=== design 1 ===
**Design 1: placement view**

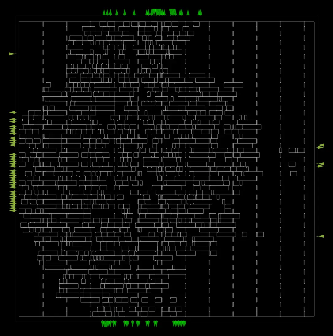

==> config.mk <==
export PLATFORM = sky130hd
export DESIGN_NAME = segment_sequence_store
export DESIGN_NICKNAME = d
export VERILOG_FILES = /design/src/rtl/seq_store_pkg.sv /design/src/rtl/seq_ptr_ctr.sv /design/src/rtl/segment_sequence_store.sv
export SDC_FILE = /design/constraint.sdc
export NUM_CORES = 1
export LEC_CHECK = 0
export CAP_MARGIN = 20
export CORE_AREA = 2 2 174 176
export DETAILED_ROUTE_END_ITERATION = 12
export DIE_AREA = 0 0 176 178
export SYNTH_ARGS = -nofsm -noshare
export SYNTH_HDL_FRONTEND = slang
export SYNTH_SLANG_ARGS = --single-unit
==> constraint.sdc <==
create_clock -name clk -period 7 [get_ports clk]
set_clock_uncertainty 0.05 [all_clocks]
set_input_delay 1.4 -clock clk [delete_from_list [all_inputs] [get_ports clk]]
set_output_delay 1.4 -clock clk [all_outputs]
set_load 0.02 [all_outputs]
==> src/rtl/seq_store_pkg.sv <==
// Shared state encodings and colour names for the Simon Says sequence store.
package seq_store_pkg;

  typedef enum logic [1:0] {IDLE = 2'd0, PLAY = 2'd1, CHECK = 2'd2} seq_state_e;

  localparam logic [1:0] ST_IDLE  = 2'd0;
  localparam logic [1:0] ST_PLAY  = 2'd1;
  localparam logic [1:0] ST_CHECK = 2'd2;

  typedef enum logic [1:0] {RED = 2'd0, GREEN = 2'd1, BLUE = 2'd2, YELLOW = 2'd3} colour_t;

endpackage

==> src/rtl/seq_ptr_ctr.sv <==
// Modulo-DEPTH pointer with synchronous clear, increment and a combinational wrap flag.
module seq_ptr_ctr #(
  parameter int unsigned DEPTH = 33,
  parameter int unsigned CNT_W = $clog2(DEPTH + 1)
) (
  input  logic             clk,
  input  logic             reset,
  input  logic             clr,
  input  logic             inc,
  output logic [CNT_W-1:0] ptr,
  output logic             wrap_c
);

  assign wrap_c = inc && (ptr == CNT_W'(DEPTH - 1));

  always_ff @(posedge clk) begin
    if (reset || clr) begin
      ptr <= '0;
    end else if (inc) begin
      ptr <= wrap_c ? '0 : ptr + CNT_W'(1);
    end
  end

endmodule

==> src/rtl/segment_sequence_store.sv <==
// Colour sequence store with valid/ready playback and step-by-step press checking.
// Optional SEQ_WRAP_EN: circular memory where a load while full overwrites the oldest entry.
module segment_sequence_store
  import seq_store_pkg::*;
#(
  parameter int unsigned DEPTH    = 33,
  parameter int unsigned COLOUR_W = 2,
  parameter int unsigned CNT_W    = $clog2(DEPTH + 1)
) (
  input  logic                        clk,
  input  logic                        reset,
  input  logic                        load_colour,
  input  logic [COLOUR_W-1:0]         new_colour,
  input  logic                        play_start,
  output logic                        play_valid,
  input  logic                        play_ready,
  output logic [COLOUR_W-1:0]         play_colour,
  output logic                        play_last,
  input  logic                        check_start,
  input  logic                        check_valid,
  input  logic [COLOUR_W-1:0]         check_colour,
  output logic                        check_match,
  output logic                        check_mismatch,
  output logic                        check_done,
  output logic [CNT_W-1:0]            seq_len,
  output logic                        full,
  output logic                        overflow,
  output logic [DEPTH*COLOUR_W-1:0]   segment
);

  localparam int unsigned IDX_W = $clog2(DEPTH);
  localparam int unsigned SUM_W = CNT_W + 1;

  logic [1:0]          state, state_nxt;
  logic [COLOUR_W-1:0] mem [DEPTH];
  logic [CNT_W-1:0]    head, rd_ptr, rd_idx, wr_idx;
  logic                head_wrap, rd_wrap, unused_wrap;
  logic                idle, go_play, go_check, load_ok, mem_we, head_inc;
  logic                last, beat, press, hit;

  // Physical slot of logical offset b from head; both operands are below DEPTH+1.
  function automatic logic [CNT_W-1:0] add_mod(input logic [CNT_W-1:0] a,
                                               input logic [CNT_W-1:0] b);
    logic [SUM_W-1:0] s;
    s = SUM_W'(a) + SUM_W'(b);
    if (s >= SUM_W'(DEPTH)) s = s - SUM_W'(DEPTH);
    return s[CNT_W-1:0];
  endfunction

  assign idle     = (state == ST_IDLE);
  assign full     = (seq_len == CNT_W'(DEPTH));
  assign go_play  = idle && play_start && (seq_len != '0);
  assign go_check = idle && check_start && (seq_len != '0) && !go_play;
  assign load_ok  = idle && load_colour && !go_play && !go_check;

`ifdef SEQ_WRAP_EN
  assign mem_we   = load_ok;
  assign head_inc = load_ok && full;
`else
  assign mem_we   = load_ok && !full;
  assign head_inc = 1'b0;
`endif

  assign rd_idx      = add_mod(head, rd_ptr);
  assign wr_idx      = add_mod(head, seq_len);
  assign last        = (rd_ptr == seq_len - CNT_W'(1));
  assign play_valid  = (state == ST_PLAY);
  assign play_colour = mem[rd_idx[IDX_W-1:0]];
  assign play_last   = play_valid && last;
  assign beat        = play_valid && play_ready;
  assign press       = (state == ST_CHECK) && check_valid;
  assign hit         = (check_colour == mem[rd_idx[IDX_W-1:0]]);
  assign unused_wrap = head_wrap ^ rd_wrap;

  seq_ptr_ctr #(.DEPTH(DEPTH), .CNT_W(CNT_W)) u_head (
    .clk(clk), .reset(reset), .clr(1'b0), .inc(head_inc), .ptr(head), .wrap_c(head_wrap)
  );

  // Logical read index; held at 0 whenever idle so every operation starts from the oldest entry.
  seq_ptr_ctr #(.DEPTH(DEPTH), .CNT_W(CNT_W)) u_rd (
    .clk(clk), .reset(reset), .clr(idle), .inc(beat || (press && hit)),
    .ptr(rd_ptr), .wrap_c(rd_wrap)
  );

  always_ff @(posedge clk) begin
    if (reset) state <= ST_IDLE;
    else       state <= state_nxt;
  end

  always_comb begin
    state_nxt = state;
    case (state)
      ST_IDLE: begin
        if (go_play)       state_nxt = ST_PLAY;
        else if (go_check) state_nxt = ST_CHECK;
      end
      ST_PLAY:  if (beat && last) state_nxt = ST_IDLE;
      ST_CHECK: if (press && (!hit || last)) state_nxt = ST_IDLE;
      default:  state_nxt = ST_IDLE;
    endcase
  end

  always_ff @(posedge clk) begin
    if (reset) begin
      for (int unsigned i = 0; i < DEPTH; i++) mem[i] <= '0;
    end else if (mem_we) begin
      mem[wr_idx[IDX_W-1:0]] <= new_colour;
    end
  end

  // Length, drop indication and registered check result pulses.
  always_ff @(posedge clk) begin
    if (reset) begin
      seq_len        <= '0;
      overflow       <= 1'b0;
      check_match    <= 1'b0;
      check_mismatch <= 1'b0;
      check_done     <= 1'b0;
    end else begin
      overflow       <= 1'b0;
      check_match    <= 1'b0;
      check_mismatch <= 1'b0;
      check_done     <= 1'b0;
      if (load_ok && !full) seq_len <= seq_len + CNT_W'(1);
`ifndef SEQ_WRAP_EN
      if (load_ok && full) overflow <= 1'b1;
`endif
      if (press) begin
        check_match    <= hit;
        check_mismatch <= !hit;
        check_done     <= hit && last;
      end
    end
  end

  for (genvar k = 0; k < DEPTH; k++) begin : g_seg
    logic [CNT_W-1:0] idx;
    assign idx = add_mod(head, CNT_W'(k));
    assign segment[k*COLOUR_W +: COLOUR_W] = mem[idx[IDX_W-1:0]];
  end

endmodule

=== design 2 ===
--- src/rtl/fetch_sequencer.sv ---
// ============================================================================
// Module      : fetch_sequencer
// Description : Instruction fetch sequencer: reads a program ROM word by word,
//               presents each word to decode with a valid/ready handshake,
//               honours PC redirects and halts on a zero word or at program end.
//               Optional macro FETCH_STALL_CNT_EN adds a decode-stall counter.
// Revision    : 1.0 - initial release
// ============================================================================
`default_nettype none

module fetch_sequencer #(
    parameter int WIDTH    = 32,
    parameter int NUM_INST = 15,
    parameter int AW       = 4
) (
    input  logic             clk,
    input  logic             rst,
    input  logic             start,
    output logic             rom_en,
    output logic [AW-1:0]    rom_addr,
    input  logic [WIDTH-1:0] rom_data,
    output logic [WIDTH-1:0] inst,
    output logic [AW-1:0]    inst_pc,
    output logic             inst_valid,
    input  logic             inst_ready,
    input  logic             redirect_valid,
    input  logic [AW-1:0]    redirect_pc,
    output logic             halted,
    output logic             fault,
    output logic [15:0]      issued_cnt
`ifdef FETCH_STALL_CNT_EN
    ,
    output logic [15:0]      stall_cnt
`endif
);

    localparam logic [2:0] c_IDLE  = 3'd0;
    localparam logic [2:0] c_FETCH = 3'd1;
    localparam logic [2:0] c_WAIT  = 3'd2;
    localparam logic [2:0] c_ISSUE = 3'd3;
    localparam logic [2:0] c_HALT  = 3'd4;

    // One extra bit so NUM_INST == 2**AW still compares correctly.
    localparam logic [AW:0] c_NUM_INST = (AW+1)'(NUM_INST);

    logic [2:0]       r_state;
    logic [2:0]       w_next_state;
    logic [AW-1:0]    r_pc;
    logic [WIDTH-1:0] r_inst;
    logic [AW-1:0]    r_inst_pc;
    logic [15:0]      r_issued_cnt;
    logic             r_fault;

    logic             w_active;
    logic             w_redirect;
    logic             w_redirect_bad;
    logic             w_start;
    logic             w_handshake;
    logic [AW:0]      w_pc_inc;
    logic             w_last;

    assign w_active       = (r_state == c_FETCH) || (r_state == c_WAIT) || (r_state == c_ISSUE);
    assign w_redirect     = w_active && redirect_valid;
    assign w_redirect_bad = ({1'b0, redirect_pc} >= c_NUM_INST);
    assign w_start        = ((r_state == c_IDLE) || (r_state == c_HALT)) && start;
    assign w_handshake    = (r_state == c_ISSUE) && inst_ready;
    assign w_pc_inc       = {1'b0, r_pc} + {{AW{1'b0}}, 1'b1};
    assign w_last         = (w_pc_inc == c_NUM_INST);

    always_ff @(posedge clk) begin
        if (rst) begin
            r_state <= c_IDLE;
        end else begin
            r_state <= w_next_state;
        end
    end

    always_comb begin
        w_next_state = r_state;
        case (r_state)
            c_IDLE, c_HALT: begin
                if (start) begin
                    w_next_state = c_FETCH;
                end
            end
            c_FETCH: begin
                if (w_redirect) begin
                    w_next_state = w_redirect_bad ? c_HALT : c_FETCH;
                end else begin
                    w_next_state = c_WAIT;
                end
            end
            c_WAIT: begin
                if (w_redirect) begin
                    w_next_state = w_redirect_bad ? c_HALT : c_FETCH;
                end else if (rom_data == '0) begin
                    w_next_state = c_HALT;
                end else begin
                    w_next_state = c_ISSUE;
                end
            end
            c_ISSUE: begin
                if (w_redirect) begin
                    w_next_state = w_redirect_bad ? c_HALT : c_FETCH;
                end else if (inst_ready) begin
                    w_next_state = w_last ? c_HALT : c_FETCH;
                end
            end
            default: w_next_state = c_IDLE;
        endcase
    end

    always_comb begin
        rom_en     = 1'b0;
        rom_addr   = '0;
        inst_valid = 1'b0;
        halted     = 1'b0;
        case (r_state)
            c_FETCH: begin
                rom_en   = 1'b1;
                rom_addr = r_pc;
            end
            c_ISSUE: inst_valid = 1'b1;
            c_HALT:  halted     = 1'b1;
            default: ;
        endcase
    end

    // Redirect wins over both the WAIT capture and the ISSUE handshake.
    always_ff @(posedge clk) begin
        if (rst) begin
            r_pc         <= '0;
            r_inst       <= '0;
            r_inst_pc    <= '0;
            r_issued_cnt <= '0;
            r_fault      <= 1'b0;
        end else if (w_start) begin
            r_pc         <= '0;
            r_issued_cnt <= '0;
            r_fault      <= 1'b0;
        end else if (w_redirect) begin
            if (w_redirect_bad) begin
                r_fault <= 1'b1;
            end else begin
                r_pc <= redirect_pc;
            end
        end else begin
            if (r_state == c_WAIT) begin
                r_inst    <= rom_data;
                r_inst_pc <= r_pc;
            end
            if (w_handshake) begin
                r_pc <= w_pc_inc[AW-1:0];
                if (r_issued_cnt != 16'hFFFF) begin
                    r_issued_cnt <= r_issued_cnt + 16'd1;
                end
            end
        end
    end

`ifdef FETCH_STALL_CNT_EN
    logic [15:0] r_stall_cnt;

    always_ff @(posedge clk) begin
        if (rst || w_start) begin
            r_stall_cnt <= '0;
        end else if ((r_state == c_ISSUE) && !inst_ready && (r_stall_cnt != 16'hFFFF)) begin
            r_stall_cnt <= r_stall_cnt + 16'd1;
        end
    end

    assign stall_cnt = r_stall_cnt;
`endif

    assign inst       = r_inst;
    assign inst_pc    = r_inst_pc;
    assign fault      = r_fault;
    assign issued_cnt = r_issued_cnt;

endmodule

`default_nettype wire

--- config.mk ---
export PLATFORM = sky130hd
export DESIGN_NAME = fetch_sequencer
export DESIGN_NICKNAME = d
export VERILOG_FILES = /design/src/rtl/fetch_sequencer.sv
export SDC_FILE = /design/constraint.sdc
export NUM_CORES = 1
export LEC_CHECK = 0
export CAP_MARGIN = 15
export CORE_MARGIN = 1.5
export CORE_UTILIZATION = 44
export DETAILED_ROUTE_END_ITERATION = 8
export PLACE_DENSITY = 0.83
export SETUP_SLACK_MARGIN = 0.1
export SYNTH_ARGS = -nofsm -noshare
export SYNTH_HDL_FRONTEND = slang
export SYNTH_SLANG_ARGS = --single-unit
export TNS_END_PERCENT = 5
--- constraint.sdc ---
create_clock -name clk -period 1.9 [get_ports clk]
set_input_delay 0.19 -clock clk [delete_from_list [all_inputs] [get_ports clk]]
set_output_delay 0.19 -clock clk [all_outputs]
set_load 0.02 [all_outputs]
=== design 3 ===
--- src/rtl/fetch_unit_pkg.sv ---
// rtl/fetch_unit_pkg.sv - shared word width, instruction field positions and fetch FSM encodings
package fetch_unit_pkg;

    localparam int DEF_WORD_SIZE = 16;

    // Instruction field positions decoded straight off IF/ID
    localparam int OPCODE_MSB = 15;
    localparam int OPCODE_LSB = 12;
    localparam int FUNC_MSB   = 5;
    localparam int FUNC_LSB   = 0;

    typedef enum logic [1:0] {
        ST_FETCH = 2'd0,
        ST_BUF   = 2'd1,
        ST_HALT  = 2'd2
    } fetch_state_e;

endpackage

--- src/rtl/fetch_unit_if.sv ---
// rtl/fetch_unit_if.sv - instruction memory request/response bundle
interface fetch_unit_if #(
    parameter int WORD_SIZE = fetch_unit_pkg::DEF_WORD_SIZE
) ();

    logic                 i_mem_read;
    logic [WORD_SIZE-1:0] i_mem_addr;
    logic [WORD_SIZE-1:0] i_mem_data;
    logic                 i_mem_ready;

    modport master (
        output i_mem_read,
        output i_mem_addr,
        input  i_mem_data,
        input  i_mem_ready
    );

    modport slave (
        input  i_mem_read,
        input  i_mem_addr,
        output i_mem_data,
        output i_mem_ready
    );

endinterface

--- src/rtl/fetch_unit_if_id_reg.sv ---
// rtl/fetch_unit_if_id_reg.sv - IF/ID pipeline register with load, hold and clear
module if_id_reg #(
    parameter int WORD_SIZE = 16
) (
    input  logic                 clk,
    input  logic                 reset_n,
    input  logic                 load_i,
    input  logic                 clear_i,
    input  logic [WORD_SIZE-1:0] inst_i,
    input  logic [WORD_SIZE-1:0] pc1_i,
    output logic [WORD_SIZE-1:0] inst_o,
    output logic [WORD_SIZE-1:0] pc1_o,
    output logic                 valid_o
);

    logic [WORD_SIZE-1:0] inst_q;
    logic [WORD_SIZE-1:0] pc1_q;
    logic                 valid_q;

    // Clear only drops the valid bit; the stale word stays visible but is marked dead
    always_ff @(posedge clk) begin
        if (!reset_n) begin
            inst_q  <= '0;
            pc1_q   <= '0;
            valid_q <= 1'b0;
        end else if (clear_i) begin
            valid_q <= 1'b0;
        end else if (load_i) begin
            inst_q  <= inst_i;
            pc1_q   <= pc1_i;
            valid_q <= 1'b1;
        end
    end

    assign inst_o  = inst_q;
    assign pc1_o   = pc1_q;
    assign valid_o = valid_q;

endmodule

--- src/rtl/fetch_unit.sv ---
// rtl/fetch_unit.sv - instruction fetch FSM, PC and stall buffer; FETCH_STATS_EN adds the num_fetch counter
module fetch_unit
    import fetch_unit_pkg::*;
#(
    parameter int                   WORD_SIZE = DEF_WORD_SIZE,
    parameter logic [WORD_SIZE-1:0] RESET_PC  = '0
) (
    input  logic                 clk,
    input  logic                 reset_n,
    fetch_unit_if.master         imem,
    input  logic                 stall,
    input  logic                 flush,
    input  logic [WORD_SIZE-1:0] redirect_pc,
    input  logic                 halt,
    output logic [WORD_SIZE-1:0] if_id_inst,
    output logic [WORD_SIZE-1:0] if_id_pc1,
    output logic                 if_id_valid,
    output logic [3:0]           opcode,
    output logic [5:0]           func_code,
`ifdef FETCH_STATS_EN
    output logic [WORD_SIZE-1:0] num_fetch,
`endif
    output logic                 halted
);

    fetch_state_e         state_q, state_d;
    logic [WORD_SIZE-1:0] pc_q, pc_d;
    logic [WORD_SIZE-1:0] buf_inst_q, buf_inst_d;
    logic [WORD_SIZE-1:0] buf_pc1_q, buf_pc1_d;
    logic [WORD_SIZE-1:0] pc_plus1;
    logic                 ifid_load;
    logic                 ifid_clear;
    logic [WORD_SIZE-1:0] ifid_inst_d;
    logic [WORD_SIZE-1:0] ifid_pc1_d;

    assign pc_plus1 = pc_q + WORD_SIZE'(1);

    // Next-state: HALT is sticky, flush beats halt, halt beats stall/ready
    always_comb begin
        state_d     = state_q;
        pc_d        = pc_q;
        buf_inst_d  = buf_inst_q;
        buf_pc1_d   = buf_pc1_q;
        ifid_load   = 1'b0;
        ifid_clear  = 1'b0;
        ifid_inst_d = imem.i_mem_data;
        ifid_pc1_d  = pc_plus1;
        if (state_q != ST_HALT) begin
            if (flush) begin
                ifid_clear = 1'b1;
                pc_d       = redirect_pc;
                buf_inst_d = '0;
                buf_pc1_d  = '0;
                state_d    = ST_FETCH;
            end else if (halt) begin
                state_d = ST_HALT;
            end else if (state_q == ST_BUF) begin
                if (!stall) begin
                    ifid_load   = 1'b1;
                    ifid_inst_d = buf_inst_q;
                    ifid_pc1_d  = buf_pc1_q;
                    pc_d        = buf_pc1_q;
                    state_d     = ST_FETCH;
                end
            end else if (imem.i_mem_ready) begin
                if (stall) begin
                    buf_inst_d = imem.i_mem_data;
                    buf_pc1_d  = pc_plus1;
                    state_d    = ST_BUF;
                end else begin
                    ifid_load = 1'b1;
                    pc_d      = pc_plus1;
                end
            end else if (!stall) begin
                // No word arrived and decode is free: pass a bubble down
                ifid_clear = 1'b1;
            end
        end
    end

    // State, PC and stall buffer registers
    always_ff @(posedge clk) begin
        if (!reset_n) begin
            state_q    <= ST_FETCH;
            pc_q       <= RESET_PC;
            buf_inst_q <= '0;
            buf_pc1_q  <= '0;
        end else begin
            state_q    <= state_d;
            pc_q       <= pc_d;
            buf_inst_q <= buf_inst_d;
            buf_pc1_q  <= buf_pc1_d;
        end
    end

    if_id_reg #(.WORD_SIZE(WORD_SIZE)) u_if_id_reg (
        .clk     (clk),
        .reset_n (reset_n),
        .load_i  (ifid_load),
        .clear_i (ifid_clear),
        .inst_i  (ifid_inst_d),
        .pc1_i   (ifid_pc1_d),
        .inst_o  (if_id_inst),
        .pc1_o   (if_id_pc1),
        .valid_o (if_id_valid)
    );

`ifdef FETCH_STATS_EN
    logic [WORD_SIZE-1:0] num_fetch_q;

    // Count every word that actually lands in IF/ID
    always_ff @(posedge clk) begin
        if (!reset_n) begin
            num_fetch_q <= '0;
        end else if (ifid_load) begin
            num_fetch_q <= num_fetch_q + WORD_SIZE'(1);
        end
    end

    assign num_fetch = num_fetch_q;
`endif

    assign imem.i_mem_read = (state_q == ST_FETCH);
    assign imem.i_mem_addr = pc_q;
    assign halted          = (state_q == ST_HALT);
    assign opcode          = if_id_inst[OPCODE_MSB:OPCODE_LSB];
    assign func_code       = if_id_inst[FUNC_MSB:FUNC_LSB];

endmodule
--- src/flat_wrapper.sv ---
// flat-port wrapper written by rule: the top's interface ports become plain ports
module fetch_unit_flat import fetch_unit_pkg::*;
#(
    parameter int                   WORD_SIZE = DEF_WORD_SIZE,
    parameter logic [WORD_SIZE-1:0] RESET_PC  = '0
)
  (clk, reset_n, stall, flush, redirect_pc, halt, if_id_inst, if_id_pc1, if_id_valid, opcode, func_code, halted, imem_i_mem_read, imem_i_mem_addr, imem_i_mem_data, imem_i_mem_ready);
  fetch_unit_if #(.WORD_SIZE(WORD_SIZE)) imem_i ();
  input  logic clk;
  input  logic reset_n;
  input  logic stall;
  input  logic flush;
  input  logic [WORD_SIZE-1:0] redirect_pc;
  input  logic halt;
  output logic [WORD_SIZE-1:0] if_id_inst;
  output logic [WORD_SIZE-1:0] if_id_pc1;
  output logic if_id_valid;
  output logic [3:0] opcode;
  output logic [5:0] func_code;
  output logic halted;
  output wire logic [$bits(imem_i.i_mem_read)-1:0] imem_i_mem_read;
  output wire logic [$bits(imem_i.i_mem_addr)-1:0] imem_i_mem_addr;
  input wire logic [$bits(imem_i.i_mem_data)-1:0] imem_i_mem_data;
  input wire logic [$bits(imem_i.i_mem_ready)-1:0] imem_i_mem_ready;
  assign imem_i_mem_read = imem_i.i_mem_read;
  assign imem_i_mem_addr = imem_i.i_mem_addr;
  assign imem_i.i_mem_data = imem_i_mem_data;
  assign imem_i.i_mem_ready = imem_i_mem_ready;
  fetch_unit #(.WORD_SIZE(WORD_SIZE), .RESET_PC(RESET_PC)) u_core (.clk(clk), .reset_n(reset_n), .imem(imem_i), .stall(stall), .flush(flush), .redirect_pc(redirect_pc), .halt(halt), .if_id_inst(if_id_inst), .if_id_pc1(if_id_pc1), .if_id_valid(if_id_valid), .opcode(opcode), .func_code(func_code), .halted(halted));
endmodule
--- config.mk ---
export PLATFORM = sky130hd
export DESIGN_NAME = fetch_unit_flat
export DESIGN_NICKNAME = d
export VERILOG_FILES = /design/src/rtl/fetch_unit_pkg.sv /design/src/rtl/fetch_unit_if.sv /design/src/rtl/fetch_unit_if_id_reg.sv /design/src/rtl/fetch_unit.sv /design/src/flat_wrapper.sv
export SDC_FILE = /design/constraint.sdc
export NUM_CORES = 1
export LEC_CHECK = 0
export ABC_AREA = 1
export CAP_MARGIN = 10
export CORE_ASPECT_RATIO = 0.75
export CORE_MARGIN = 2
export CORE_UTILIZATION = 38
export DETAILED_ROUTE_END_ITERATION = 8
export MAX_ROUTING_LAYER = met4
export PLACE_DENSITY = 0.65
export SETUP_SLACK_MARGIN = 0.02
export SKIP_CTS_REPAIR_TIMING = 1
export SLEW_MARGIN = 20
export SYNTH_ARGS = -nofsm -noshare
export SYNTH_HDL_FRONTEND = slang
export SYNTH_HIERARCHICAL = 1
export SYNTH_SLANG_ARGS = --single-unit
--- constraint.sdc ---
create_clock -name clk -period 2.29 [get_ports clk]
set_clock_uncertainty 0.15 [all_clocks]
set_input_delay 0.229 -clock clk [delete_from_list [all_inputs] [get_ports clk]]
set_output_delay 0.229 -clock clk [all_outputs]
set_load 0.01 [all_outputs]
**Design 3: metal 2**

Cells faint in the background.
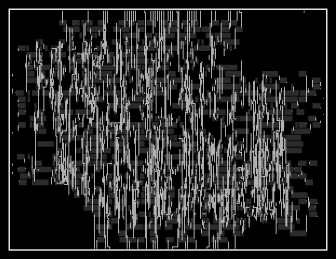
main direction: vertical
share of all routed wire: 44%
wire length on this layer: 6030 µm
nets with wire on the layer: 669
longest straight run: 38.4 µm
met2 Usage GRT: 0.318
detailed-route via count: 4914
final WL: 13700 µm

==> results.toml, design 3 <==
# synthesis and place-and-route metrics
[status]
outcome = "complete, no violations"

[critical_path]
cp.required_ns = 2.37
reg2reg_from = "u_core/imem.i_mem_addr[1]"
crit_cells = 14
worstPathArrival_ns = 2.16

[final_timing]
finalCriticalPeriod_ns = 2.07
hold_viol_final = 0
holdWs_ns = 0.146
finalSetupTns_ns = 0

[synth]
synth-main-ff-cell = "dfxtp_1"
top_cell_area_share = 0.341
xor_share = 0.00900
async_reset_ff_frac = 0

[cells_and_area]
n_clock_buffer = 10
nonClockInverterCount = 82
nFillCells = 1263
mostFrequentLayoutCell = "nand2_1"
seqCellArea_mm2 = 0.00166
logic_gate_count = 541
buf_share = 0.196
design_area_mm2 = 0.00633
buffers = 122

[power_and_ir_drop]
peakVddDrop_uv = 393
powerDensity_mw_per_mm2 = 657

[die]
fp_util = 0.393
row_count = 35
core_region_area_mm2 = 0.0124

[global_routing]
overflow = 0

[placement]
numPortBuffers = 98

[clocking]
clock_latency_ns = 0.34
[design 3: per-layer routing]
metal | vias up | part of all wire | wire length (µm)
met5 | - | 0 | 0
met4 | 0 | 0.012 | 160
met3 | 10 | 0.052 | 715
met2 | 125 | 0.44 | 6030
met1 | 2203 | 0.49 | 6760
li1 | 2576 | - | -
[design 3: state kept, by name (all words and copies together) (netlist names)]
signal                      cells
u_core/buf_inst_q              16
u_core/u_if_id_reg/pc1_o       16
u_core/imem.i_mem_addr         16
u_core/u_if_id_reg/inst_o      16
u_core/buf_pc1_q               16
u_core/state_q                  2
u_core/u_if_id_reg/valid_o      1
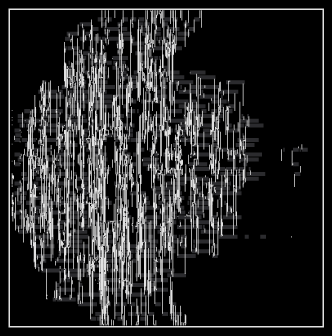
**Above:** design 1 (metal 2).
Cells faint in the background.
main direction: vertical
wire length on this layer: 11700 µm
longest straight run: 92.5 µm
detailed-route via count: 6327
final WL: 23400 µm
met2 Usage GRT: 0.257

Notes on 'placement view' of design 1 above:
flop count: 138
TAP cells: 390
core area: 0.0294 mm²
Fillers: 2895
row cnt: 63

==> results.toml, design 1 <==
# synthesis and place-and-route metrics
[final_timing]
relSlewSlack = 0.292

[synth]
synth.distinct_cells = 68
mux_share = 0.216
xor_share = 0.0198

[cells_and_area]
design_area_mm2 = 0.0104
mostFrequentLayoutCell = "mux2i_1"
drive_above_1_share = 0.114

[power_and_ir_drop]
p_sw_mw = 0.726
p_comb_mw = 0.438
power_mw = 2.32
power_leader = "registers"
clkPwrFrac = 0.379

[critical_path]
cp.required_ns = 5.55
path_class = "reg2out"
crit_start = "u_rd.ptr[0]"
endpoint_kind = "output port"
critPathMaxFanout = 31

[clocking]
clock_latency_ns = 0.43
cts.clk_slew.worst_paths_ns = 0.06

[detailed_routing]
dr.pass1.iters = 7
highest_layer = "met4"

[status]
outcome = "complete, no violations"

[min_path]
whs_path_depth = 2

[job]
drv_cap = 0

[global_routing]
grt_util_met3 = 0.0305
overflow = 0
top_usage_layer = "met2"

[die]
die-width_um = 176
==> design 1: worst max-delay path: stages, from the launching register on <==
cell and delay, ns:
dfxtp_1 0.44, buf_4 0.26, inv_1 0.14, ha_1 0.25, nor2b_1 0.20, a21oi_4 0.52, buf_12 0.27, mux2_2 0.36
a221oi_1 0.42, o211ai_1 0.19, nand4_1 0.21, and2_1 0.25, clkdlybuf4s50_1 0.64
==> design 1: cell type report <==
type,count,area share
Clock buffer,17,0.0409
Clock inverter,15,0.0146
Inverter,14,0.00505
Multi-Input combinational cell,583,0.415
Sequential cell,138,0.382
Tap cell,390,0.0469
Timing Repair Buffer,102,0.0963
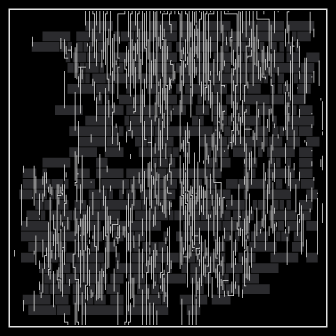
**Above:** design 2 (metal 2).
Cells faint in the background.
longest straight run: 27.4 µm
nets with wire on the layer: 422
wire length on this layer: 3670 µm
share of all routed wire: 50%

==> results.toml, design 2 <==
# synthesis and place-and-route metrics
[status]
outcome = "complete, no violations"

[synth]
synth.logic.top_family = "simple AND/OR/NAND/NOR gates"
yosys_warnings = 0

[clocking]
holdBufCountCts = 0
numCtsBuffers = 9

[detailed_routing]
drc = 0
drtIter0Drc = 191

[job]
drv_cap = 0

[final_timing]
holdWs_ns = 0.427
finalSetupTns_ns = 0

[placement]
hpwl_um = 5380

[cells_and_area]
seq_area_frac = 0.295
nNetsFinal = 492
drive_above_1_share = 0.0949

[min_path]
hold_path_class = "in2reg"

[global_routing]
grt_first_pass_wirelength_um = 11200

[critical_path]
reg2reg_depth = 6
## design 2: critical path, cell delays in order, from the launching register on
cell and delay, ns:
dfxtp_1 0.35, or2b_1 0.28, nor2_2 0.15, and2_1 0.15, dlygate4sd2_1 0.33
## design 2: where the power goes
part | internal (mW) | leakage [nW] | switching, mW
clock | 0.744 | 0.110 | 0.539
sequential | 1.30 | 0.485 | 0.0303
combinational | 0.266 | 0.895 | 0.298
total | 2.31 | 1.49 | 0.867
## design 2: sequential cells by signal (all words and copies together), names as in the netlist
signal / cells
r_pc: 4
fault: 1
r_state: 3
inst: 32
issued_cnt: 16
inst_pc: 4

## Gallery

Metal 1.
(a)
The bar under the picture is 50 µm long. Cells faint in the background.
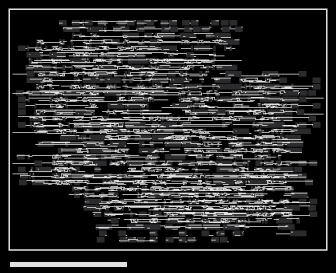
(b)
The bar under the picture is 20 µm long. Cells faint in the background.
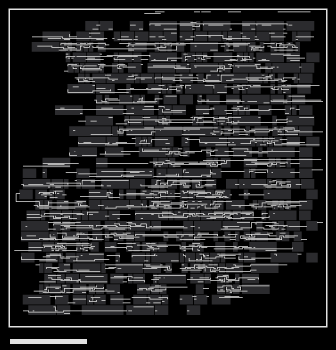
(c)
The bar under the picture is 50 µm long. Cells faint in the background.
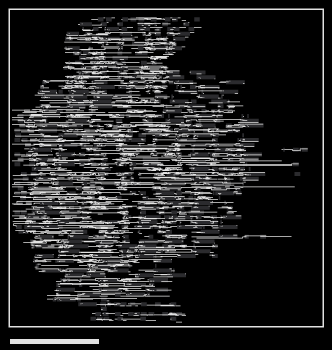
Of these, smallest die: (b)
Of these, largest die: (c)
(b): design 2
(a): design 3
(c): design 1

Key to (a):
longest straight run: 52.9 µm
main direction: horizontal
share of all routed wire: 49%


=== design 4 ===
**Design 4: where the registers sit**

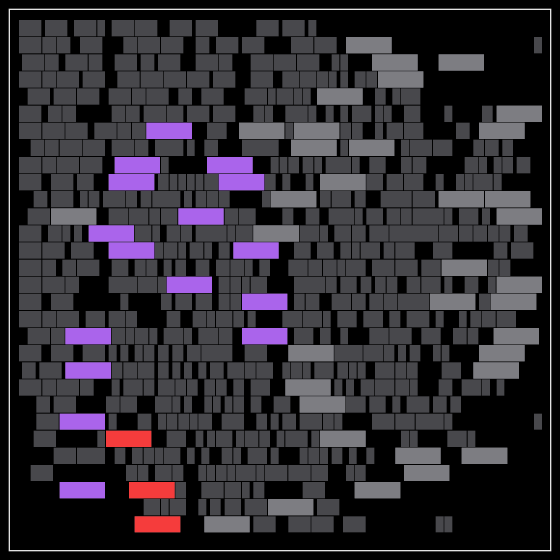

`src/rtl/tx_burst_sequencer.sv`:
```
// TX burst power sequencer: wakes the DAC, settles the PA, streams one framed
// burst from upstream to the DAC chain, drains the interpolators and powers down.
module tx_burst_sequencer #(
  parameter int unsigned WAKE_CYCLES      = 200,
  parameter int unsigned PA_SETTLE_CYCLES = 1000,
  parameter int unsigned DRAIN_CYCLES     = 2000,
  parameter logic [3:0]  DAC_CTRL_ON      = 4'b0011
) (
  input  logic        aclk,
  input  logic        areset,
  input  logic        start,
  input  logic [15:0] frame_len,
  input  logic        abort,
  input  logic [31:0] s_axis_tdata,
  input  logic        s_axis_tvalid,
  output logic        s_axis_tready,
  output logic [31:0] m_axis_tdata,
  output logic        m_axis_tvalid,
  output logic        m_axis_tlast,
  output logic [3:0]  m_axis_tkeep,
  input  logic        m_axis_tready,
  output logic [3:0]  dac_control,
  output logic        dac_sleep,
  output logic        pa_enable,
  output logic        busy,
  output logic        done,
  output logic        underrun,
  output logic        aborted
);

  typedef enum logic [2:0] {
    S_IDLE      = 3'd0,
    S_WAKE      = 3'd1,
    S_PA_SETTLE = 3'd2,
    S_STREAM    = 3'd3,
    S_DRAIN     = 3'd4,
    S_POWERDOWN = 3'd5
  } state_t;

  // Timer is loaded with N-1 on entry so each phase lasts exactly N cycles.
  localparam logic [15:0] WAKE_LD   = 16'(WAKE_CYCLES - 1);
  localparam logic [15:0] SETTLE_LD = 16'(PA_SETTLE_CYCLES - 1);
  localparam logic [15:0] DRAIN_LD  = 16'(DRAIN_CYCLES - 1);

  state_t      state_q, state_d;
  logic [15:0] timer_q, timer_d;
  logic [15:0] count_q, count_d;
  logic [15:0] len_q, len_d;
  logic        underrun_q, underrun_d;
  logic        aborted_q, aborted_d;
  logic        done_q, done_d;

  logic        in_stream_s;
  logic        hs_s;
  logic        last_s;
  logic        timer_zero_s;

  assign in_stream_s  = (state_q == S_STREAM);
  assign hs_s         = in_stream_s && s_axis_tvalid && m_axis_tready;
  assign last_s       = in_stream_s && (count_q == (len_q - 16'd1));
  assign timer_zero_s = (timer_q == 16'd0);

  // State register and sticky status flags
  always_ff @(posedge aclk) begin
    if (areset) begin
      state_q    <= S_IDLE;
      timer_q    <= 16'd0;
      count_q    <= 16'd0;
      len_q      <= 16'd0;
      underrun_q <= 1'b0;
      aborted_q  <= 1'b0;
      done_q     <= 1'b0;
    end else begin
      state_q    <= state_d;
      timer_q    <= timer_d;
      count_q    <= count_d;
      len_q      <= len_d;
      underrun_q <= underrun_d;
      aborted_q  <= aborted_d;
      done_q     <= done_d;
    end
  end

  // Next-state, timer, counter and flag logic
  always_comb begin
    state_d    = state_q;
    timer_d    = timer_q;
    count_d    = count_q;
    len_d      = len_q;
    underrun_d = underrun_q;
    aborted_d  = aborted_q;
    done_d     = 1'b0;
    case (state_q)
      S_IDLE: begin
        if (start && (frame_len != 16'd0)) begin
          state_d    = S_WAKE;
          timer_d    = WAKE_LD;
          count_d    = 16'd0;
          len_d      = frame_len;
          underrun_d = 1'b0;
          aborted_d  = 1'b0;
        end else begin
          state_d = S_IDLE;
        end
      end
      S_WAKE: begin
        if (abort) begin
          state_d   = S_POWERDOWN;
          timer_d   = WAKE_LD;
          aborted_d = 1'b1;
        end else if (timer_zero_s) begin
          state_d = S_PA_SETTLE;
          timer_d = SETTLE_LD;
        end else begin
          timer_d = timer_q - 16'd1;
        end
      end
      S_PA_SETTLE: begin
        if (abort) begin
          state_d   = S_POWERDOWN;
          timer_d   = WAKE_LD;
          aborted_d = 1'b1;
        end else if (timer_zero_s) begin
          state_d = S_STREAM;
          timer_d = 16'd0;
        end else begin
          timer_d = timer_q - 16'd1;
        end
      end
      S_STREAM: begin
        if (hs_s) begin
          count_d = count_q + 16'd1;
        end else begin
          count_d = count_q;
        end
        if (m_axis_tready && !s_axis_tvalid) begin
          underrun_d = 1'b1;
        end else begin
          underrun_d = underrun_q;
        end
        // Abort wins over end-of-frame; a coincident sample still transfers.
        if (abort) begin
          state_d   = S_POWERDOWN;
          timer_d   = WAKE_LD;
          aborted_d = 1'b1;
        end else if (hs_s && last_s) begin
          state_d = S_DRAIN;
          timer_d = DRAIN_LD;
        end else begin
          state_d = S_STREAM;
        end
      end
      S_DRAIN: begin
        if (abort) begin
          state_d   = S_POWERDOWN;
          timer_d   = WAKE_LD;
          aborted_d = 1'b1;
        end else if (timer_zero_s) begin
          state_d = S_POWERDOWN;
          timer_d = WAKE_LD;
        end else begin
          timer_d = timer_q - 16'd1;
        end
      end
      S_POWERDOWN: begin
        if (timer_zero_s) begin
          state_d = S_IDLE;
          done_d  = 1'b1;
        end else begin
          timer_d = timer_q - 16'd1;
        end
      end
      default: begin
        state_d = S_IDLE;
        timer_d = 16'd0;
      end
    endcase
  end

  // Power-control outputs decoded from the registered state
  always_comb begin
    dac_control = 4'd0;
    dac_sleep   = 1'b1;
    pa_enable   = 1'b0;
    case (state_q)
      S_IDLE: begin
        dac_control = 4'd0;
        dac_sleep   = 1'b1;
        pa_enable   = 1'b0;
      end
      S_WAKE: begin
        dac_control = 4'd0;
        dac_sleep   = 1'b0;
        pa_enable   = 1'b0;
      end
      S_PA_SETTLE, S_STREAM, S_DRAIN: begin
        dac_control = DAC_CTRL_ON;
        dac_sleep   = 1'b0;
        pa_enable   = 1'b1;
      end
      S_POWERDOWN: begin
        dac_control = DAC_CTRL_ON;
        dac_sleep   = 1'b0;
        pa_enable   = 1'b0;
      end
      default: begin
        dac_control = 4'd0;
        dac_sleep   = 1'b1;
        pa_enable   = 1'b0;
      end
    endcase
  end

  assign m_axis_tdata  = in_stream_s ? s_axis_tdata : 32'd0;
  assign m_axis_tvalid = in_stream_s && s_axis_tvalid;
  assign m_axis_tlast  = last_s;
  assign m_axis_tkeep  = 4'hF;
  assign s_axis_tready = in_stream_s && m_axis_tready;

  assign busy     = (state_q != S_IDLE);
  assign done     = done_q;
  assign underrun = underrun_q;
  assign aborted  = aborted_q;

endmodule

```
`config.mk`:
```
export PLATFORM = sky130hd
export DESIGN_NAME = tx_burst_sequencer
export DESIGN_NICKNAME = d
export VERILOG_FILES = /design/src/rtl/tx_burst_sequencer.sv
export SDC_FILE = /design/constraint.sdc
export NUM_CORES = 1
export LEC_CHECK = 0
export CORE_UTILIZATION = 53
export DETAILED_ROUTE_END_ITERATION = 10
export PLACE_DENSITY = 0.93
export SLEW_MARGIN = 25
export SYNTH_ARGS = -nofsm -noshare
export SYNTH_HDL_FRONTEND = slang
export SYNTH_SLANG_ARGS = --single-unit
```
`constraint.sdc`:
```
create_clock -name aclk -period 6.25 [get_ports aclk]
set_input_delay 1.25 -clock aclk [delete_from_list [all_inputs] [get_ports aclk]]
set_output_delay 1.25 -clock aclk [all_outputs]
set_load 0.02 [all_outputs]
```
=== design 5 ===
File: src/rtl/taiga_axi_master_port_pkg.sv
// Shared AXI4 types and constants for the Taiga AXI master port.
// Holds the burst/response encodings, the write FSM state type and the fixed cache attribute.
package taiga_axi_master_port_pkg;

  // Default widths for the core's external-memory port
  localparam int unsigned AXI_ID_W   = 6;
  localparam int unsigned AXI_DATA_W = 32;
  localparam int unsigned MAX_RD_OUT = 4;

  typedef enum logic [1:0] {
    BURST_FIXED = 2'b00,
    BURST_INCR  = 2'b01,
    BURST_WRAP  = 2'b10
  } axi_burst_t;

  typedef enum logic [1:0] {
    RESP_OKAY   = 2'b00,
    RESP_EXOKAY = 2'b01,
    RESP_SLVERR = 2'b10,
    RESP_DECERR = 2'b11
  } axi_resp_t;

  typedef enum logic [1:0] {
    W_IDLE = 2'b00,
    W_XFER = 2'b01,
    W_RESP = 2'b10
  } wr_state_t;

  // Normal non-cacheable bufferable
  localparam logic [3:0] ARCACHE = 4'b0011;

  function automatic logic [2:0] axsize(input int unsigned data_w);
    return 3'($clog2(data_w / 8));
  endfunction

endpackage

File: src/rtl/taiga_axi_master_port_write_burst_fsm.sv
// AW/W/B sequencing for a single in-flight AXI4 write burst.
// AW and W run independently; the response phase starts once both have completed.
module taiga_axi_master_port_write_burst_fsm
  import taiga_axi_master_port_pkg::*;
#(
  parameter int unsigned ADDR_W = 32,
  parameter int unsigned DATA_W = 32,
  parameter int unsigned ID_W   = 6,
  parameter int unsigned LEN_W  = 4
) (
  input  logic                clk,
  input  logic                rst,
  input  logic                start,
  input  logic [ADDR_W-1:0]   start_addr,
  input  logic [LEN_W-1:0]    start_len,
  input  logic [ID_W-1:0]     start_id,
  output logic                idle,
  output logic                awvalid,
  input  logic                awready,
  output logic [ADDR_W-1:0]   awaddr,
  output logic [LEN_W-1:0]    awlen,
  output logic [ID_W-1:0]     awid,
  input  logic                wd_valid,
  output logic                wd_ready,
  input  logic [DATA_W-1:0]   wd_data,
  input  logic [DATA_W/8-1:0] wd_strb,
  output logic                wvalid,
  input  logic                wready,
  output logic [DATA_W-1:0]   wdata,
  output logic [DATA_W/8-1:0] wstrb,
  output logic                wlast,
  input  logic                bvalid,
  output logic                bready,
  input  logic [1:0]          bresp,
  input  logic [ID_W-1:0]     bid,
  output logic                wr_done,
  output logic [ID_W-1:0]     wr_id,
  output logic                wr_err
);

  wr_state_t         state_q, state_d;
  logic              awvalid_q, awvalid_d;
  logic              aw_done_q, aw_done_d;
  logic              w_done_q, w_done_d;
  logic [LEN_W-1:0]  beat_q, beat_d;
  logic [ADDR_W-1:0] addr_q, addr_d;
  logic [LEN_W-1:0]  len_q, len_d;
  logic [ID_W-1:0]   id_q, id_d;
  logic              aw_hs, w_hs, last_hs;

  assign idle     = (state_q == W_IDLE);
  assign awvalid  = awvalid_q;
  assign awaddr   = addr_q;
  assign awlen    = len_q;
  assign awid     = id_q;
  // Beats after the last one are held off until the next burst
  assign wvalid   = (state_q == W_XFER) && !w_done_q && wd_valid;
  assign wd_ready = (state_q == W_XFER) && !w_done_q && wready;
  assign wdata    = wd_data;
  assign wstrb    = wd_strb;
  assign wlast    = (beat_q == '0);
  assign bready   = (state_q == W_RESP);
  assign wr_done  = bready && bvalid;
  assign wr_id    = bid;
  assign wr_err   = (bresp != RESP_OKAY);

  assign aw_hs   = awvalid_q && awready;
  assign w_hs    = wvalid && wready;
  assign last_hs = w_hs && (beat_q == '0);

  always_comb begin
    state_d   = state_q;
    awvalid_d = awvalid_q;
    aw_done_d = aw_done_q;
    w_done_d  = w_done_q;
    beat_d    = beat_q;
    addr_d    = addr_q;
    len_d     = len_q;
    id_d      = id_q;
    unique case (state_q)
      W_IDLE: begin
        if (start) begin
          addr_d    = start_addr;
          len_d     = start_len;
          id_d      = start_id;
          awvalid_d = 1'b1;
          aw_done_d = 1'b0;
          w_done_d  = 1'b0;
          beat_d    = start_len;
          state_d   = W_XFER;
        end
      end
      W_XFER: begin
        if (aw_hs) begin
          awvalid_d = 1'b0;
          aw_done_d = 1'b1;
        end
        if (last_hs) begin
          w_done_d = 1'b1;
        end else if (w_hs) begin
          beat_d = beat_q - 1'b1;
        end
        if ((aw_done_q || aw_hs) && (w_done_q || last_hs)) begin
          state_d = W_RESP;
        end
      end
      W_RESP: begin
        if (bvalid) begin
          state_d = W_IDLE;
        end
      end
      default: state_d = W_IDLE;
    endcase
  end

  always_ff @(posedge clk or posedge rst) begin
    if (rst) begin
      state_q   <= W_IDLE;
      awvalid_q <= 1'b0;
      aw_done_q <= 1'b0;
      w_done_q  <= 1'b0;
      beat_q    <= '0;
      addr_q    <= '0;
      len_q     <= '0;
      id_q      <= '0;
    end else begin
      state_q   <= state_d;
      awvalid_q <= awvalid_d;
      aw_done_q <= aw_done_d;
      w_done_q  <= w_done_d;
      beat_q    <= beat_d;
      addr_q    <= addr_d;
      len_q     <= len_d;
      id_q      <= id_d;
    end
  end

endmodule

File: src/rtl/taiga_axi_master_port.sv
// AXI4 master port: turns tagged requests and write beats into AXI4 bursts.
// Reads are issued with a bounded outstanding count; reads and writes never overlap.
module taiga_axi_master_port
  import taiga_axi_master_port_pkg::*;
#(
  parameter int unsigned ADDR_W     = 32,
  parameter int unsigned DATA_W     = 32,
  parameter int unsigned ID_W       = 6,
  parameter int unsigned MAX_RD_OUT = 4,
  parameter int unsigned LEN_W      = 4
) (
  input  logic                clk,
  input  logic                rst,
  input  logic                req_valid,
  output logic                req_ready,
  input  logic [ADDR_W-1:0]   req_addr,
  input  logic                req_rnw,
  input  logic [LEN_W-1:0]    req_len,
  input  logic [ID_W-1:0]     req_id,
  input  logic                wd_valid,
  output logic                wd_ready,
  input  logic [DATA_W-1:0]   wd_data,
  input  logic [DATA_W/8-1:0] wd_strb,
  output logic                rd_valid,
  input  logic                rd_ready,
  output logic [DATA_W-1:0]   rd_data,
  output logic [ID_W-1:0]     rd_id,
  output logic                rd_last,
  output logic                rd_err,
  output logic                wr_done,
  output logic [ID_W-1:0]     wr_id,
  output logic                wr_err,
  output logic                m_axi_arvalid,
  input  logic                m_axi_arready,
  output logic [ADDR_W-1:0]   m_axi_araddr,
  output logic [7:0]          m_axi_arlen,
  output logic [2:0]          m_axi_arsize,
  output logic [1:0]          m_axi_arburst,
  output logic [3:0]          m_axi_arcache,
  output logic [ID_W-1:0]     m_axi_arid,
  input  logic                m_axi_rvalid,
  output logic                m_axi_rready,
  input  logic [DATA_W-1:0]   m_axi_rdata,
  input  logic [1:0]          m_axi_rresp,
  input  logic                m_axi_rlast,
  input  logic [ID_W-1:0]     m_axi_rid,
  output logic                m_axi_awvalid,
  input  logic                m_axi_awready,
  output logic [ADDR_W-1:0]   m_axi_awaddr,
  output logic [7:0]          m_axi_awlen,
  output logic [2:0]          m_axi_awsize,
  output logic [1:0]          m_axi_awburst,
  output logic [3:0]          m_axi_awcache,
  output logic [ID_W-1:0]     m_axi_awid,
  output logic                m_axi_wvalid,
  input  logic                m_axi_wready,
  output logic [DATA_W-1:0]   m_axi_wdata,
  output logic [DATA_W/8-1:0] m_axi_wstrb,
  output logic                m_axi_wlast,
  input  logic                m_axi_bvalid,
  output logic                m_axi_bready,
  input  logic [1:0]          m_axi_bresp,
  input  logic [ID_W-1:0]     m_axi_bid
);

  localparam int unsigned      CNT_W  = $clog2(MAX_RD_OUT + 1);
  localparam logic [CNT_W-1:0] MaxCnt = CNT_W'(MAX_RD_OUT);
  localparam logic [2:0]       AxSize = axsize(DATA_W);

  logic              arvalid_q;
  logic [ADDR_W-1:0] araddr_q;
  logic [LEN_W-1:0]  arlen_q;
  logic [ID_W-1:0]   arid_q;
  logic [CNT_W-1:0]  rd_count_q, rd_count_d;
  logic              wr_idle;
  logic [LEN_W-1:0]  awlen_raw;
  logic              rd_ok, wr_ok, rd_accept, wr_start, ar_hs, r_last_hs;

  // A write only starts on a fully drained read side, a read only with the writer idle
  assign rd_ok     = !arvalid_q && (rd_count_q < MaxCnt) && wr_idle;
  assign wr_ok     = wr_idle && (rd_count_q == '0) && !arvalid_q;
  assign req_ready = req_rnw ? rd_ok : wr_ok;
  assign rd_accept = req_valid && req_ready && req_rnw;
  assign wr_start  = req_valid && req_ready && !req_rnw;
  assign ar_hs     = arvalid_q && m_axi_arready;
  assign r_last_hs = m_axi_rvalid && rd_ready && m_axi_rlast;

  assign m_axi_arvalid = arvalid_q;
  assign m_axi_araddr  = araddr_q;
  assign m_axi_arlen   = 8'(arlen_q);
  assign m_axi_arsize  = AxSize;
  assign m_axi_arburst = BURST_INCR;
  assign m_axi_arcache = ARCACHE;
  assign m_axi_arid    = arid_q;

  assign m_axi_awlen   = 8'(awlen_raw);
  assign m_axi_awsize  = AxSize;
  assign m_axi_awburst = BURST_INCR;
  assign m_axi_awcache = ARCACHE;

  assign rd_valid     = m_axi_rvalid;
  assign m_axi_rready = rd_ready;
  assign rd_data      = m_axi_rdata;
  assign rd_id        = m_axi_rid;
  assign rd_last      = m_axi_rlast;
  assign rd_err       = (m_axi_rresp != RESP_OKAY);

  always_comb begin
    rd_count_d = rd_count_q;
    case ({ar_hs, r_last_hs})
      2'b10:   rd_count_d = rd_count_q + 1'b1;
      2'b01:   rd_count_d = rd_count_q - 1'b1;
      default: rd_count_d = rd_count_q;
    endcase
  end

  always_ff @(posedge clk or posedge rst) begin
    if (rst) begin
      arvalid_q  <= 1'b0;
      araddr_q   <= '0;
      arlen_q    <= '0;
      arid_q     <= '0;
      rd_count_q <= '0;
    end else begin
      if (rd_accept) begin
        arvalid_q <= 1'b1;
        araddr_q  <= req_addr;
        arlen_q   <= req_len;
        arid_q    <= req_id;
      end else if (ar_hs) begin
        arvalid_q <= 1'b0;
      end
      rd_count_q <= rd_count_d;
    end
  end

  taiga_axi_master_port_write_burst_fsm #(
    .ADDR_W (ADDR_W),
    .DATA_W (DATA_W),
    .ID_W   (ID_W),
    .LEN_W  (LEN_W)
  ) u_wfsm (
    .clk        (clk),
    .rst        (rst),
    .start      (wr_start),
    .start_addr (req_addr),
    .start_len  (req_len),
    .start_id   (req_id),
    .idle       (wr_idle),
    .awvalid    (m_axi_awvalid),
    .awready    (m_axi_awready),
    .awaddr     (m_axi_awaddr),
    .awlen      (awlen_raw),
    .awid       (m_axi_awid),
    .wd_valid   (wd_valid),
    .wd_ready   (wd_ready),
    .wd_data    (wd_data),
    .wd_strb    (wd_strb),
    .wvalid     (m_axi_wvalid),
    .wready     (m_axi_wready),
    .wdata      (m_axi_wdata),
    .wstrb      (m_axi_wstrb),
    .wlast      (m_axi_wlast),
    .bvalid     (m_axi_bvalid),
    .bready     (m_axi_bready),
    .bresp      (m_axi_bresp),
    .bid        (m_axi_bid),
    .wr_done    (wr_done),
    .wr_id      (wr_id),
    .wr_err     (wr_err)
  );

  a_rd_count_bound: assert property (@(posedge clk) disable iff (rst) rd_count_q <= MaxCnt);

  a_rlast_underflow: assert property (@(posedge clk) disable iff (rst)
    r_last_hs |-> (rd_count_q != '0));

  a_no_4k_cross: assert property (@(posedge clk) disable iff (rst)
    (req_valid && req_ready) |->
      ((32'(req_addr[11:0]) + ((32'(req_len) + 32'd1) << AxSize)) <= 32'd4096));

endmodule
File: config.mk
export PLATFORM = sky130hd
export DESIGN_NAME = taiga_axi_master_port
export DESIGN_NICKNAME = d
export VERILOG_FILES = /design/src/rtl/taiga_axi_master_port_pkg.sv /design/src/rtl/taiga_axi_master_port_write_burst_fsm.sv /design/src/rtl/taiga_axi_master_port.sv
export SDC_FILE = /design/constraint.sdc
export NUM_CORES = 1
export LEC_CHECK = 0
export ABC_AREA = 1
export CORE_AREA = 2 2 133 135
export CTS_CLUSTER_DIAMETER = 60
export CTS_CLUSTER_SIZE = 25
export DETAILED_ROUTE_END_ITERATION = 10
export DIE_AREA = 0 0 135 137
export GPL_TIMING_DRIVEN = 0
export PLACE_DENSITY = 0.75
export SYNTH_ARGS = -nofsm -noshare
export SYNTH_HDL_FRONTEND = slang
export SYNTH_SLANG_ARGS = --single-unit
File: constraint.sdc
create_clock -name clk -period 2.93 [get_ports clk]
set_input_delay 0.4395 -clock clk [delete_from_list [all_inputs] [get_ports clk]]
set_output_delay 0.4395 -clock clk [all_outputs]
set_load 0.1 [all_outputs]
=== design 6 ===
[config.mk]
export PLATFORM = sky130hd
export DESIGN_NAME = deconcatenator
export DESIGN_NICKNAME = d
export VERILOG_FILES = /design/src/rtl/deconcatenator.sv
export SDC_FILE = /design/constraint.sdc
export NUM_CORES = 1
export LEC_CHECK = 0
export CAP_MARGIN = 25
export CORE_AREA = 2 2 78 80
export CTS_CLUSTER_SIZE = 10
export DETAILED_ROUTE_END_ITERATION = 6
export DIE_AREA = 0 0 80 82
export PLACE_DENSITY = 0.65
export SLEW_MARGIN = 20
export SYNTH_ARGS = -nofsm -noshare
export SYNTH_HDL_FRONTEND = slang
export SYNTH_SLANG_ARGS = --single-unit
[constraint.sdc]
create_clock -name i_clock -period 5.9 [get_ports i_clock]
set_input_delay 0.885 -clock i_clock [delete_from_list [all_inputs] [get_ports i_clock]]
set_output_delay 0.885 -clock i_clock [all_outputs]
set_load 0.01 [all_outputs]
[src/rtl/deconcatenator.sv]
// Splits a continuous word stream into frames of NUM_WORDS words. Each accepted word is tagged
// with first/last markers and parked in a 2-entry skid buffer that absorbs downstream stalls.
module deconcatenator #(
  parameter int unsigned WIDTH      = 8,
  parameter int unsigned NUM_WORDS  = 1024,
  parameter int unsigned FCNT_WIDTH = 16
) (
  input  logic                  i_clock,
  input  logic                  i_reset,
  input  logic [WIDTH-1:0]      i_in_data,
  input  logic                  i_in_valid,
  output logic                  o_in_ready,
  input  logic                  i_resync,
  output logic [WIDTH-1:0]      o_out_data,
  output logic                  o_out_valid,
  input  logic                  i_out_ready,
  output logic                  o_out_first,
  output logic                  o_out_last,
  output logic [FCNT_WIDTH-1:0] o_frame_count
);

  // A 1-word frame still needs a 1-bit index register.
  localparam int unsigned IDX_W = (NUM_WORDS > 1) ? $clog2(NUM_WORDS) : 1;
  localparam logic [IDX_W-1:0] LAST_IDX = IDX_W'(NUM_WORDS - 1);

  if ((NUM_WORDS < 1) || (NUM_WORDS > 65536)) begin : g_bad_num_words
    $error("deconcatenator: NUM_WORDS must be in 1..65536");
  end

  logic [WIDTH-1:0]      data_q [2];
  logic [1:0]            first_q;
  logic [1:0]            last_q;
  logic                  rd_ptr_q;
  logic                  wr_ptr_q;
  logic [1:0]            count_q;
  logic [IDX_W-1:0]      idx_q;
  logic [IDX_W-1:0]      idx_d;
  logic [FCNT_WIDTH-1:0] fcnt_q;

  logic             push;
  logic             pop;
  logic [IDX_W-1:0] tag_idx;
  logic             tag_first;
  logic             tag_last;

  // Handshakes, tag of the incoming word and next frame index.
  always_comb begin
    push      = i_in_valid && o_in_ready;
    pop       = o_out_valid && i_out_ready;
    // A resync forces the word accepted in the same cycle to start a new frame.
    tag_idx   = i_resync ? '0 : idx_q;
    tag_first = (tag_idx == '0);
    tag_last  = (tag_idx == LAST_IDX);
    idx_d     = idx_q;
    if (push) begin
      idx_d = tag_last ? '0 : tag_idx + 1'b1;
    end else if (i_resync) begin
      idx_d = '0;
    end
  end

  // Buffer storage, pointers, occupancy, frame index and frame counter.
  always_ff @(posedge i_clock) begin
    if (i_reset) begin
      data_q[0] <= '0;
      data_q[1] <= '0;
      first_q   <= '0;
      last_q    <= '0;
      rd_ptr_q  <= 1'b0;
      wr_ptr_q  <= 1'b0;
      count_q   <= 2'd0;
      idx_q     <= '0;
      fcnt_q    <= '0;
    end else begin
      if (push) begin
        data_q[wr_ptr_q]  <= i_in_data;
        first_q[wr_ptr_q] <= tag_first;
        last_q[wr_ptr_q]  <= tag_last;
        wr_ptr_q          <= ~wr_ptr_q;
        if (tag_last) begin
          fcnt_q <= fcnt_q + 1'b1;
        end
      end
      if (pop) begin
        rd_ptr_q <= ~rd_ptr_q;
      end
      case ({push, pop})
        2'b10:   count_q <= count_q + 2'd1;
        2'b01:   count_q <= count_q - 2'd1;
        default: count_q <= count_q;
      endcase
      idx_q <= idx_d;
    end
  end

  // Outputs come from registered state only; ready never depends on i_out_ready.
  always_comb begin
    o_in_ready    = (count_q < 2'd2);
    o_out_valid   = (count_q != 2'd0);
    o_out_data    = data_q[rd_ptr_q];
    o_out_first   = o_out_valid && first_q[rd_ptr_q];
    o_out_last    = o_out_valid && last_q[rd_ptr_q];
    o_frame_count = fcnt_q;
  end

endmodule
=== design 7 ===
==> config.mk <==
export PLATFORM = sky130hd
export DESIGN_NAME = uart_tx_sched
export DESIGN_NICKNAME = d
export VERILOG_FILES = /design/src/rtl/uart_tx_sched.sv
export SDC_FILE = /design/constraint.sdc
export NUM_CORES = 1
export LEC_CHECK = 0
export ABC_AREA = 1
export CAP_MARGIN = 20
export CORE_AREA = 2 2 70 72
export DETAILED_ROUTE_END_ITERATION = 6
export DIE_AREA = 0 0 72 74
export PLACE_DENSITY = 0.75
export SLEW_MARGIN = 0
export SYNTH_ARGS = -nofsm -noshare
export SYNTH_HDL_FRONTEND = slang
export SYNTH_SLANG_ARGS = --single-unit
export TNS_END_PERCENT = 1
==> constraint.sdc <==
create_clock -name CLK -period 2.2 [get_ports CLK]
set_input_delay 0.22 -clock CLK [delete_from_list [all_inputs] [get_ports CLK]]
set_output_delay 0.22 -clock CLK [all_outputs]
set_load 0.05 [all_outputs]
==> src/rtl/uart_tx_sched.sv <==
// Round-robin scheduler sharing one UART_TX between a 1-byte port (A) and a 2-byte port (B).
// Latency: request sampled in IDLE -> ack next edge -> DATA_VALID pulse the edge after (2 cycles).
// Backpressure: requests are held until ack; grants wait for tx_busy low; bytes paced off tx_busy.
module uart_tx_sched #(
    parameter int DATA_WIDTH = 8,
    parameter int TIMEOUT    = 16
) (
    input  logic                    CLK,
    input  logic                    RST,
    input  logic                    a_req,
    input  logic [DATA_WIDTH-1:0]   a_data,
    output logic                    a_ack,
    input  logic                    b_req,
    input  logic [2*DATA_WIDTH-1:0] b_data,
    output logic                    b_ack,
    output logic [DATA_WIDTH-1:0]   tx_p_data,
    output logic                    tx_data_valid,
    input  logic                    tx_busy,
    output logic                    sched_busy,
    output logic                    frame_done,
    output logic                    err_timeout
);

    typedef enum logic [1:0] {IDLE, SEND, WAIT_HI, WAIT_LO} state_t;

    state_t                  state, state_nx;
    logic [2*DATA_WIDTH-1:0] buf_q, buf_nx;
    logic [1:0]              left_q, left_nx;
    logic [7:0]              cnt_q, cnt_nx;
    logic                    last_b_q, last_b_nx;   // 1: last grant went to port B
    logic                    grant_b;
    logic                    a_ack_nx, b_ack_nx, valid_nx, done_nx, err_nx, sbusy_nx;
    logic [DATA_WIDTH-1:0]   p_data_nx;

    // Register state and every output; reset leaves last grant at B so A wins the first tie.
    always_ff @(posedge CLK) begin
        if (RST) begin
            state         <= IDLE;
            buf_q         <= '0;
            left_q        <= '0;
            cnt_q         <= '0;
            last_b_q      <= 1'b1;
            a_ack         <= 1'b0;
            b_ack         <= 1'b0;
            tx_p_data     <= '0;
            tx_data_valid <= 1'b0;
            sched_busy    <= 1'b0;
            frame_done    <= 1'b0;
            err_timeout   <= 1'b0;
        end else begin
            state         <= state_nx;
            buf_q         <= buf_nx;
            left_q        <= left_nx;
            cnt_q         <= cnt_nx;
            last_b_q      <= last_b_nx;
            a_ack         <= a_ack_nx;
            b_ack         <= b_ack_nx;
            tx_p_data     <= p_data_nx;
            tx_data_valid <= valid_nx;
            sched_busy    <= sbusy_nx;
            frame_done    <= done_nx;
            err_timeout   <= err_nx;
        end
    end

    // Next-state logic: arbitrate in IDLE, emit a byte in SEND, pace on tx_busy rise then fall.
    always_comb begin
        state_nx  = state;
        buf_nx    = buf_q;
        left_nx   = left_q;
        cnt_nx    = cnt_q;
        last_b_nx = last_b_q;
        grant_b   = 1'b0;
        a_ack_nx  = 1'b0;
        b_ack_nx  = 1'b0;
        valid_nx  = 1'b0;
        done_nx   = 1'b0;
        err_nx    = 1'b0;
        p_data_nx = tx_p_data;
        case (state)
            IDLE: begin
                if (!tx_busy && (a_req || b_req)) begin
                    // B wins when alone, or on a tie when A was served last.
                    grant_b  = b_req && (!a_req || !last_b_q);
                    state_nx = SEND;
                    if (grant_b) begin
                        b_ack_nx  = 1'b1;
                        buf_nx    = b_data;
                        left_nx   = 2'd2;
                        last_b_nx = 1'b1;
                    end else begin
                        a_ack_nx  = 1'b1;
                        buf_nx    = {{DATA_WIDTH{1'b0}}, a_data};
                        left_nx   = 2'd1;
                        last_b_nx = 1'b0;
                    end
                end
            end
            SEND: begin
                valid_nx  = 1'b1;
                p_data_nx = buf_q[DATA_WIDTH-1:0];
                cnt_nx    = '0;
                state_nx  = WAIT_HI;
            end
            WAIT_HI: begin
                if (tx_busy) begin
                    state_nx = WAIT_LO;
                end else if (cnt_q == 8'(TIMEOUT - 1)) begin
                    // UART never accepted the byte: drop whatever is left of the frame.
                    err_nx   = 1'b1;
                    left_nx  = '0;
                    state_nx = IDLE;
                end else begin
                    cnt_nx = cnt_q + 8'd1;
                end
            end
            WAIT_LO: begin
                if (!tx_busy) begin
                    left_nx = left_q - 2'd1;
                    if (left_q == 2'd2) begin
                        buf_nx   = {{DATA_WIDTH{1'b0}}, buf_q[2*DATA_WIDTH-1:DATA_WIDTH]};
                        state_nx = SEND;
                    end else begin
                        done_nx  = 1'b1;
                        state_nx = IDLE;
                    end
                end
            end
            default: state_nx = IDLE;
        endcase
        sbusy_nx = (state_nx != IDLE);
    end

endmodule


==> screenshots <==
Placement view.
picture 1
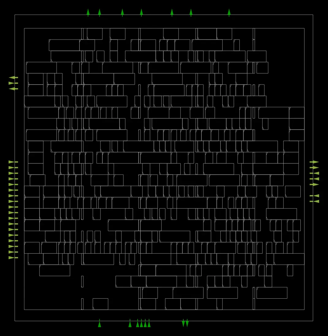
picture 2
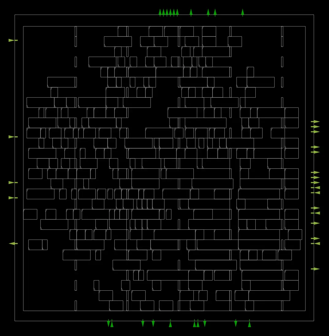
picture 3
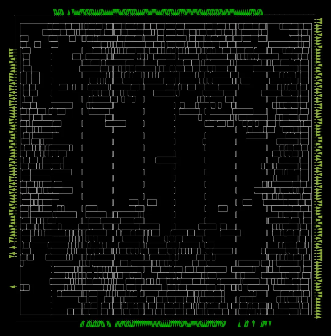
picture 4
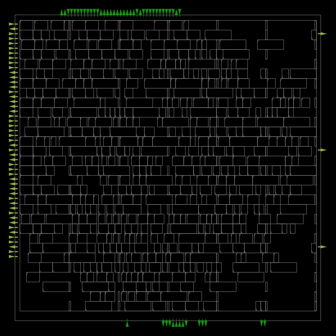
picture 4: design 4
picture 1: design 7
picture 3: design 5
picture 2: design 6

**Design 7: metal 2**

Cells faint in the background.
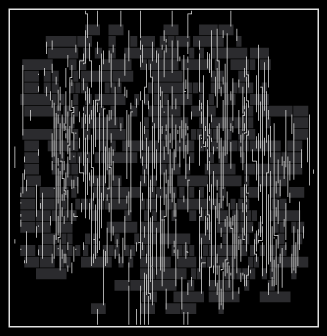
nets with wire on the layer: 316
longest straight run: 34.3 µm

==> results.toml, design 7 <==
# synthesis and place-and-route metrics
[die]
row_count = 25

[placement]
numPortBuffers = 42
hpwl_um = 3890
gp_congestion = 0.872

[global_routing]
antenna_found_initial = 0
track_usage = 0.211

[clocking]
clock_latency_ns = 0.30
cts_root_buf = "clkbuf_8"
h-tree-depth = 2

[cells_and_area]
regMostFlops = "buf_q"
final_cells = 432
areaGrowthSynthToFinish_pct = 25.1

[status]
outcome = "complete, no violations"

[synth]
async_reset_ff_frac = 0
synth-main-ff-cell = "dfxtp_1"
fa_ha_area_frac = 0.0340

[final_timing]
finalCriticalPeriod_ns = 1.74
skew_ns = 0.00654
setup_slack_ns = 0.460

[critical_path]
reg2reg_from = "state[0]"
cp_cell_sequence = "inv_1, ha_1, inv_1, o21ai_2, and3_1, buf_4, nand2_1, nand2_1, nor2_1"
startpoint_type = "flop"

[job]
drv_cap = 0
## design 7: tightest hold or removal path, cell delays in order (launching register included)
cell	delay (ns)
dfxtp_1	0.30
inv_1	0.06
a21oi_1	0.06
## design 7: cell type report
cell class / count / area (µm²) / share of cell area
Multi-Input combinational cell: 237 / 1110 / 0.403
Timing Repair Buffer: 50 / 480 / 0.174
Clock buffer: 5 / 68.8 / 0.0249
Clock inverter: 3 / 20.0 / 0.00725
Inverter: 40 / 150 / 0.0544
Tap cell: 54 / 67.6 / 0.0245
Sequential cell: 43 / 861 / 0.312
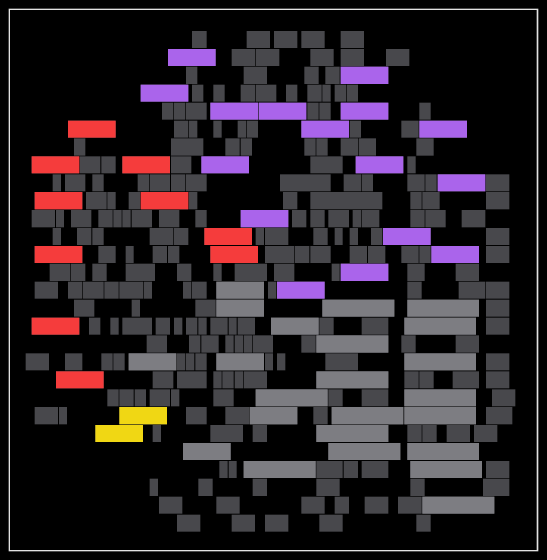
**Above:** design 6 (where the registers sit).
[purple] `o_frame_count` | placed flops: 16
[red] `idx_q` | placed flops: 10
[yellow] `count_q` | placed flops: 2
not colored: 23

==> results.toml, design 6 <==
# synthesis and place-and-route metrics
[status]
outcome = "complete, no violations"

[cells_and_area]
clkCellAreaFrac = 0.0390
mostFrequentLayoutCell = "clkdlybuf4s50_1"
antennaDiodeCount = 0
ff_count = 51
nNetsFinal = 296

[detailed_routing]
dr.pass1.iters = 4
highest_layer = "met4"

[clocking]
cts_root_buf = "clkbuf_8"
clk_path_buf_depth = 2
clock_sinks = 51

[global_routing]
grt_max_degree = 34
grt_use_met2 = 0.237

[synth]
top_cell_area_share = 0.292
topCellsByArea = "dfxtp_1 (29%), edfxtp_1 (20%), and2_1 (4.4%)"
yosysMostFrequentCell = "dfxtp_1"
synth_nets = 260

[final_timing]
finalSetupTns_ns = 0
setup_slack_ns = 2.76
maxSlewViolCount = 0

[min_path]
hold_start = "last_q[1]"

[placement]
dpl.cell_count = 347

[critical_path]
r2r_slack_ns = 3.61
reg2reg_depth = 6
design 6: critical path, stage by stage:
cell             delay (ns)
clkdlybuf4s50_1        0.58
nor2b_1                0.31
ha_1                   0.24
and4b_1                0.45
nand4_4                0.23
or4_1                  0.55
a21oi_1                0.14
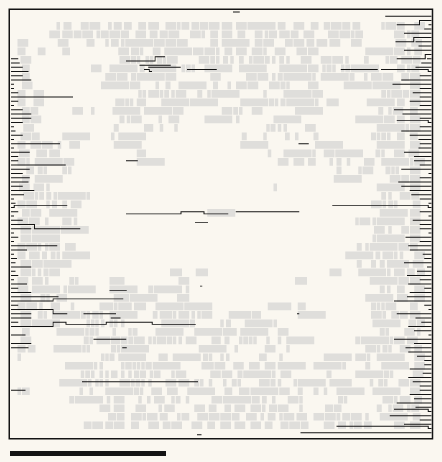
**Above:** design 5 (the metal 3 layer).
The bar under the picture is 50 µm long. Cells faint in the background.
share of all routed wire: 9.1%
main direction: horizontal
wire length on this layer: 1290 µm
nets with wire on the layer: 179
longest straight run: 41.6 µm

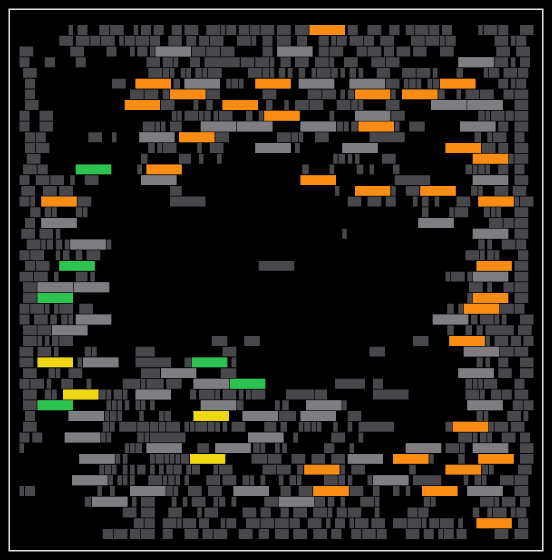
**Above:** design 5 (where the registers sit).
[orange] `m_axi_araddr` | placed flops: 32 | where: widely spread
[yellow] `u_wfsm.awlen` | placed flops: 4 | where: bottom left
[green] `m_axi_arid` | placed flops: 6
not colored: 55
FF/Latch Area: 0.00243 mm²

==> results.toml, design 5 <==
# synthesis and place-and-route metrics
[clocking]
numCtsBuffers = 9
clock_sinks = 97
clk_path_buf_depth = 2
holdBufCountCts = 0

[critical_path]
critPathMaxFanout = 4
crit_start = "u_wfsm.state_q[0]"
r2r_slack_ns = 1.31
path_delay_family = "buffers and inverters"

[synth]
synth.cell_area_mm2 = 0.00480
yosys_warnings = 0
yosys_cells = 532
netlist_top_cells_count = "nand2_1 (113), buf_4 (110), dfrtp_1 (97)"
top_area_cell = "dfrtp_1"

[cells_and_area]
fin_util = 0.460

[status]
outcome = "complete, no violations"

[final_timing]
relSlewSlack = 0.268
skew_ns = 0.00668
clock.fmax_mhz = 353
maxSlewViolCount = 0
hold_viol_final = 0

[die]
die-area_mm2 = 0.0185
row_count = 48

[detailed_routing]
viasPerCell = 4.07
drt_wl_total_um = 14200

[placement]
post-place-ws_ns = 0.240

[min_path]
hold_path_class = "in2async"

[global_routing]
grt_first_pass_wirelength_um = 20600
[design 5: metal layers]
metal  part of all wire  vias up  wire length (µm)  track usage
met5                  0        -                 0            0
met4              0.016        0               226       0.0550
met3              0.091       12              1290       0.0430
met2               0.50      198              7160        0.252
met1               0.39     1938              5500        0.174
li1                   -     2061                 -            -
[design 5: cell families (layout without fill, tap and decap cells)]
family	Yosys count	after routing	synth area share
buffers and inverters	191	443	0.248
AND/OR/NAND/NOR	137	137	0.119
AND-OR/OR-AND	98	98	0.109
flip-flops	97	97	0.505
adder cells (fa/ha/maj)	4	4	0.0120
XOR/XNOR	3	3	0.00547
other	2	26	0.00156
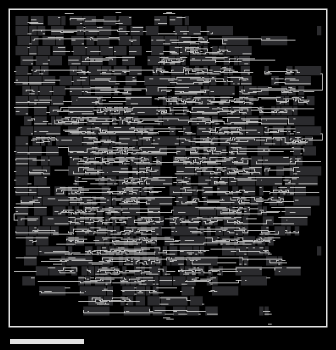
**Above:** design 4 (metal 1).
The bar under the picture is 20 µm long. Cells faint in the background.
longest straight run: 23.0 µm
share of all routed wire: 40%
nets with wire on the layer: 584
main direction: horizontal
met1 Use GR: 0.317
final WL: 10100 µm
detailed-route via count: 3943

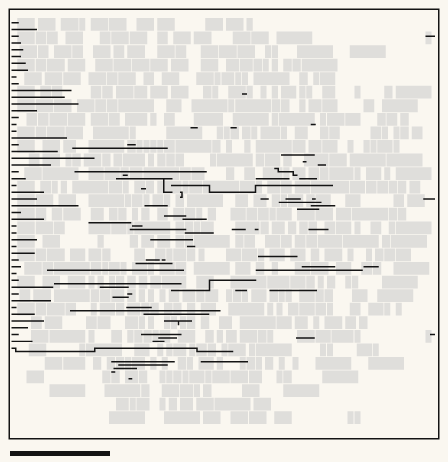
**Above:** design 4 (the metal 3 layer).
The bar under the picture is 20 µm long. Cells faint in the background.
share of all routed wire: 6.9%
wire length on this layer: 696 µm
main direction: horizontal
longest straight run: 29.9 µm

## Picture notes: 'where the registers sit' of design 4
[purple] `timer_q` | placed flops: 16
[red] `state_q` | placed flops: 3
not colored: 35

==> results.toml, design 4 <==
# synthesis and place-and-route metrics
[min_path]
hold_start = "timer_q[12]"
hold_path_class = "reg2reg"

[synth]
fa_ha_area_frac = 0.0161
synth-main-ff-cell = "dfxtp_1"
yosysMostFrequentCell = "nand2_1"
syn_area_per_cell_um2 = 7.32
synth.logic.top_family = "simple AND/OR/NAND/NOR gates"

[status]
outcome = "complete, no violations"

[die]
core_region_area_mm2 = 0.00679
io_pins = 103

[cells_and_area]
areaGrowthSynthToFinish_pct = 26.3
fin_util = 0.692

[final_timing]
rsz0062_at_grt = "false"

[detailed_routing]
antenna_left = 0

[clocking]
clk_path_buf_depth = 2
design 4: layout make-up:
type	instances	area, µm²	share of cell area
timing repair buffer	97	968	0.206
multi-input combinational	408	2410	0.513
clock buffer	6	82.6	0.0176
inverter	10	37.5	0.00798
sequential	54	1080	0.230
tap	96	120	0.0255

=== design 8 ===
**Design 8: placement view**

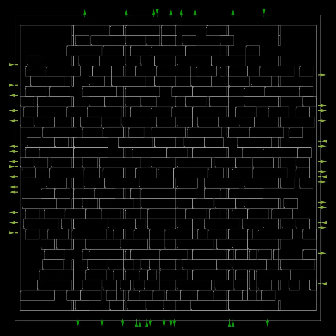

===== config.mk =====
export PLATFORM = sky130hd
export DESIGN_NAME = wish_pack
export DESIGN_NICKNAME = d
export VERILOG_FILES = /design/src/rtl/wish_pack.sv
export SDC_FILE = /design/constraint.sdc
export NUM_CORES = 1
export LEC_CHECK = 0
export CAP_MARGIN = 10
export CORE_UTILIZATION = 47
export DETAILED_ROUTE_END_ITERATION = 10
export PLACE_DENSITY = 0.75
export SYNTH_ARGS = -nofsm -noshare
export SYNTH_HDL_FRONTEND = slang
export SYNTH_SLANG_ARGS = --single-unit

===== constraint.sdc =====
create_clock -name clk_i -period 1.45 [get_ports clk_i]
set_input_delay 0.145 -clock clk_i [delete_from_list [all_inputs] [get_ports clk_i]]
set_output_delay 0.145 -clock clk_i [all_outputs]
set_load 0.005 [all_outputs]

===== src/rtl/wish_pack.sv =====
`default_nettype none
// ============================================================================
// Module   : wish_pack
// Brief    : Wishbone-style width packer, NUM_PACK source words per output word.
// Revision : 1.0 - initial release
// ============================================================================
module wish_pack #(
  parameter int DATA_WIDTH    = 8,
  parameter int NUM_PACK      = 4,
  parameter int TGC_WIDTH     = 2,
  parameter int LITTLE_ENDIAN = 1
) (
  input  logic                           clk_i,
  input  logic                           rst_i,
  input  logic                           s_stb_i,
  input  logic                           s_cyc_i,
  output logic                           s_ack_o,
  output logic                           s_stall_o,
  input  logic [DATA_WIDTH-1:0]          s_dat_i,
  input  logic [TGC_WIDTH-1:0]           s_tgc_i,
  output logic                           d_stb_o,
  output logic                           d_cyc_o,
  input  logic                           d_ack_i,
  output logic [DATA_WIDTH*NUM_PACK-1:0] d_dat_o,
  output logic [TGC_WIDTH-1:0]           d_tgc_o
);

  localparam int c_idx_w = $clog2(NUM_PACK);
  localparam int c_pw    = DATA_WIDTH * NUM_PACK;
  localparam logic [c_idx_w-1:0] c_top_lane   = c_idx_w'(NUM_PACK - 1);
  localparam logic [c_idx_w-1:0] c_first_lane = (LITTLE_ENDIAN != 0) ? {c_idx_w{1'b0}} : c_top_lane;
  localparam logic [c_idx_w-1:0] c_last_lane  = (LITTLE_ENDIAN != 0) ? c_top_lane : {c_idx_w{1'b0}};

  logic [c_idx_w-1:0]   r_idx;
  logic [c_pw-1:0]      r_acc;
  logic [TGC_WIDTH-1:0] r_tgc_acc;
  logic                 r_d_stb;
  logic [c_pw-1:0]      r_d_dat;
  logic [TGC_WIDTH-1:0] r_d_tgc;

  logic                 w_stall;
  logic                 w_xfer;
  logic                 w_first;
  logic                 w_last;
  logic [c_idx_w-1:0]   w_idx_next;
  logic [c_pw-1:0]      w_acc_next;
  logic [TGC_WIDTH-1:0] w_tgc_next;

  // Stall only while a packed word is waiting and not being consumed this cycle.
  assign w_stall   = r_d_stb & ~d_ack_i;
  assign w_xfer    = s_stb_i & s_cyc_i & ~w_stall & rst_i;
  assign s_stall_o = w_stall;
  assign s_ack_o   = w_xfer;

  assign d_stb_o = r_d_stb;
  assign d_cyc_o = r_d_stb;
  assign d_dat_o = r_d_dat;
  assign d_tgc_o = r_d_tgc;

  assign w_first    = (r_idx == c_first_lane);
  assign w_last     = (r_idx == c_last_lane);
  assign w_tgc_next = w_first ? s_tgc_i : (r_tgc_acc | s_tgc_i);

  always_comb begin
    w_idx_next = r_idx;
    if (w_last)
      w_idx_next = c_first_lane;
    else if (LITTLE_ENDIAN != 0)
      w_idx_next = r_idx + c_idx_w'(1);
    else
      w_idx_next = r_idx - c_idx_w'(1);
  end

  generate
    for (genvar l = 0; l < NUM_PACK; l++) begin : g_lane
      localparam logic [c_idx_w-1:0] c_lane = c_idx_w'(l);
      assign w_acc_next[l*DATA_WIDTH +: DATA_WIDTH] =
        (r_idx == c_lane) ? s_dat_i : r_acc[l*DATA_WIDTH +: DATA_WIDTH];
    end
  endgenerate

  always_ff @(posedge clk_i or negedge rst_i) begin
    if (!rst_i) begin
      r_idx     <= c_first_lane;
      r_acc     <= '0;
      r_tgc_acc <= '0;
      r_d_stb   <= 1'b0;
      r_d_dat   <= '0;
      r_d_tgc   <= '0;
    end else begin
      if (w_xfer) begin
        r_idx     <= w_idx_next;
        r_acc     <= w_acc_next;
        r_tgc_acc <= w_tgc_next;
      end
      // A group completing on the ack edge replaces the consumed word directly.
      if (w_xfer && w_last) begin
        r_d_stb <= 1'b1;
        r_d_dat <= w_acc_next;
        r_d_tgc <= w_tgc_next;
      end else if (d_ack_i) begin
        r_d_stb <= 1'b0;
      end
    end
  end

endmodule
`default_nettype wire


=== design 9 ===
--- src/rtl/mem_req_arbiter.sv ---
// Round-robin read arbiter plus line-conflict-aware write path in front of the cache controller.
// Issue latency 1 cycle, read response READ_LAT cycles after issue; c_stall freezes everything and drops all readies.
module mem_req_arbiter #(
  parameter int ADDR_W        = 32,
  parameter int DATA_W        = 32,
  parameter int LINE_OFF_BITS = 7,
  parameter int READ_LAT      = 2
) (
  input  logic              clk,
  input  logic              rst,
  input  logic              if_req_valid,
  output logic              if_req_ready,
  input  logic [ADDR_W-1:0] if_req_addr,
  output logic              if_rsp_valid,
  output logic [DATA_W-1:0] if_rsp_data,
  input  logic              ls_rd_valid,
  output logic              ls_rd_ready,
  input  logic [ADDR_W-1:0] ls_rd_addr,
  output logic              ls_rsp_valid,
  output logic [DATA_W-1:0] ls_rsp_data,
  input  logic              ls_wr_valid,
  output logic              ls_wr_ready,
  input  logic [ADDR_W-1:0] ls_wr_addr,
  input  logic [DATA_W-1:0] ls_wr_data,
  output logic              c_raddr_valid,
  output logic [ADDR_W-1:0] c_raddr,
  input  logic [DATA_W-1:0] c_rdata,
  output logic              c_waddr_valid,
  output logic [ADDR_W-1:0] c_waddr,
  output logic [DATA_W-1:0] c_wdata,
  input  logic              c_stall
);

  logic                run;
  logic                prio_if;
  logic                c_rid;
  logic [READ_LAT-1:0] pipe_vld;
  logic [READ_LAT-1:0] pipe_id;
  logic                gnt_if;
  logic                gnt_ls;
  logic                gnt_rd;
  logic                conflict;
  logic                wr_acc;
  logic                out_vld;
  logic [ADDR_W-1:0]   rd_addr;

  always_comb begin
    gnt_if   = run & ~c_stall & if_req_valid & (~ls_rd_valid | prio_if);
    gnt_ls   = run & ~c_stall & ls_rd_valid & ~gnt_if;
    gnt_rd   = gnt_if | gnt_ls;
    rd_addr  = gnt_if ? if_req_addr : ls_rd_addr;
    // The read always wins a same-line collision; the write simply retries.
    conflict = ls_wr_valid & gnt_rd &
               (rd_addr[ADDR_W-1:LINE_OFF_BITS] == ls_wr_addr[ADDR_W-1:LINE_OFF_BITS]);
    wr_acc   = ls_wr_valid & ls_wr_ready;
  end

  assign if_req_ready = gnt_if;
  assign ls_rd_ready  = gnt_ls;
  assign ls_wr_ready  = run & ~c_stall & ~conflict;

  // A response held at the pipe exit during a stall is delivered once, when the stall lifts.
  assign out_vld      = pipe_vld[READ_LAT-1] & ~c_stall;
  assign if_rsp_valid = out_vld & ~pipe_id[READ_LAT-1];
  assign ls_rsp_valid = out_vld & pipe_id[READ_LAT-1];
  assign if_rsp_data  = if_rsp_valid ? c_rdata : '0;
  assign ls_rsp_data  = ls_rsp_valid ? c_rdata : '0;

  always_ff @(posedge clk or negedge rst) begin
    if (!rst) begin
      run           <= 1'b0;
      prio_if       <= 1'b1;
      c_raddr_valid <= 1'b0;
      c_raddr       <= '0;
      c_rid         <= 1'b0;
      c_waddr_valid <= 1'b0;
      c_waddr       <= '0;
      c_wdata       <= '0;
      pipe_vld      <= '0;
      pipe_id       <= '0;
    end else begin
      run <= 1'b1;
      if (!c_stall) begin
        c_raddr_valid <= gnt_rd;
        if (gnt_rd) begin
          c_raddr <= rd_addr;
          c_rid   <= gnt_ls;
          prio_if <= gnt_ls;
        end
        c_waddr_valid <= wr_acc;
        if (wr_acc) begin
          c_waddr <= ls_wr_addr;
          c_wdata <= ls_wr_data;
        end
        pipe_vld[0] <= c_raddr_valid;
        pipe_id[0]  <= c_rid;
        for (int i = 1; i < READ_LAT; i++) begin
          pipe_vld[i] <= pipe_vld[i-1];
          pipe_id[i]  <= pipe_id[i-1];
        end
      end
    end
  end

endmodule

--- config.mk ---
export PLATFORM = sky130hd
export DESIGN_NAME = mem_req_arbiter
export DESIGN_NICKNAME = d
export VERILOG_FILES = /design/src/rtl/mem_req_arbiter.sv
export SDC_FILE = /design/constraint.sdc
export NUM_CORES = 1
export LEC_CHECK = 0
export ABC_AREA = 1
export CAP_MARGIN = 20
export CORE_AREA = 2 2 129 131
export DETAILED_ROUTE_END_ITERATION = 16
export DIE_AREA = 0 0 131 133
export GPL_TIMING_DRIVEN = 0
export PLACE_DENSITY = 0.77
export SYNTH_ARGS = -nofsm -noshare
export SYNTH_HDL_FRONTEND = slang
export SYNTH_SLANG_ARGS = --single-unit
--- constraint.sdc ---
create_clock -name clk -period 4.4 [get_ports clk]
set_input_delay 1.1 -clock clk [delete_from_list [all_inputs] [get_ports clk]]
set_output_delay 1.1 -clock clk [all_outputs]
set_load 0.05 [all_outputs]
**Design 9: where the registers sit**

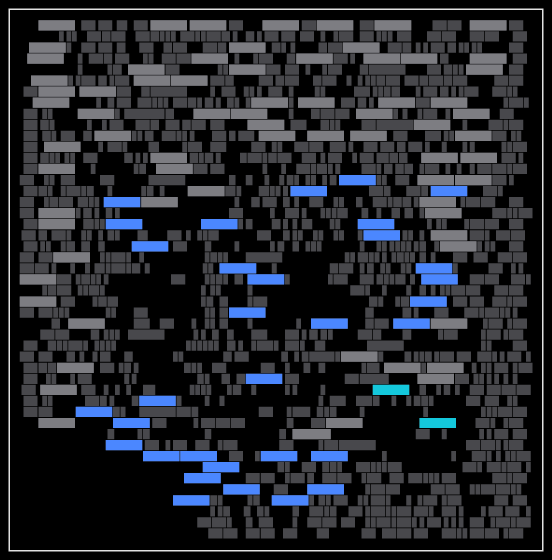
[blue] `c_raddr` | placed flops: 32
[cyan] `pipe_id` | placed flops: 2
not colored: 71
flop share of the area: 0.276
Seq. pwr: 1.22 mW
final core area utilization: 0.590

==> results.toml, design 9 <==
# synthesis and place-and-route metrics
[status]
outcome = "complete, no violations"

[final_timing]
setup_slack_ns = 0.142
hold_viol_final = 0
finalCritPeriodShare = 0.968

[clocking]
h-tree-depth = 3
cts.clk_slew.worst_paths_ns = 0.08

[global_routing]
overflow = 0
antenna_found_initial = 0

[detailed_routing]
dr_wl_met2_um = 11300
drtIter0Drc = 478

[synth]
fa_ha_area_frac = 0
async_reset_ff_frac = 1.00

[cells_and_area]
areaGrowthSynthToFinish_pct = 69.2
nNetsFinal = 1290
nFillCells = 1510

[critical_path]
path_class = "in2out"
cp_slowest_stage_delay_ns = 0.48
==> design 9: power groups by stage <==
stage	sequential (mW)	clock [mW]	combinational, mW
after global routing	1.23	0.869	1.64
after global placement	1.23	0	1.54
after detailed placement	1.23	0	1.56
final	1.22	0.817	1.55
after floorplan	1.77	0	0.364
after CTS	1.22	0.827	1.56
==> design 9: final cells by class <==
type | instances | share of cell area
plain buffers | 51 | 0.0292
inverters | 97 | 0.0386
clock inverters | 6 | 0.00590
clock buffers | 10 | 0.0240
multi-input cells | 528 | 0.248
repair buffers | 332 | 0.350
flip-flops and latches | 105 | 0.276
well taps | 220 | 0.0289
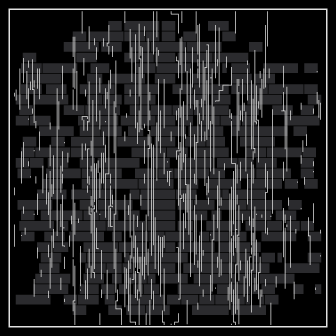
**Above:** design 8 (metal 2).
Cells faint in the background.
wire length on this layer: 2860 µm
longest straight run: 39.8 µm
main direction: vertical
share of all routed wire: 46%

About 'placement view' of design 8:
Final Non-Filler Cells: 352
core area: 0.00603 mm²

==> results.toml, design 8 <==
# synthesis and place-and-route metrics
[status]
outcome = "finished, violations left"
violations = "setup timing"

[clocking]
cts_tree = "yes"
clock_sinks = 63
numCtsBuffers = 9

[critical_path]
worstPathArrival_ns = 1.83
path_delay_family = "flip-flops"
path_class = "reg2reg"
reg2reg_from = "r_idx[0]"

[final_timing]
hold_viol_final = 0
setup_slack_ns = -0.156
finalSetupViolCount = 59

[synth]
synth-edff-count = 0
synth_nets = 203

[detailed_routing]
vias = 1766

[placement]
numPortBuffers = 52

[power_and_ir_drop]
p_comb_mw = 3.86
p_seq_mw = 3.11
power_mw = 8.58

[cells_and_area]
areaGrowthSynthToFinish_pct = 42.6

[job]
warnings = 32

[die]
fp_util = 0.495

[global_routing]
track_usage = 0.202
grt_pass1_vias = 1836
## design 8: path summary, 6_finish.rpt
check	end	slack, ns	cells after the start
worst max-delay path	r_acc[15]	-0.16	6
worst min-delay path	d_cyc_o	0.39	5
worst max register to register	r_acc[15]	-0.16	6
worst min register to register	r_acc[4]	0.51	1
max in group asynchronous	r_acc[3]	0.53	3
min in group asynchronous	r_acc[21]	0.54	3

==> notes/layouts.md <==
Pictures saved along the way, in no particular order.

Metal 1.
image #1
The bar under the picture is 50 µm long. Cells faint in the background.
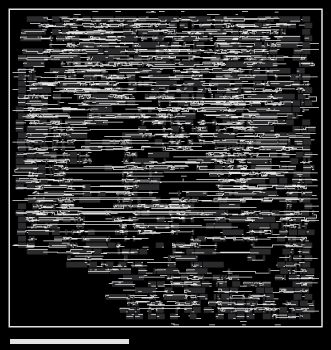
image #2
The bar under the picture is 20 µm long. Cells faint in the background.
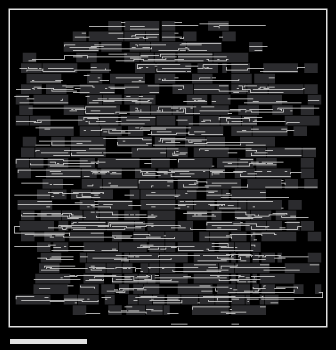
- image #1 = design 9
- image #2 = design 8
Of these, largest die: image #1

Key to image #1:
share of all routed wire: 40%
longest straight run: 49.2 µm
nets with wire on the layer: 1133
main direction: horizontal


=== design 10 ===
### config.mk
export PLATFORM = sky130hd
export DESIGN_NAME = alu_control_muldiv
export DESIGN_NICKNAME = d
export VERILOG_FILES = /design/src/rtl/alu_ctrl_pkg.sv /design/src/rtl/muldiv_iter.sv /design/src/rtl/alu_control_muldiv.sv
export SDC_FILE = /design/constraint.sdc
export NUM_CORES = 1
export LEC_CHECK = 0
export CAP_MARGIN = 5
export CORE_ASPECT_RATIO = 1.75
export CORE_UTILIZATION = 59
export CTS_CLUSTER_DIAMETER = 50
export DETAILED_ROUTE_END_ITERATION = 8
export PLACE_DENSITY = 0.94
export SLEW_MARGIN = 40
export SYNTH_ARGS = -nofsm -noshare
export SYNTH_HDL_FRONTEND = slang
export SYNTH_SLANG_ARGS = --single-unit
### constraint.sdc
create_clock -name clk -period 3.4 [get_ports clk]
set_input_delay 0.68 -clock clk [delete_from_list [all_inputs] [get_ports clk]]
set_output_delay 0.68 -clock clk [all_outputs]
set_load 0.02 [all_outputs]
### src/rtl/alu_ctrl_pkg.sv
// Shared encodings for the ALU control / multiply-divide block: ALUControl codes,
// ALUOp codes, Funct codes and the engine FSM state constants.
package alu_ctrl_pkg;

  localparam logic [3:0] ALU_AND  = 4'b0000;
  localparam logic [3:0] ALU_OR   = 4'b0001;
  localparam logic [3:0] ALU_ADD  = 4'b0010;
  localparam logic [3:0] ALU_XOR  = 4'b0011;
  localparam logic [3:0] ALU_SUB  = 4'b0110;
  localparam logic [3:0] ALU_SLT  = 4'b0111;
  localparam logic [3:0] ALU_NOR  = 4'b1100;
  localparam logic [3:0] ALU_SLTU = 4'b1111;

  localparam logic [1:0] ALUOP_ADD   = 2'b00;
  localparam logic [1:0] ALUOP_SUB   = 2'b01;
  localparam logic [1:0] ALUOP_RTYPE = 2'b10;
  localparam logic [1:0] ALUOP_ILL   = 2'b11;

  localparam logic [5:0] F_ADD   = 6'b100000;
  localparam logic [5:0] F_SUB   = 6'b100010;
  localparam logic [5:0] F_AND   = 6'b100100;
  localparam logic [5:0] F_OR    = 6'b100101;
  localparam logic [5:0] F_XOR   = 6'b100110;
  localparam logic [5:0] F_NOR   = 6'b100111;
  localparam logic [5:0] F_SLT   = 6'b101010;
  localparam logic [5:0] F_SLTU  = 6'b101011;
  localparam logic [5:0] F_MULT  = 6'b011000;
  localparam logic [5:0] F_MULTU = 6'b011001;
  localparam logic [5:0] F_DIV   = 6'b011010;
  localparam logic [5:0] F_DIVU  = 6'b011011;
  localparam logic [5:0] F_MFHI  = 6'b010000;
  localparam logic [5:0] F_MFLO  = 6'b010010;

  localparam logic [1:0] ST_IDLE = 2'd0;
  localparam logic [1:0] ST_MUL  = 2'd1;
  localparam logic [1:0] ST_DIV  = 2'd2;
  localparam logic [1:0] ST_DONE = 2'd3;

endpackage

### src/rtl/muldiv_iter.sv
// Iterative unsigned engine: shift-add multiply or restoring divide, one bit per cycle,
// sharing one 2*WIDTH accumulator (upper = partial product / remainder, lower = multiplier / quotient).
module muldiv_iter #(
  parameter int WIDTH = 32,
  parameter int CNT_W = 6
) (
  input  logic             clk,
  input  logic             reset,
  input  logic             load,
  input  logic             run,
  input  logic             is_div,
  input  logic [WIDTH-1:0] opa,
  input  logic [WIDTH-1:0] opb,
  output logic             cnt_zero,
  output logic [WIDTH-1:0] res_hi,
  output logic [WIDTH-1:0] res_lo
);

  logic [WIDTH-1:0] upper, lower, operand;
  logic [WIDTH-1:0] upper_nxt, lower_nxt;
  logic [WIDTH:0]   sum, trial;
  logic [CNT_W-1:0] count;

  // Results are the next accumulator value so the top can capture them on the final edge.
  always_comb begin
    sum   = {1'b0, upper} + {1'b0, (lower[0] ? operand : {WIDTH{1'b0}})};
    trial = {upper, lower[WIDTH-1]} - {1'b0, operand};
    if (is_div) begin
      if (!trial[WIDTH]) begin
        upper_nxt = trial[WIDTH-1:0];
        lower_nxt = {lower[WIDTH-2:0], 1'b1};
      end else begin
        upper_nxt = {upper[WIDTH-2:0], lower[WIDTH-1]};
        lower_nxt = {lower[WIDTH-2:0], 1'b0};
      end
    end else begin
      upper_nxt = sum[WIDTH:1];
      lower_nxt = {sum[0], lower[WIDTH-1:1]};
    end
  end

  always_ff @(posedge clk) begin
    if (reset) begin
      upper   <= '0;
      lower   <= '0;
      operand <= '0;
      count   <= '0;
    end else if (load) begin
      upper   <= '0;
      lower   <= opa;
      operand <= opb;
      count   <= CNT_W'(WIDTH - 1);
    end else if (run) begin
      upper <= upper_nxt;
      lower <= lower_nxt;
      if (count != '0) count <= count - 1'b1;
    end
  end

  assign cnt_zero = (count == '0);
  assign res_hi   = upper_nxt;
  assign res_lo   = lower_nxt;

endmodule

### src/rtl/alu_control_muldiv.sv
// ALU control decode plus multiply/divide FSM with HI/LO and pipeline stall.
// Define SIGNED_MULDIV_EN to also accept signed MULT/DIV.
module alu_control_muldiv #(
  parameter int WIDTH = 32,
  parameter int CNT_W = 6
) (
  input  logic             clk,
  input  logic             reset,
  input  logic             InstrValid,
  input  logic [1:0]       ALUOp,
  input  logic [5:0]       Funct,
  input  logic [WIDTH-1:0] SrcA,
  input  logic [WIDTH-1:0] SrcB,
  output logic [3:0]       ALUControl,
  output logic             Illegal,
  output logic             Stall,
  output logic             HiLoWrite,
  output logic [WIDTH-1:0] HiLoOut,
  output logic             DivByZero
);

  import alu_ctrl_pkg::*;

  logic [1:0]         state;
  logic [WIDTH-1:0]   hi, lo;
  logic               neg_lo, neg_hi;
  logic               dec_multu, dec_divu, dec_mult, dec_div, dec_mfhi, dec_mflo;
  logic               signed_op, start_mul, start_div, start, div_zero;
  logic [WIDTH-1:0]   mag_a, mag_b, res_hi, res_lo, fin_hi, fin_lo;
  logic [2*WIDTH-1:0] prod;
  logic               cnt_zero;

  always_comb begin
    ALUControl = ALU_ADD;
    Illegal    = 1'b0;
    dec_multu  = 1'b0;
    dec_divu   = 1'b0;
    dec_mult   = 1'b0;
    dec_div    = 1'b0;
    dec_mfhi   = 1'b0;
    dec_mflo   = 1'b0;
    case (ALUOp)
      ALUOP_ADD:   ALUControl = ALU_ADD;
      ALUOP_SUB:   ALUControl = ALU_SUB;
      ALUOP_RTYPE: begin
        case (Funct)
          F_ADD:   ALUControl = ALU_ADD;
          F_SUB:   ALUControl = ALU_SUB;
          F_AND:   ALUControl = ALU_AND;
          F_OR:    ALUControl = ALU_OR;
          F_XOR:   ALUControl = ALU_XOR;
          F_NOR:   ALUControl = ALU_NOR;
          F_SLT:   ALUControl = ALU_SLT;
          F_SLTU:  ALUControl = ALU_SLTU;
          F_MULTU: dec_multu  = 1'b1;
          F_DIVU:  dec_divu   = 1'b1;
          F_MFHI:  dec_mfhi   = 1'b1;
          F_MFLO:  dec_mflo   = 1'b1;
`ifdef SIGNED_MULDIV_EN
          F_MULT:  dec_mult   = 1'b1;
          F_DIV:   dec_div    = 1'b1;
`endif
          default: Illegal    = 1'b1;
        endcase
      end
      default:     Illegal    = 1'b1;
    endcase
  end

  assign signed_op = dec_mult | dec_div;
  assign start_mul = InstrValid && (state == ST_IDLE) && (dec_multu || dec_mult);
  assign start_div = InstrValid && (state == ST_IDLE) && (dec_divu || dec_div);
  assign start     = start_mul | start_div;
  assign div_zero  = start_div && (SrcB == '0);
  assign mag_a     = (signed_op && SrcA[WIDTH-1]) ? -SrcA : SrcA;
  assign mag_b     = (signed_op && SrcB[WIDTH-1]) ? -SrcB : SrcB;

  muldiv_iter #(.WIDTH(WIDTH), .CNT_W(CNT_W)) u_iter (
    .clk      (clk),
    .reset    (reset),
    .load     (start && !div_zero),
    .run      ((state == ST_MUL) || (state == ST_DIV)),
    .is_div   (state == ST_DIV),
    .opa      (mag_a),
    .opb      (mag_b),
    .cnt_zero (cnt_zero),
    .res_hi   (res_hi),
    .res_lo   (res_lo)
  );

  // Sign correction applied to the engine's final magnitude results.
  always_comb begin
    prod = {res_hi, res_lo};
    if (neg_lo) prod = -prod;
    fin_hi = prod[2*WIDTH-1:WIDTH];
    fin_lo = prod[WIDTH-1:0];
    if (state == ST_DIV) begin
      fin_lo = neg_lo ? -res_lo : res_lo;
      fin_hi = neg_hi ? -res_hi : res_hi;
    end
  end

  always_ff @(posedge clk) begin
    if (reset) begin
      state     <= ST_IDLE;
      hi        <= '0;
      lo        <= '0;
      neg_lo    <= 1'b0;
      neg_hi    <= 1'b0;
      DivByZero <= 1'b0;
    end else begin
      case (state)
        ST_IDLE: begin
          if (start) begin
            DivByZero <= 1'b0;
            neg_lo    <= signed_op && (SrcA[WIDTH-1] ^ SrcB[WIDTH-1]);
            neg_hi    <= signed_op && start_div && SrcA[WIDTH-1];
            if (div_zero) begin
              lo        <= '1;
              hi        <= SrcA;
              DivByZero <= 1'b1;
              state     <= ST_DONE;
            end else begin
              state <= start_mul ? ST_MUL : ST_DIV;
            end
          end
        end
        ST_MUL, ST_DIV: begin
          if (cnt_zero) begin
            hi    <= fin_hi;
            lo    <= fin_lo;
            state <= ST_DONE;
          end
        end
        default: state <= ST_IDLE;
      endcase
    end
  end

  // MFHI/MFLO issued mid-operation are covered because MUL/DIV always stall.
  assign Stall     = start || (state == ST_MUL) || (state == ST_DIV);
  assign HiLoWrite = InstrValid && (dec_mfhi || dec_mflo);
  assign HiLoOut   = (InstrValid && dec_mfhi) ? hi :
                     (InstrValid && dec_mflo) ? lo : '0;

endmodule

=== design 11 ===
--- config.mk ---
export PLATFORM = sky130hd
export DESIGN_NAME = add32_seq_ctrl
export DESIGN_NICKNAME = d
export VERILOG_FILES = /design/src/rtl/add32_seq_ctrl_pkg.sv /design/src/rtl/add32_seq_ctrl_cla8_slice.sv /design/src/rtl/add32_seq_ctrl.sv
export SDC_FILE = /design/constraint.sdc
export NUM_CORES = 1
export LEC_CHECK = 0
export CORE_ASPECT_RATIO = 1.2
export CORE_MARGIN = 1
export CORE_UTILIZATION = 44
export DETAILED_ROUTE_END_ITERATION = 8
export DONT_BUFFER_PORTS = 1
export GPL_ROUTABILITY_DRIVEN = 0
export PLACE_DENSITY = 0.62
export SLEW_MARGIN = 20
export SYNTH_ARGS = -nofsm -noshare
export SYNTH_HDL_FRONTEND = slang
export SYNTH_SLANG_ARGS = --single-unit
--- constraint.sdc ---
create_clock -name clk -period 3.5 [get_ports clk]
set_input_delay 0.7 -clock clk [delete_from_list [all_inputs] [get_ports clk]]
set_output_delay 0.7 -clock clk [all_outputs]
set_load 0.02 [all_outputs]
--- src/rtl/add32_seq_ctrl_pkg.sv ---
// Shared types and default widths for the serialised add/subtract controller.
package add32_seq_ctrl_pkg;

    localparam int unsigned DATA_W_DEF  = 32;
    localparam int unsigned SLICE_W_DEF = 8;
    localparam int unsigned ID_W        = 1;

    typedef enum logic [1:0] {
        ST_IDLE = 2'd0,
        ST_RUN  = 2'd1,
        ST_DONE = 2'd2
    } state_e;

endpackage

--- src/rtl/add32_seq_ctrl_cla8_slice.sv ---
// Combinational carry-lookahead slice adder shared by all passes of an operation.
module cla8_slice #(
    parameter int unsigned W = 8
) (
    input  logic [W-1:0] a,
    input  logic [W-1:0] b,
    input  logic         cin,
    output logic [W-1:0] sum,
    output logic         cout
);

    logic [W-1:0] g;
    logic [W-1:0] p;
    logic [W:0]   c;
    logic         cy;
    logic         pp;

    assign g = a & b;
    assign p = a ^ b;

    // Each carry is the flat OR of every generate propagated up to this bit, plus cin.
    always_comb begin
        c    = '0;
        cy   = 1'b0;
        pp   = 1'b1;
        c[0] = cin;
        for (int i = 0; i < int'(W); i++) begin
            cy = 1'b0;
            pp = 1'b1;
            for (int k = i; k >= 0; k--) begin
                cy = cy | (pp & g[k]);
                pp = pp & p[k];
            end
            c[i+1] = cy | (pp & cin);
        end
    end

    assign sum  = p ^ c[W-1:0];
    assign cout = c[W];

endmodule

--- src/rtl/add32_seq_ctrl.sv ---
// Round-robin two-requester add/subtract controller that walks one narrow
// lookahead slice across the operand, one slice per cycle.
module add32_seq_ctrl
    import add32_seq_ctrl_pkg::*;
#(
    parameter int unsigned DATA_W  = DATA_W_DEF,
    parameter int unsigned SLICE_W = SLICE_W_DEF
) (
    input  logic              clk,
    input  logic              rst,
    input  logic              r0_valid,
    output logic              r0_ready,
    input  logic [DATA_W-1:0] r0_a,
    input  logic [DATA_W-1:0] r0_b,
    input  logic              r0_sub,
    input  logic              r1_valid,
    output logic              r1_ready,
    input  logic [DATA_W-1:0] r1_a,
    input  logic [DATA_W-1:0] r1_b,
    input  logic              r1_sub,
    output logic              rsp_valid,
    input  logic              rsp_ready,
    output logic [ID_W-1:0]   rsp_id,
    output logic [DATA_W-1:0] rsp_sum,
    output logic              rsp_cout,
    output logic              rsp_ovf,
    output logic              busy
);

    localparam int unsigned NSLICE = DATA_W / SLICE_W;
    localparam int unsigned IDX_W  = (NSLICE > 1) ? $clog2(NSLICE) : 1;
    localparam int unsigned MSB    = DATA_W - 1;

    state_e              state_q, state_d;
    logic                last_q, last_d;
    logic [ID_W-1:0]     id_q, id_d;
    logic [DATA_W-1:0]   a_q, a_d;
    logic [DATA_W-1:0]   b_q, b_d;
    logic [DATA_W-1:0]   res_q, res_d;
    logic                carry_q, carry_d;
    logic [IDX_W-1:0]    idx_q, idx_d;

    logic                gnt_vld_c;
    logic                gnt_c;
    logic [SLICE_W-1:0]  slice_a, slice_b, slice_sum;
    logic                slice_cout;
    logic                done;

    // Round-robin: the requester not served last has priority; reset blocks grants.
    always_comb begin
        gnt_vld_c = 1'b0;
        gnt_c     = ~last_q;
        if ((state_q == ST_IDLE) && !rst) begin
            if (last_q ? r0_valid : r1_valid) begin
                gnt_vld_c = 1'b1;
                gnt_c     = ~last_q;
            end else if (last_q ? r1_valid : r0_valid) begin
                gnt_vld_c = 1'b1;
                gnt_c     = last_q;
            end
        end
    end

    assign r0_ready = gnt_vld_c & ~gnt_c;
    assign r1_ready = gnt_vld_c &  gnt_c;

    assign slice_a = a_q[idx_q*SLICE_W +: SLICE_W];
    assign slice_b = b_q[idx_q*SLICE_W +: SLICE_W];

    cla8_slice #(.W(SLICE_W)) u_slice (
        .a    (slice_a),
        .b    (slice_b),
        .cin  (carry_q),
        .sum  (slice_sum),
        .cout (slice_cout)
    );

    always_comb begin
        state_d = state_q;
        last_d  = last_q;
        id_d    = id_q;
        a_d     = a_q;
        b_d     = b_q;
        res_d   = res_q;
        carry_d = carry_q;
        idx_d   = idx_q;
        case (state_q)
            ST_IDLE: begin
                if (gnt_vld_c) begin
                    a_d     = gnt_c ? r1_a : r0_a;
                    b_d     = gnt_c ? (r1_sub ? ~r1_b : r1_b) : (r0_sub ? ~r0_b : r0_b);
                    carry_d = gnt_c ? r1_sub : r0_sub;
                    id_d    = ID_W'(gnt_c);
                    idx_d   = '0;
                    last_d  = gnt_c;
                    state_d = ST_RUN;
                end
            end
            ST_RUN: begin
                res_d[idx_q*SLICE_W +: SLICE_W] = slice_sum;
                carry_d = slice_cout;
                idx_d   = idx_q + IDX_W'(1);
                if (idx_q == IDX_W'(NSLICE - 1)) begin
                    state_d = ST_DONE;
                end
            end
            ST_DONE: begin
                if (rsp_ready) begin
                    state_d = ST_IDLE;
                end
            end
            default: state_d = ST_IDLE;
        endcase
    end

    always_ff @(posedge clk) begin
        if (rst) begin
            state_q <= ST_IDLE;
            last_q  <= 1'b1;
            id_q    <= '0;
            a_q     <= '0;
            b_q     <= '0;
            res_q   <= '0;
            carry_q <= 1'b0;
            idx_q   <= '0;
        end else begin
            state_q <= state_d;
            last_q  <= last_d;
            id_q    <= id_d;
            a_q     <= a_d;
            b_q     <= b_d;
            res_q   <= res_d;
            carry_q <= carry_d;
            idx_q   <= idx_d;
        end
    end

    // Response fields are only exposed while a finished result is held.
    assign done      = (state_q == ST_DONE);
    assign rsp_valid = done;
    assign rsp_id    = done ? id_q : '0;
    assign rsp_sum   = done ? res_q : '0;
    assign rsp_cout  = done & carry_q;
    assign rsp_ovf   = done & (a_q[MSB] == b_q[MSB]) & (res_q[MSB] != a_q[MSB]);
    assign busy      = (state_q != ST_IDLE);

endmodule
**Design 11: metal 2**

Cells faint in the background.
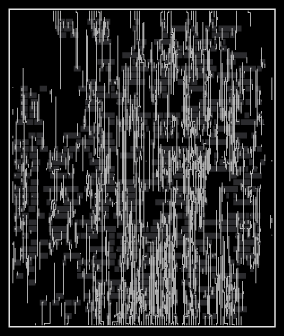
longest straight run: 66.8 µm
nets with wire on the layer: 631
wire length on this layer: 7530 µm
met2 Usage GRT: 0.387
detailed-route via count: 4570
final WL: 15000 µm

==> results.toml, design 11 <==
# synthesis and place-and-route metrics
[power_and_ir_drop]
p_int_mw = 2.09
cellLeakagePower_nw = 2.43
switching_share = 0.284

[synth]
yosysMostFrequentCell = "dfxtp_1"
yosys_cells = 635
xor_share = 0.0999
netlist_top_cells_count = "dfxtp_1 (103), xor2_1 (66), a22oi_1 (51)"

[clocking]
clk_path_buf_depth = 2
cts.clk_slew.worst_paths_ns = 0.07
numCtsBuffers = 9

[placement]
post-place-ws_ns = 0.575

[critical_path]
reg2reg_from = "idx_q[1]"
crit_end = "res_q[20]"
cp_slowest_stage_delay_ns = 0.63

[global_routing]
antenna_found_initial = 0

[status]
outcome = "complete, no violations"

[job]
warnings = 33

[final_timing]
tightest_slew_ns = 1.07
## design 11: routing by layer
layer  GRT usage  wire length, µm  part of all wire
met2       0.387             7530              0.50
met1       0.264             6150              0.41
met5           0                0                 0
met3      0.0441              930             0.062
met4       0.104              433             0.029
## design 11: area by class of cell
type | count | area share
clock inverters | 5 | 0.0104
flip-flops and latches | 103 | 0.330
clock buffers | 11 | 0.0389
multi-input cells | 470 | 0.572
inverters | 6 | 0.00361
well taps | 164 | 0.0329
repair buffers | 10 | 0.0120
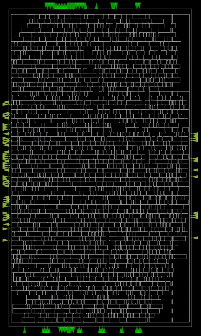
**Above:** design 10 (placement view).
final core area utilization: 0.772
Fillers: 1366
Final Non-Filler Cells: 2094
TAP cells: 245
core area: 0.0198 mm²

==> results.toml, design 10 <==
# synthesis and place-and-route metrics
[final_timing]
finalSetupViolCount = 0
clock.fmax_mhz = 294

[global_routing]
grt_max_degree = 64
track_usage = 0.437
grt_util_met1 = 0.478
grt_first_pass_wirelength_um = 69800

[synth]
synth_seq_share = 0.281
yosys_cells = 1629

[power_and_ir_drop]
clkPwrFrac = 0.175
p_comb_mw = 6.81
cellLeakagePower_nw = 6.28

[cells_and_area]
mostFrequentLayoutCell = "nand2_1"
comb_area_mm2 = 0.00820

[detailed_routing]
viasPerCell = 6.65
dr.pass1.iters = 7
drt_wl_total_um = 45400
drtIter0Drc = 1327

[clocking]
post_cts_buffers = 0
cts_root_buf = "clkbuf_16"

[status]
outcome = "complete, no violations"

[min_path]
hold_end = "u_iter.operand[26]"
whs_path_depth = 2

[critical_path]
reg2reg_depth = 13
## design 10: layout make-up
type | instances | area share
clock buffer | 17 | 0.0278
sequential | 169 | 0.221
inverter | 61 | 0.0150
clock inverter | 14 | 0.00899
tap | 245 | 0.0200
timing repair buffer | 296 | 0.171
antenna | 1 | 0.000163
multi-input combinational | 1291 | 0.536
## design 10: kinds of logic after synthesis
logic type | count (synthesis) | synth area share
fa+ha+maj | 74 | 0.0782
xor+xnor | 55 | 0.0400
simple gates | 615 | 0.231
flops | 169 | 0.281
compound gates | 470 | 0.249
buf+inv | 170 | 0.0570
mux | 76 | 0.0642

=== design 12 ===
File: config.mk
export PLATFORM = sky130hd
export DESIGN_NAME = led_pattern_ctrl
export DESIGN_NICKNAME = d
export VERILOG_FILES = /design/src/rtl/led_pattern_ctrl.sv
export SDC_FILE = /design/constraint.sdc
export NUM_CORES = 1
export LEC_CHECK = 0
export ABC_AREA = 1
export ABC_CLOCK_PERIOD_IN_PS = 1950
export CAP_MARGIN = 20
export CELL_PAD_IN_SITES_DETAIL_PLACEMENT = 1
export CELL_PAD_IN_SITES_GLOBAL_PLACEMENT = 2
export CORE_ASPECT_RATIO = 0.9
export CORE_MARGIN = 3
export CORE_UTILIZATION = 33
export DETAILED_ROUTE_END_ITERATION = 8
export HOLD_SLACK_MARGIN = 0.02
export PLACE_DENSITY_LB_ADDON = 0.1
export SLEW_MARGIN = 15
export SYNTH_ARGS = -nofsm -noshare
export SYNTH_HDL_FRONTEND = slang
export SYNTH_SLANG_ARGS = --single-unit
File: constraint.sdc
create_clock -name sclk -period 1.95 [get_ports sclk]
set_input_delay 0.39 -clock sclk [delete_from_list [all_inputs] [get_ports sclk]]
set_output_delay 0.39 -clock sclk [all_outputs]
set_load 0.03 [all_outputs]
File: src/rtl/led_pattern_ctrl.sv
// LED bank sequencer: blink, rotate, ping-pong and binary count patterns,
// stepped by a prescaled base tick with an optional step budget.
module led_pattern_ctrl #(
  parameter int TICK_CNT = 49999999,
  parameter int CNT_W    = 26,
  parameter int LED_W    = 4
) (
  input  logic             sclk,
  input  logic             rst,
  input  logic             start,
  input  logic             stop,
  input  logic [1:0]       mode,
  input  logic [1:0]       speed,
  input  logic [7:0]       steps,
  output logic [LED_W-1:0] led,
  output logic             busy,
  output logic             step_o,
  output logic             done
);

  // state | meaning
  // IDLE  | waiting for start; led holds last pattern (or 0 after stop)
  // RUN   | prescaler running, pattern advances on each step_tick
  // DONE  | one-cycle state after the last budgeted step (done pulse)
  typedef enum logic [1:0] {IDLE, RUN, DONE} state_t;

  localparam logic [CNT_W-1:0] TICK_MAX = CNT_W'(TICK_CNT);
  localparam logic [LED_W-1:0] LED_ONE  = LED_W'(1);

  state_t           state, state_n;
  logic [CNT_W-1:0] pre, pre_n;
  logic [1:0]       sub, sub_n;
  logic [7:0]       cnt, cnt_n;
  logic             dir, dir_n;            // 0 = moving left (towards MSB)
  logic [1:0]       mode_q, mode_n;
  logic [1:0]       speed_q, speed_n;
  logic [7:0]       steps_q, steps_n;
  logic [LED_W-1:0] led_n, step_led;
  logic             step_dir, step_n;
  logic             base_tick, step_tick, last_step;

  assign base_tick = (pre == TICK_MAX);
  assign step_tick = base_tick && (sub == speed_q);
  assign last_step = (steps_q != 8'd0) && (cnt == steps_q - 8'd1);
  assign busy      = (state != IDLE);
  assign done      = (state == DONE);

  // Next pattern for the latched mode
  always_comb begin
    step_led = led;
    step_dir = dir;
    case (mode_q)
      2'd0: step_led = ~led;
      2'd1: step_led = {led[LED_W-2:0], led[LED_W-1]};
      2'd2: begin
        if (!dir) begin
          if (led[LED_W-1]) begin
            step_led = led >> 1;
            step_dir = 1'b1;
          end else begin
            step_led = led << 1;
          end
        end else begin
          if (led[0]) begin
            step_led = led << 1;
            step_dir = 1'b0;
          end else begin
            step_led = led >> 1;
          end
        end
      end
      default: step_led = led + LED_ONE;
    endcase
  end

  always_comb begin
    state_n = state;
    pre_n   = pre;
    sub_n   = sub;
    cnt_n   = cnt;
    dir_n   = dir;
    mode_n  = mode_q;
    speed_n = speed_q;
    steps_n = steps_q;
    led_n   = led;
    step_n  = 1'b0;
    case (state)
      IDLE: begin
        if (stop) begin
          led_n = '0;
        end else if (start) begin
          state_n = RUN;
          mode_n  = mode;
          speed_n = speed;
          steps_n = steps;
          pre_n   = '0;
          sub_n   = '0;
          cnt_n   = '0;
          dir_n   = 1'b0;
          case (mode)
            2'd0:    led_n = '1;
            2'd3:    led_n = '0;
            default: led_n = LED_ONE;
          endcase
        end
      end
      RUN: begin
        if (stop) begin
          state_n = IDLE;
          led_n   = '0;
          pre_n   = '0;
          sub_n   = '0;
        end else begin
          pre_n = base_tick ? '0 : pre + CNT_W'(1);
          if (base_tick) sub_n = (sub == speed_q) ? 2'd0 : sub + 2'd1;
          if (step_tick) begin
            led_n  = step_led;
            dir_n  = step_dir;
            step_n = 1'b1;
            cnt_n  = cnt + 8'd1;
            if (last_step) state_n = DONE;
          end
        end
      end
      DONE: begin
        state_n = IDLE;
        if (stop) begin
          led_n = '0;
          pre_n = '0;
        end
      end
      default: state_n = IDLE;
    endcase
  end

  always_ff @(posedge sclk) begin
    if (rst) begin
      state   <= IDLE;
      pre     <= '0;
      sub     <= '0;
      cnt     <= '0;
      dir     <= 1'b0;
      mode_q  <= '0;
      speed_q <= '0;
      steps_q <= '0;
      led     <= '0;
      step_o  <= 1'b0;
    end else begin
      state   <= state_n;
      pre     <= pre_n;
      sub     <= sub_n;
      cnt     <= cnt_n;
      dir     <= dir_n;
      mode_q  <= mode_n;
      speed_q <= speed_n;
      steps_q <= steps_n;
      led     <= led_n;
      step_o  <= step_n;
    end
  end

endmodule

==> results.toml <==
# synthesis and place-and-route metrics
[global_routing]
overflow = 0
grt_pass1_vias = 3403

[final_timing]
relSlewSlack = 0.664
tightest_slew_ns = 0.503

[critical_path]
path_buffers = 1
crit_start = "led[1]"
cp_slowest_stage_delay_ns = 0.72
endpoint_kind = "output port"

[cells_and_area]
nFillCells = 1225
nNetsFinal = 597
buffers = 72
largest_class = "logic gates"
logic_gate_count = 377
reg_top3 = "pre x26, cnt x8, steps_q x8"

[clocking]
post_cts_buffers = 0
cts.repair.resized = 4

[synth]
yosysChipArea_mm2 = 0.00330
synth.cell_area_mm2 = 0.00330
yosys_cells = 500

[min_path]
hold_start = "speed_q[1]"
hold_path_class = "reg2reg"

[placement]
dpl.cell_count = 685
place_area_mm2 = 0.00403

[power_and_ir_drop]
power_mw = 4.77

[die]
core_region_area_mm2 = 0.00941
io_pins = 23

[status]
outcome = "complete, no violations"

[detailed_routing]
drt_wl_total_um = 9790
drc = 0
-- kinds of logic after synthesis --
logic type | synth area share
and+or+nand+nor | 0.349
AOI/OAI and AO/OA | 0.150
buffers and inverters | 0.0770
DFF | 0.340
xor gates and xnor gates | 0.0505
adders and majority gates | 0.0341
-- where the power goes --
part / internal [mW] / total (mW) / switching [mW]
clock network: 0.454 / 0.873 / 0.418
registers: 1.31 / 1.48 / 0.169
logic: 0.995 / 2.43 / 1.43
total: 2.76 / 4.77 / 2.02
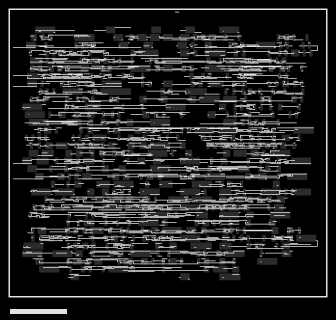
**Above:** design 12 (metal 1).
The bar under the picture is 20 µm long. Cells faint in the background.
share of all routed wire: 53%
longest straight run: 34.5 µm
nets with wire on the layer: 572
main direction: horizontal
wire length on this layer: 5140 µm

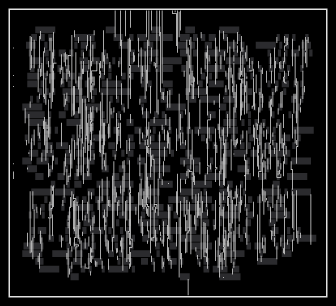
**Above:** design 12 (metal 2).
Cells faint in the background.
wire length on this layer: 4370 µm
longest straight run: 39.1 µm



==> screenshots <==
Metal 2.
Cells faint in the background.
panel A
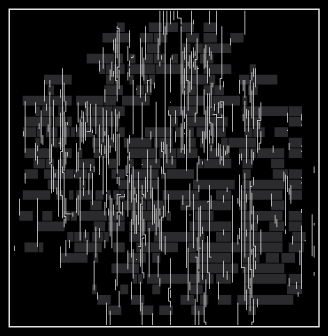
panel B
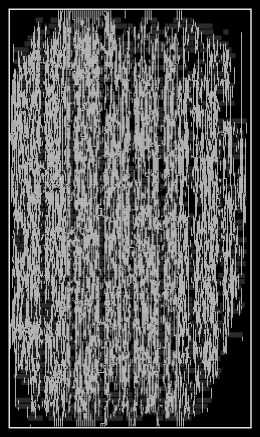
panel C
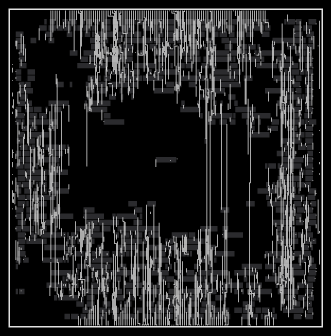
panel D
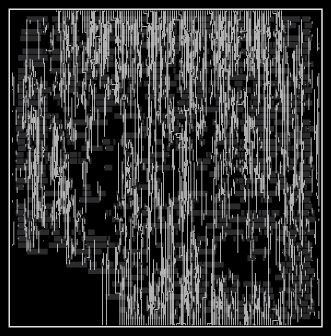
panel E
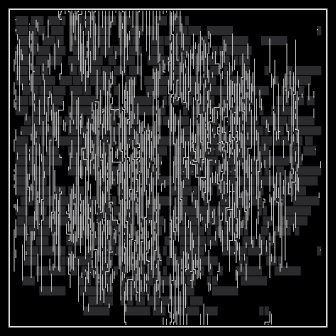
- design 4 = panel E
- design 5 = panel C
- design 9 = panel D
- design 10 = panel B
- design 6 = panel A


## Gallery

Where the registers sit.
shot_01.png
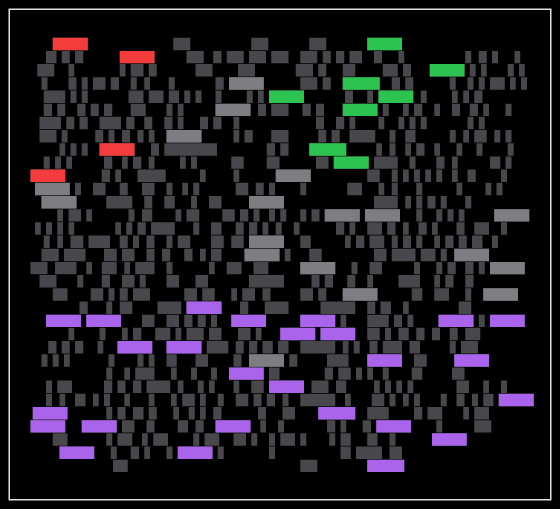
shot_02.png
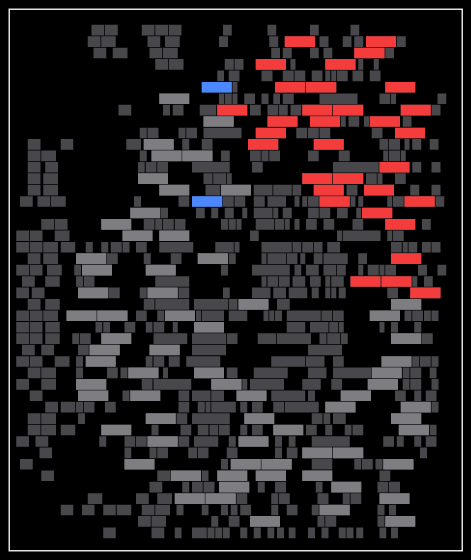
shot_03.png
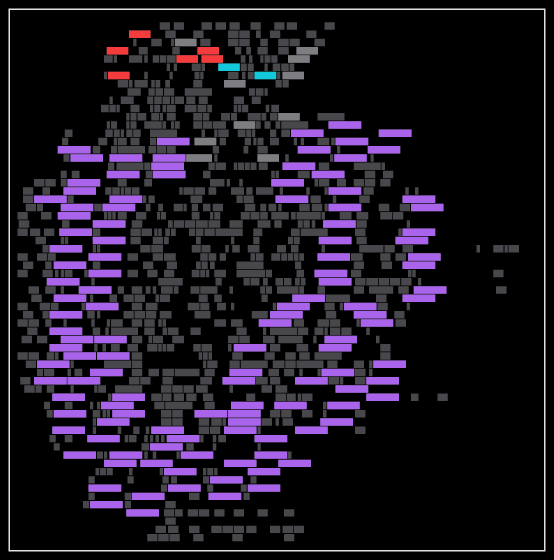
shot_04.png
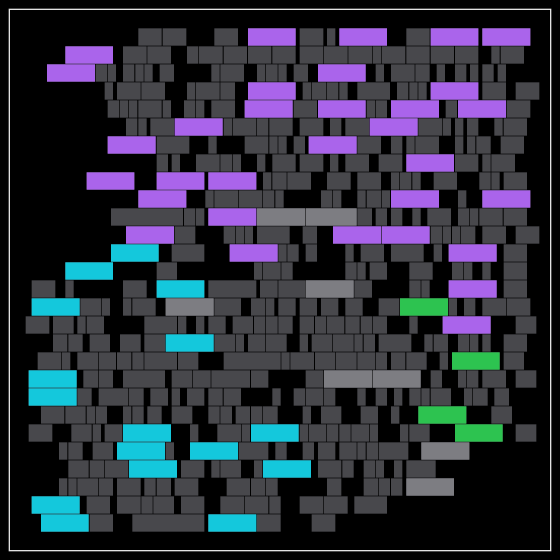
shot_05.png
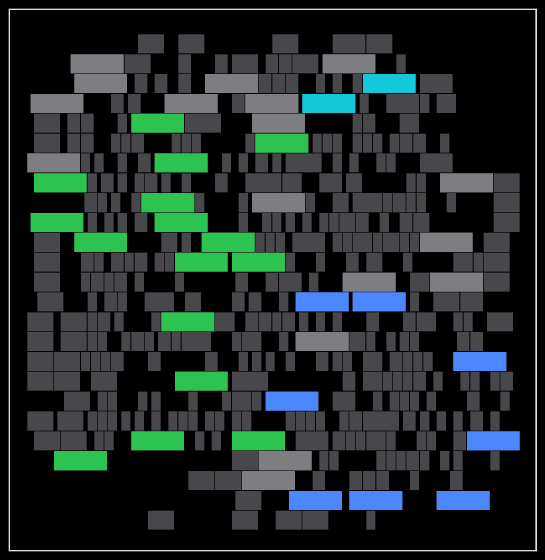
shot_06.png
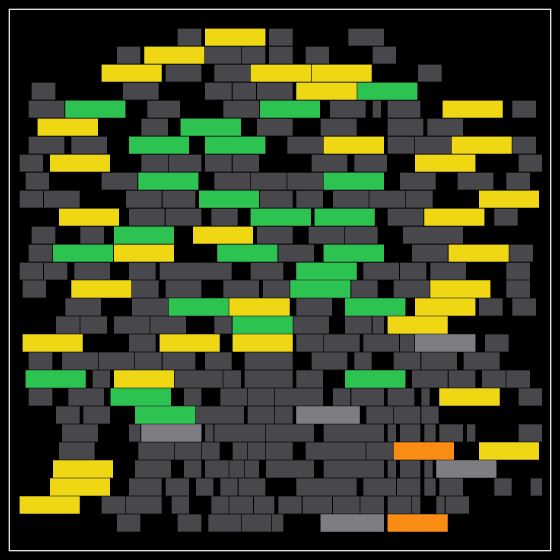
Of these, fewest cells: shot_06.png
- shot_05.png = design 7
- shot_03.png = design 1
- shot_01.png = design 12
- shot_04.png = design 2
- shot_06.png = design 8
- shot_02.png = design 11

No activity file was given, so power comes from the tool's default toggle rates.
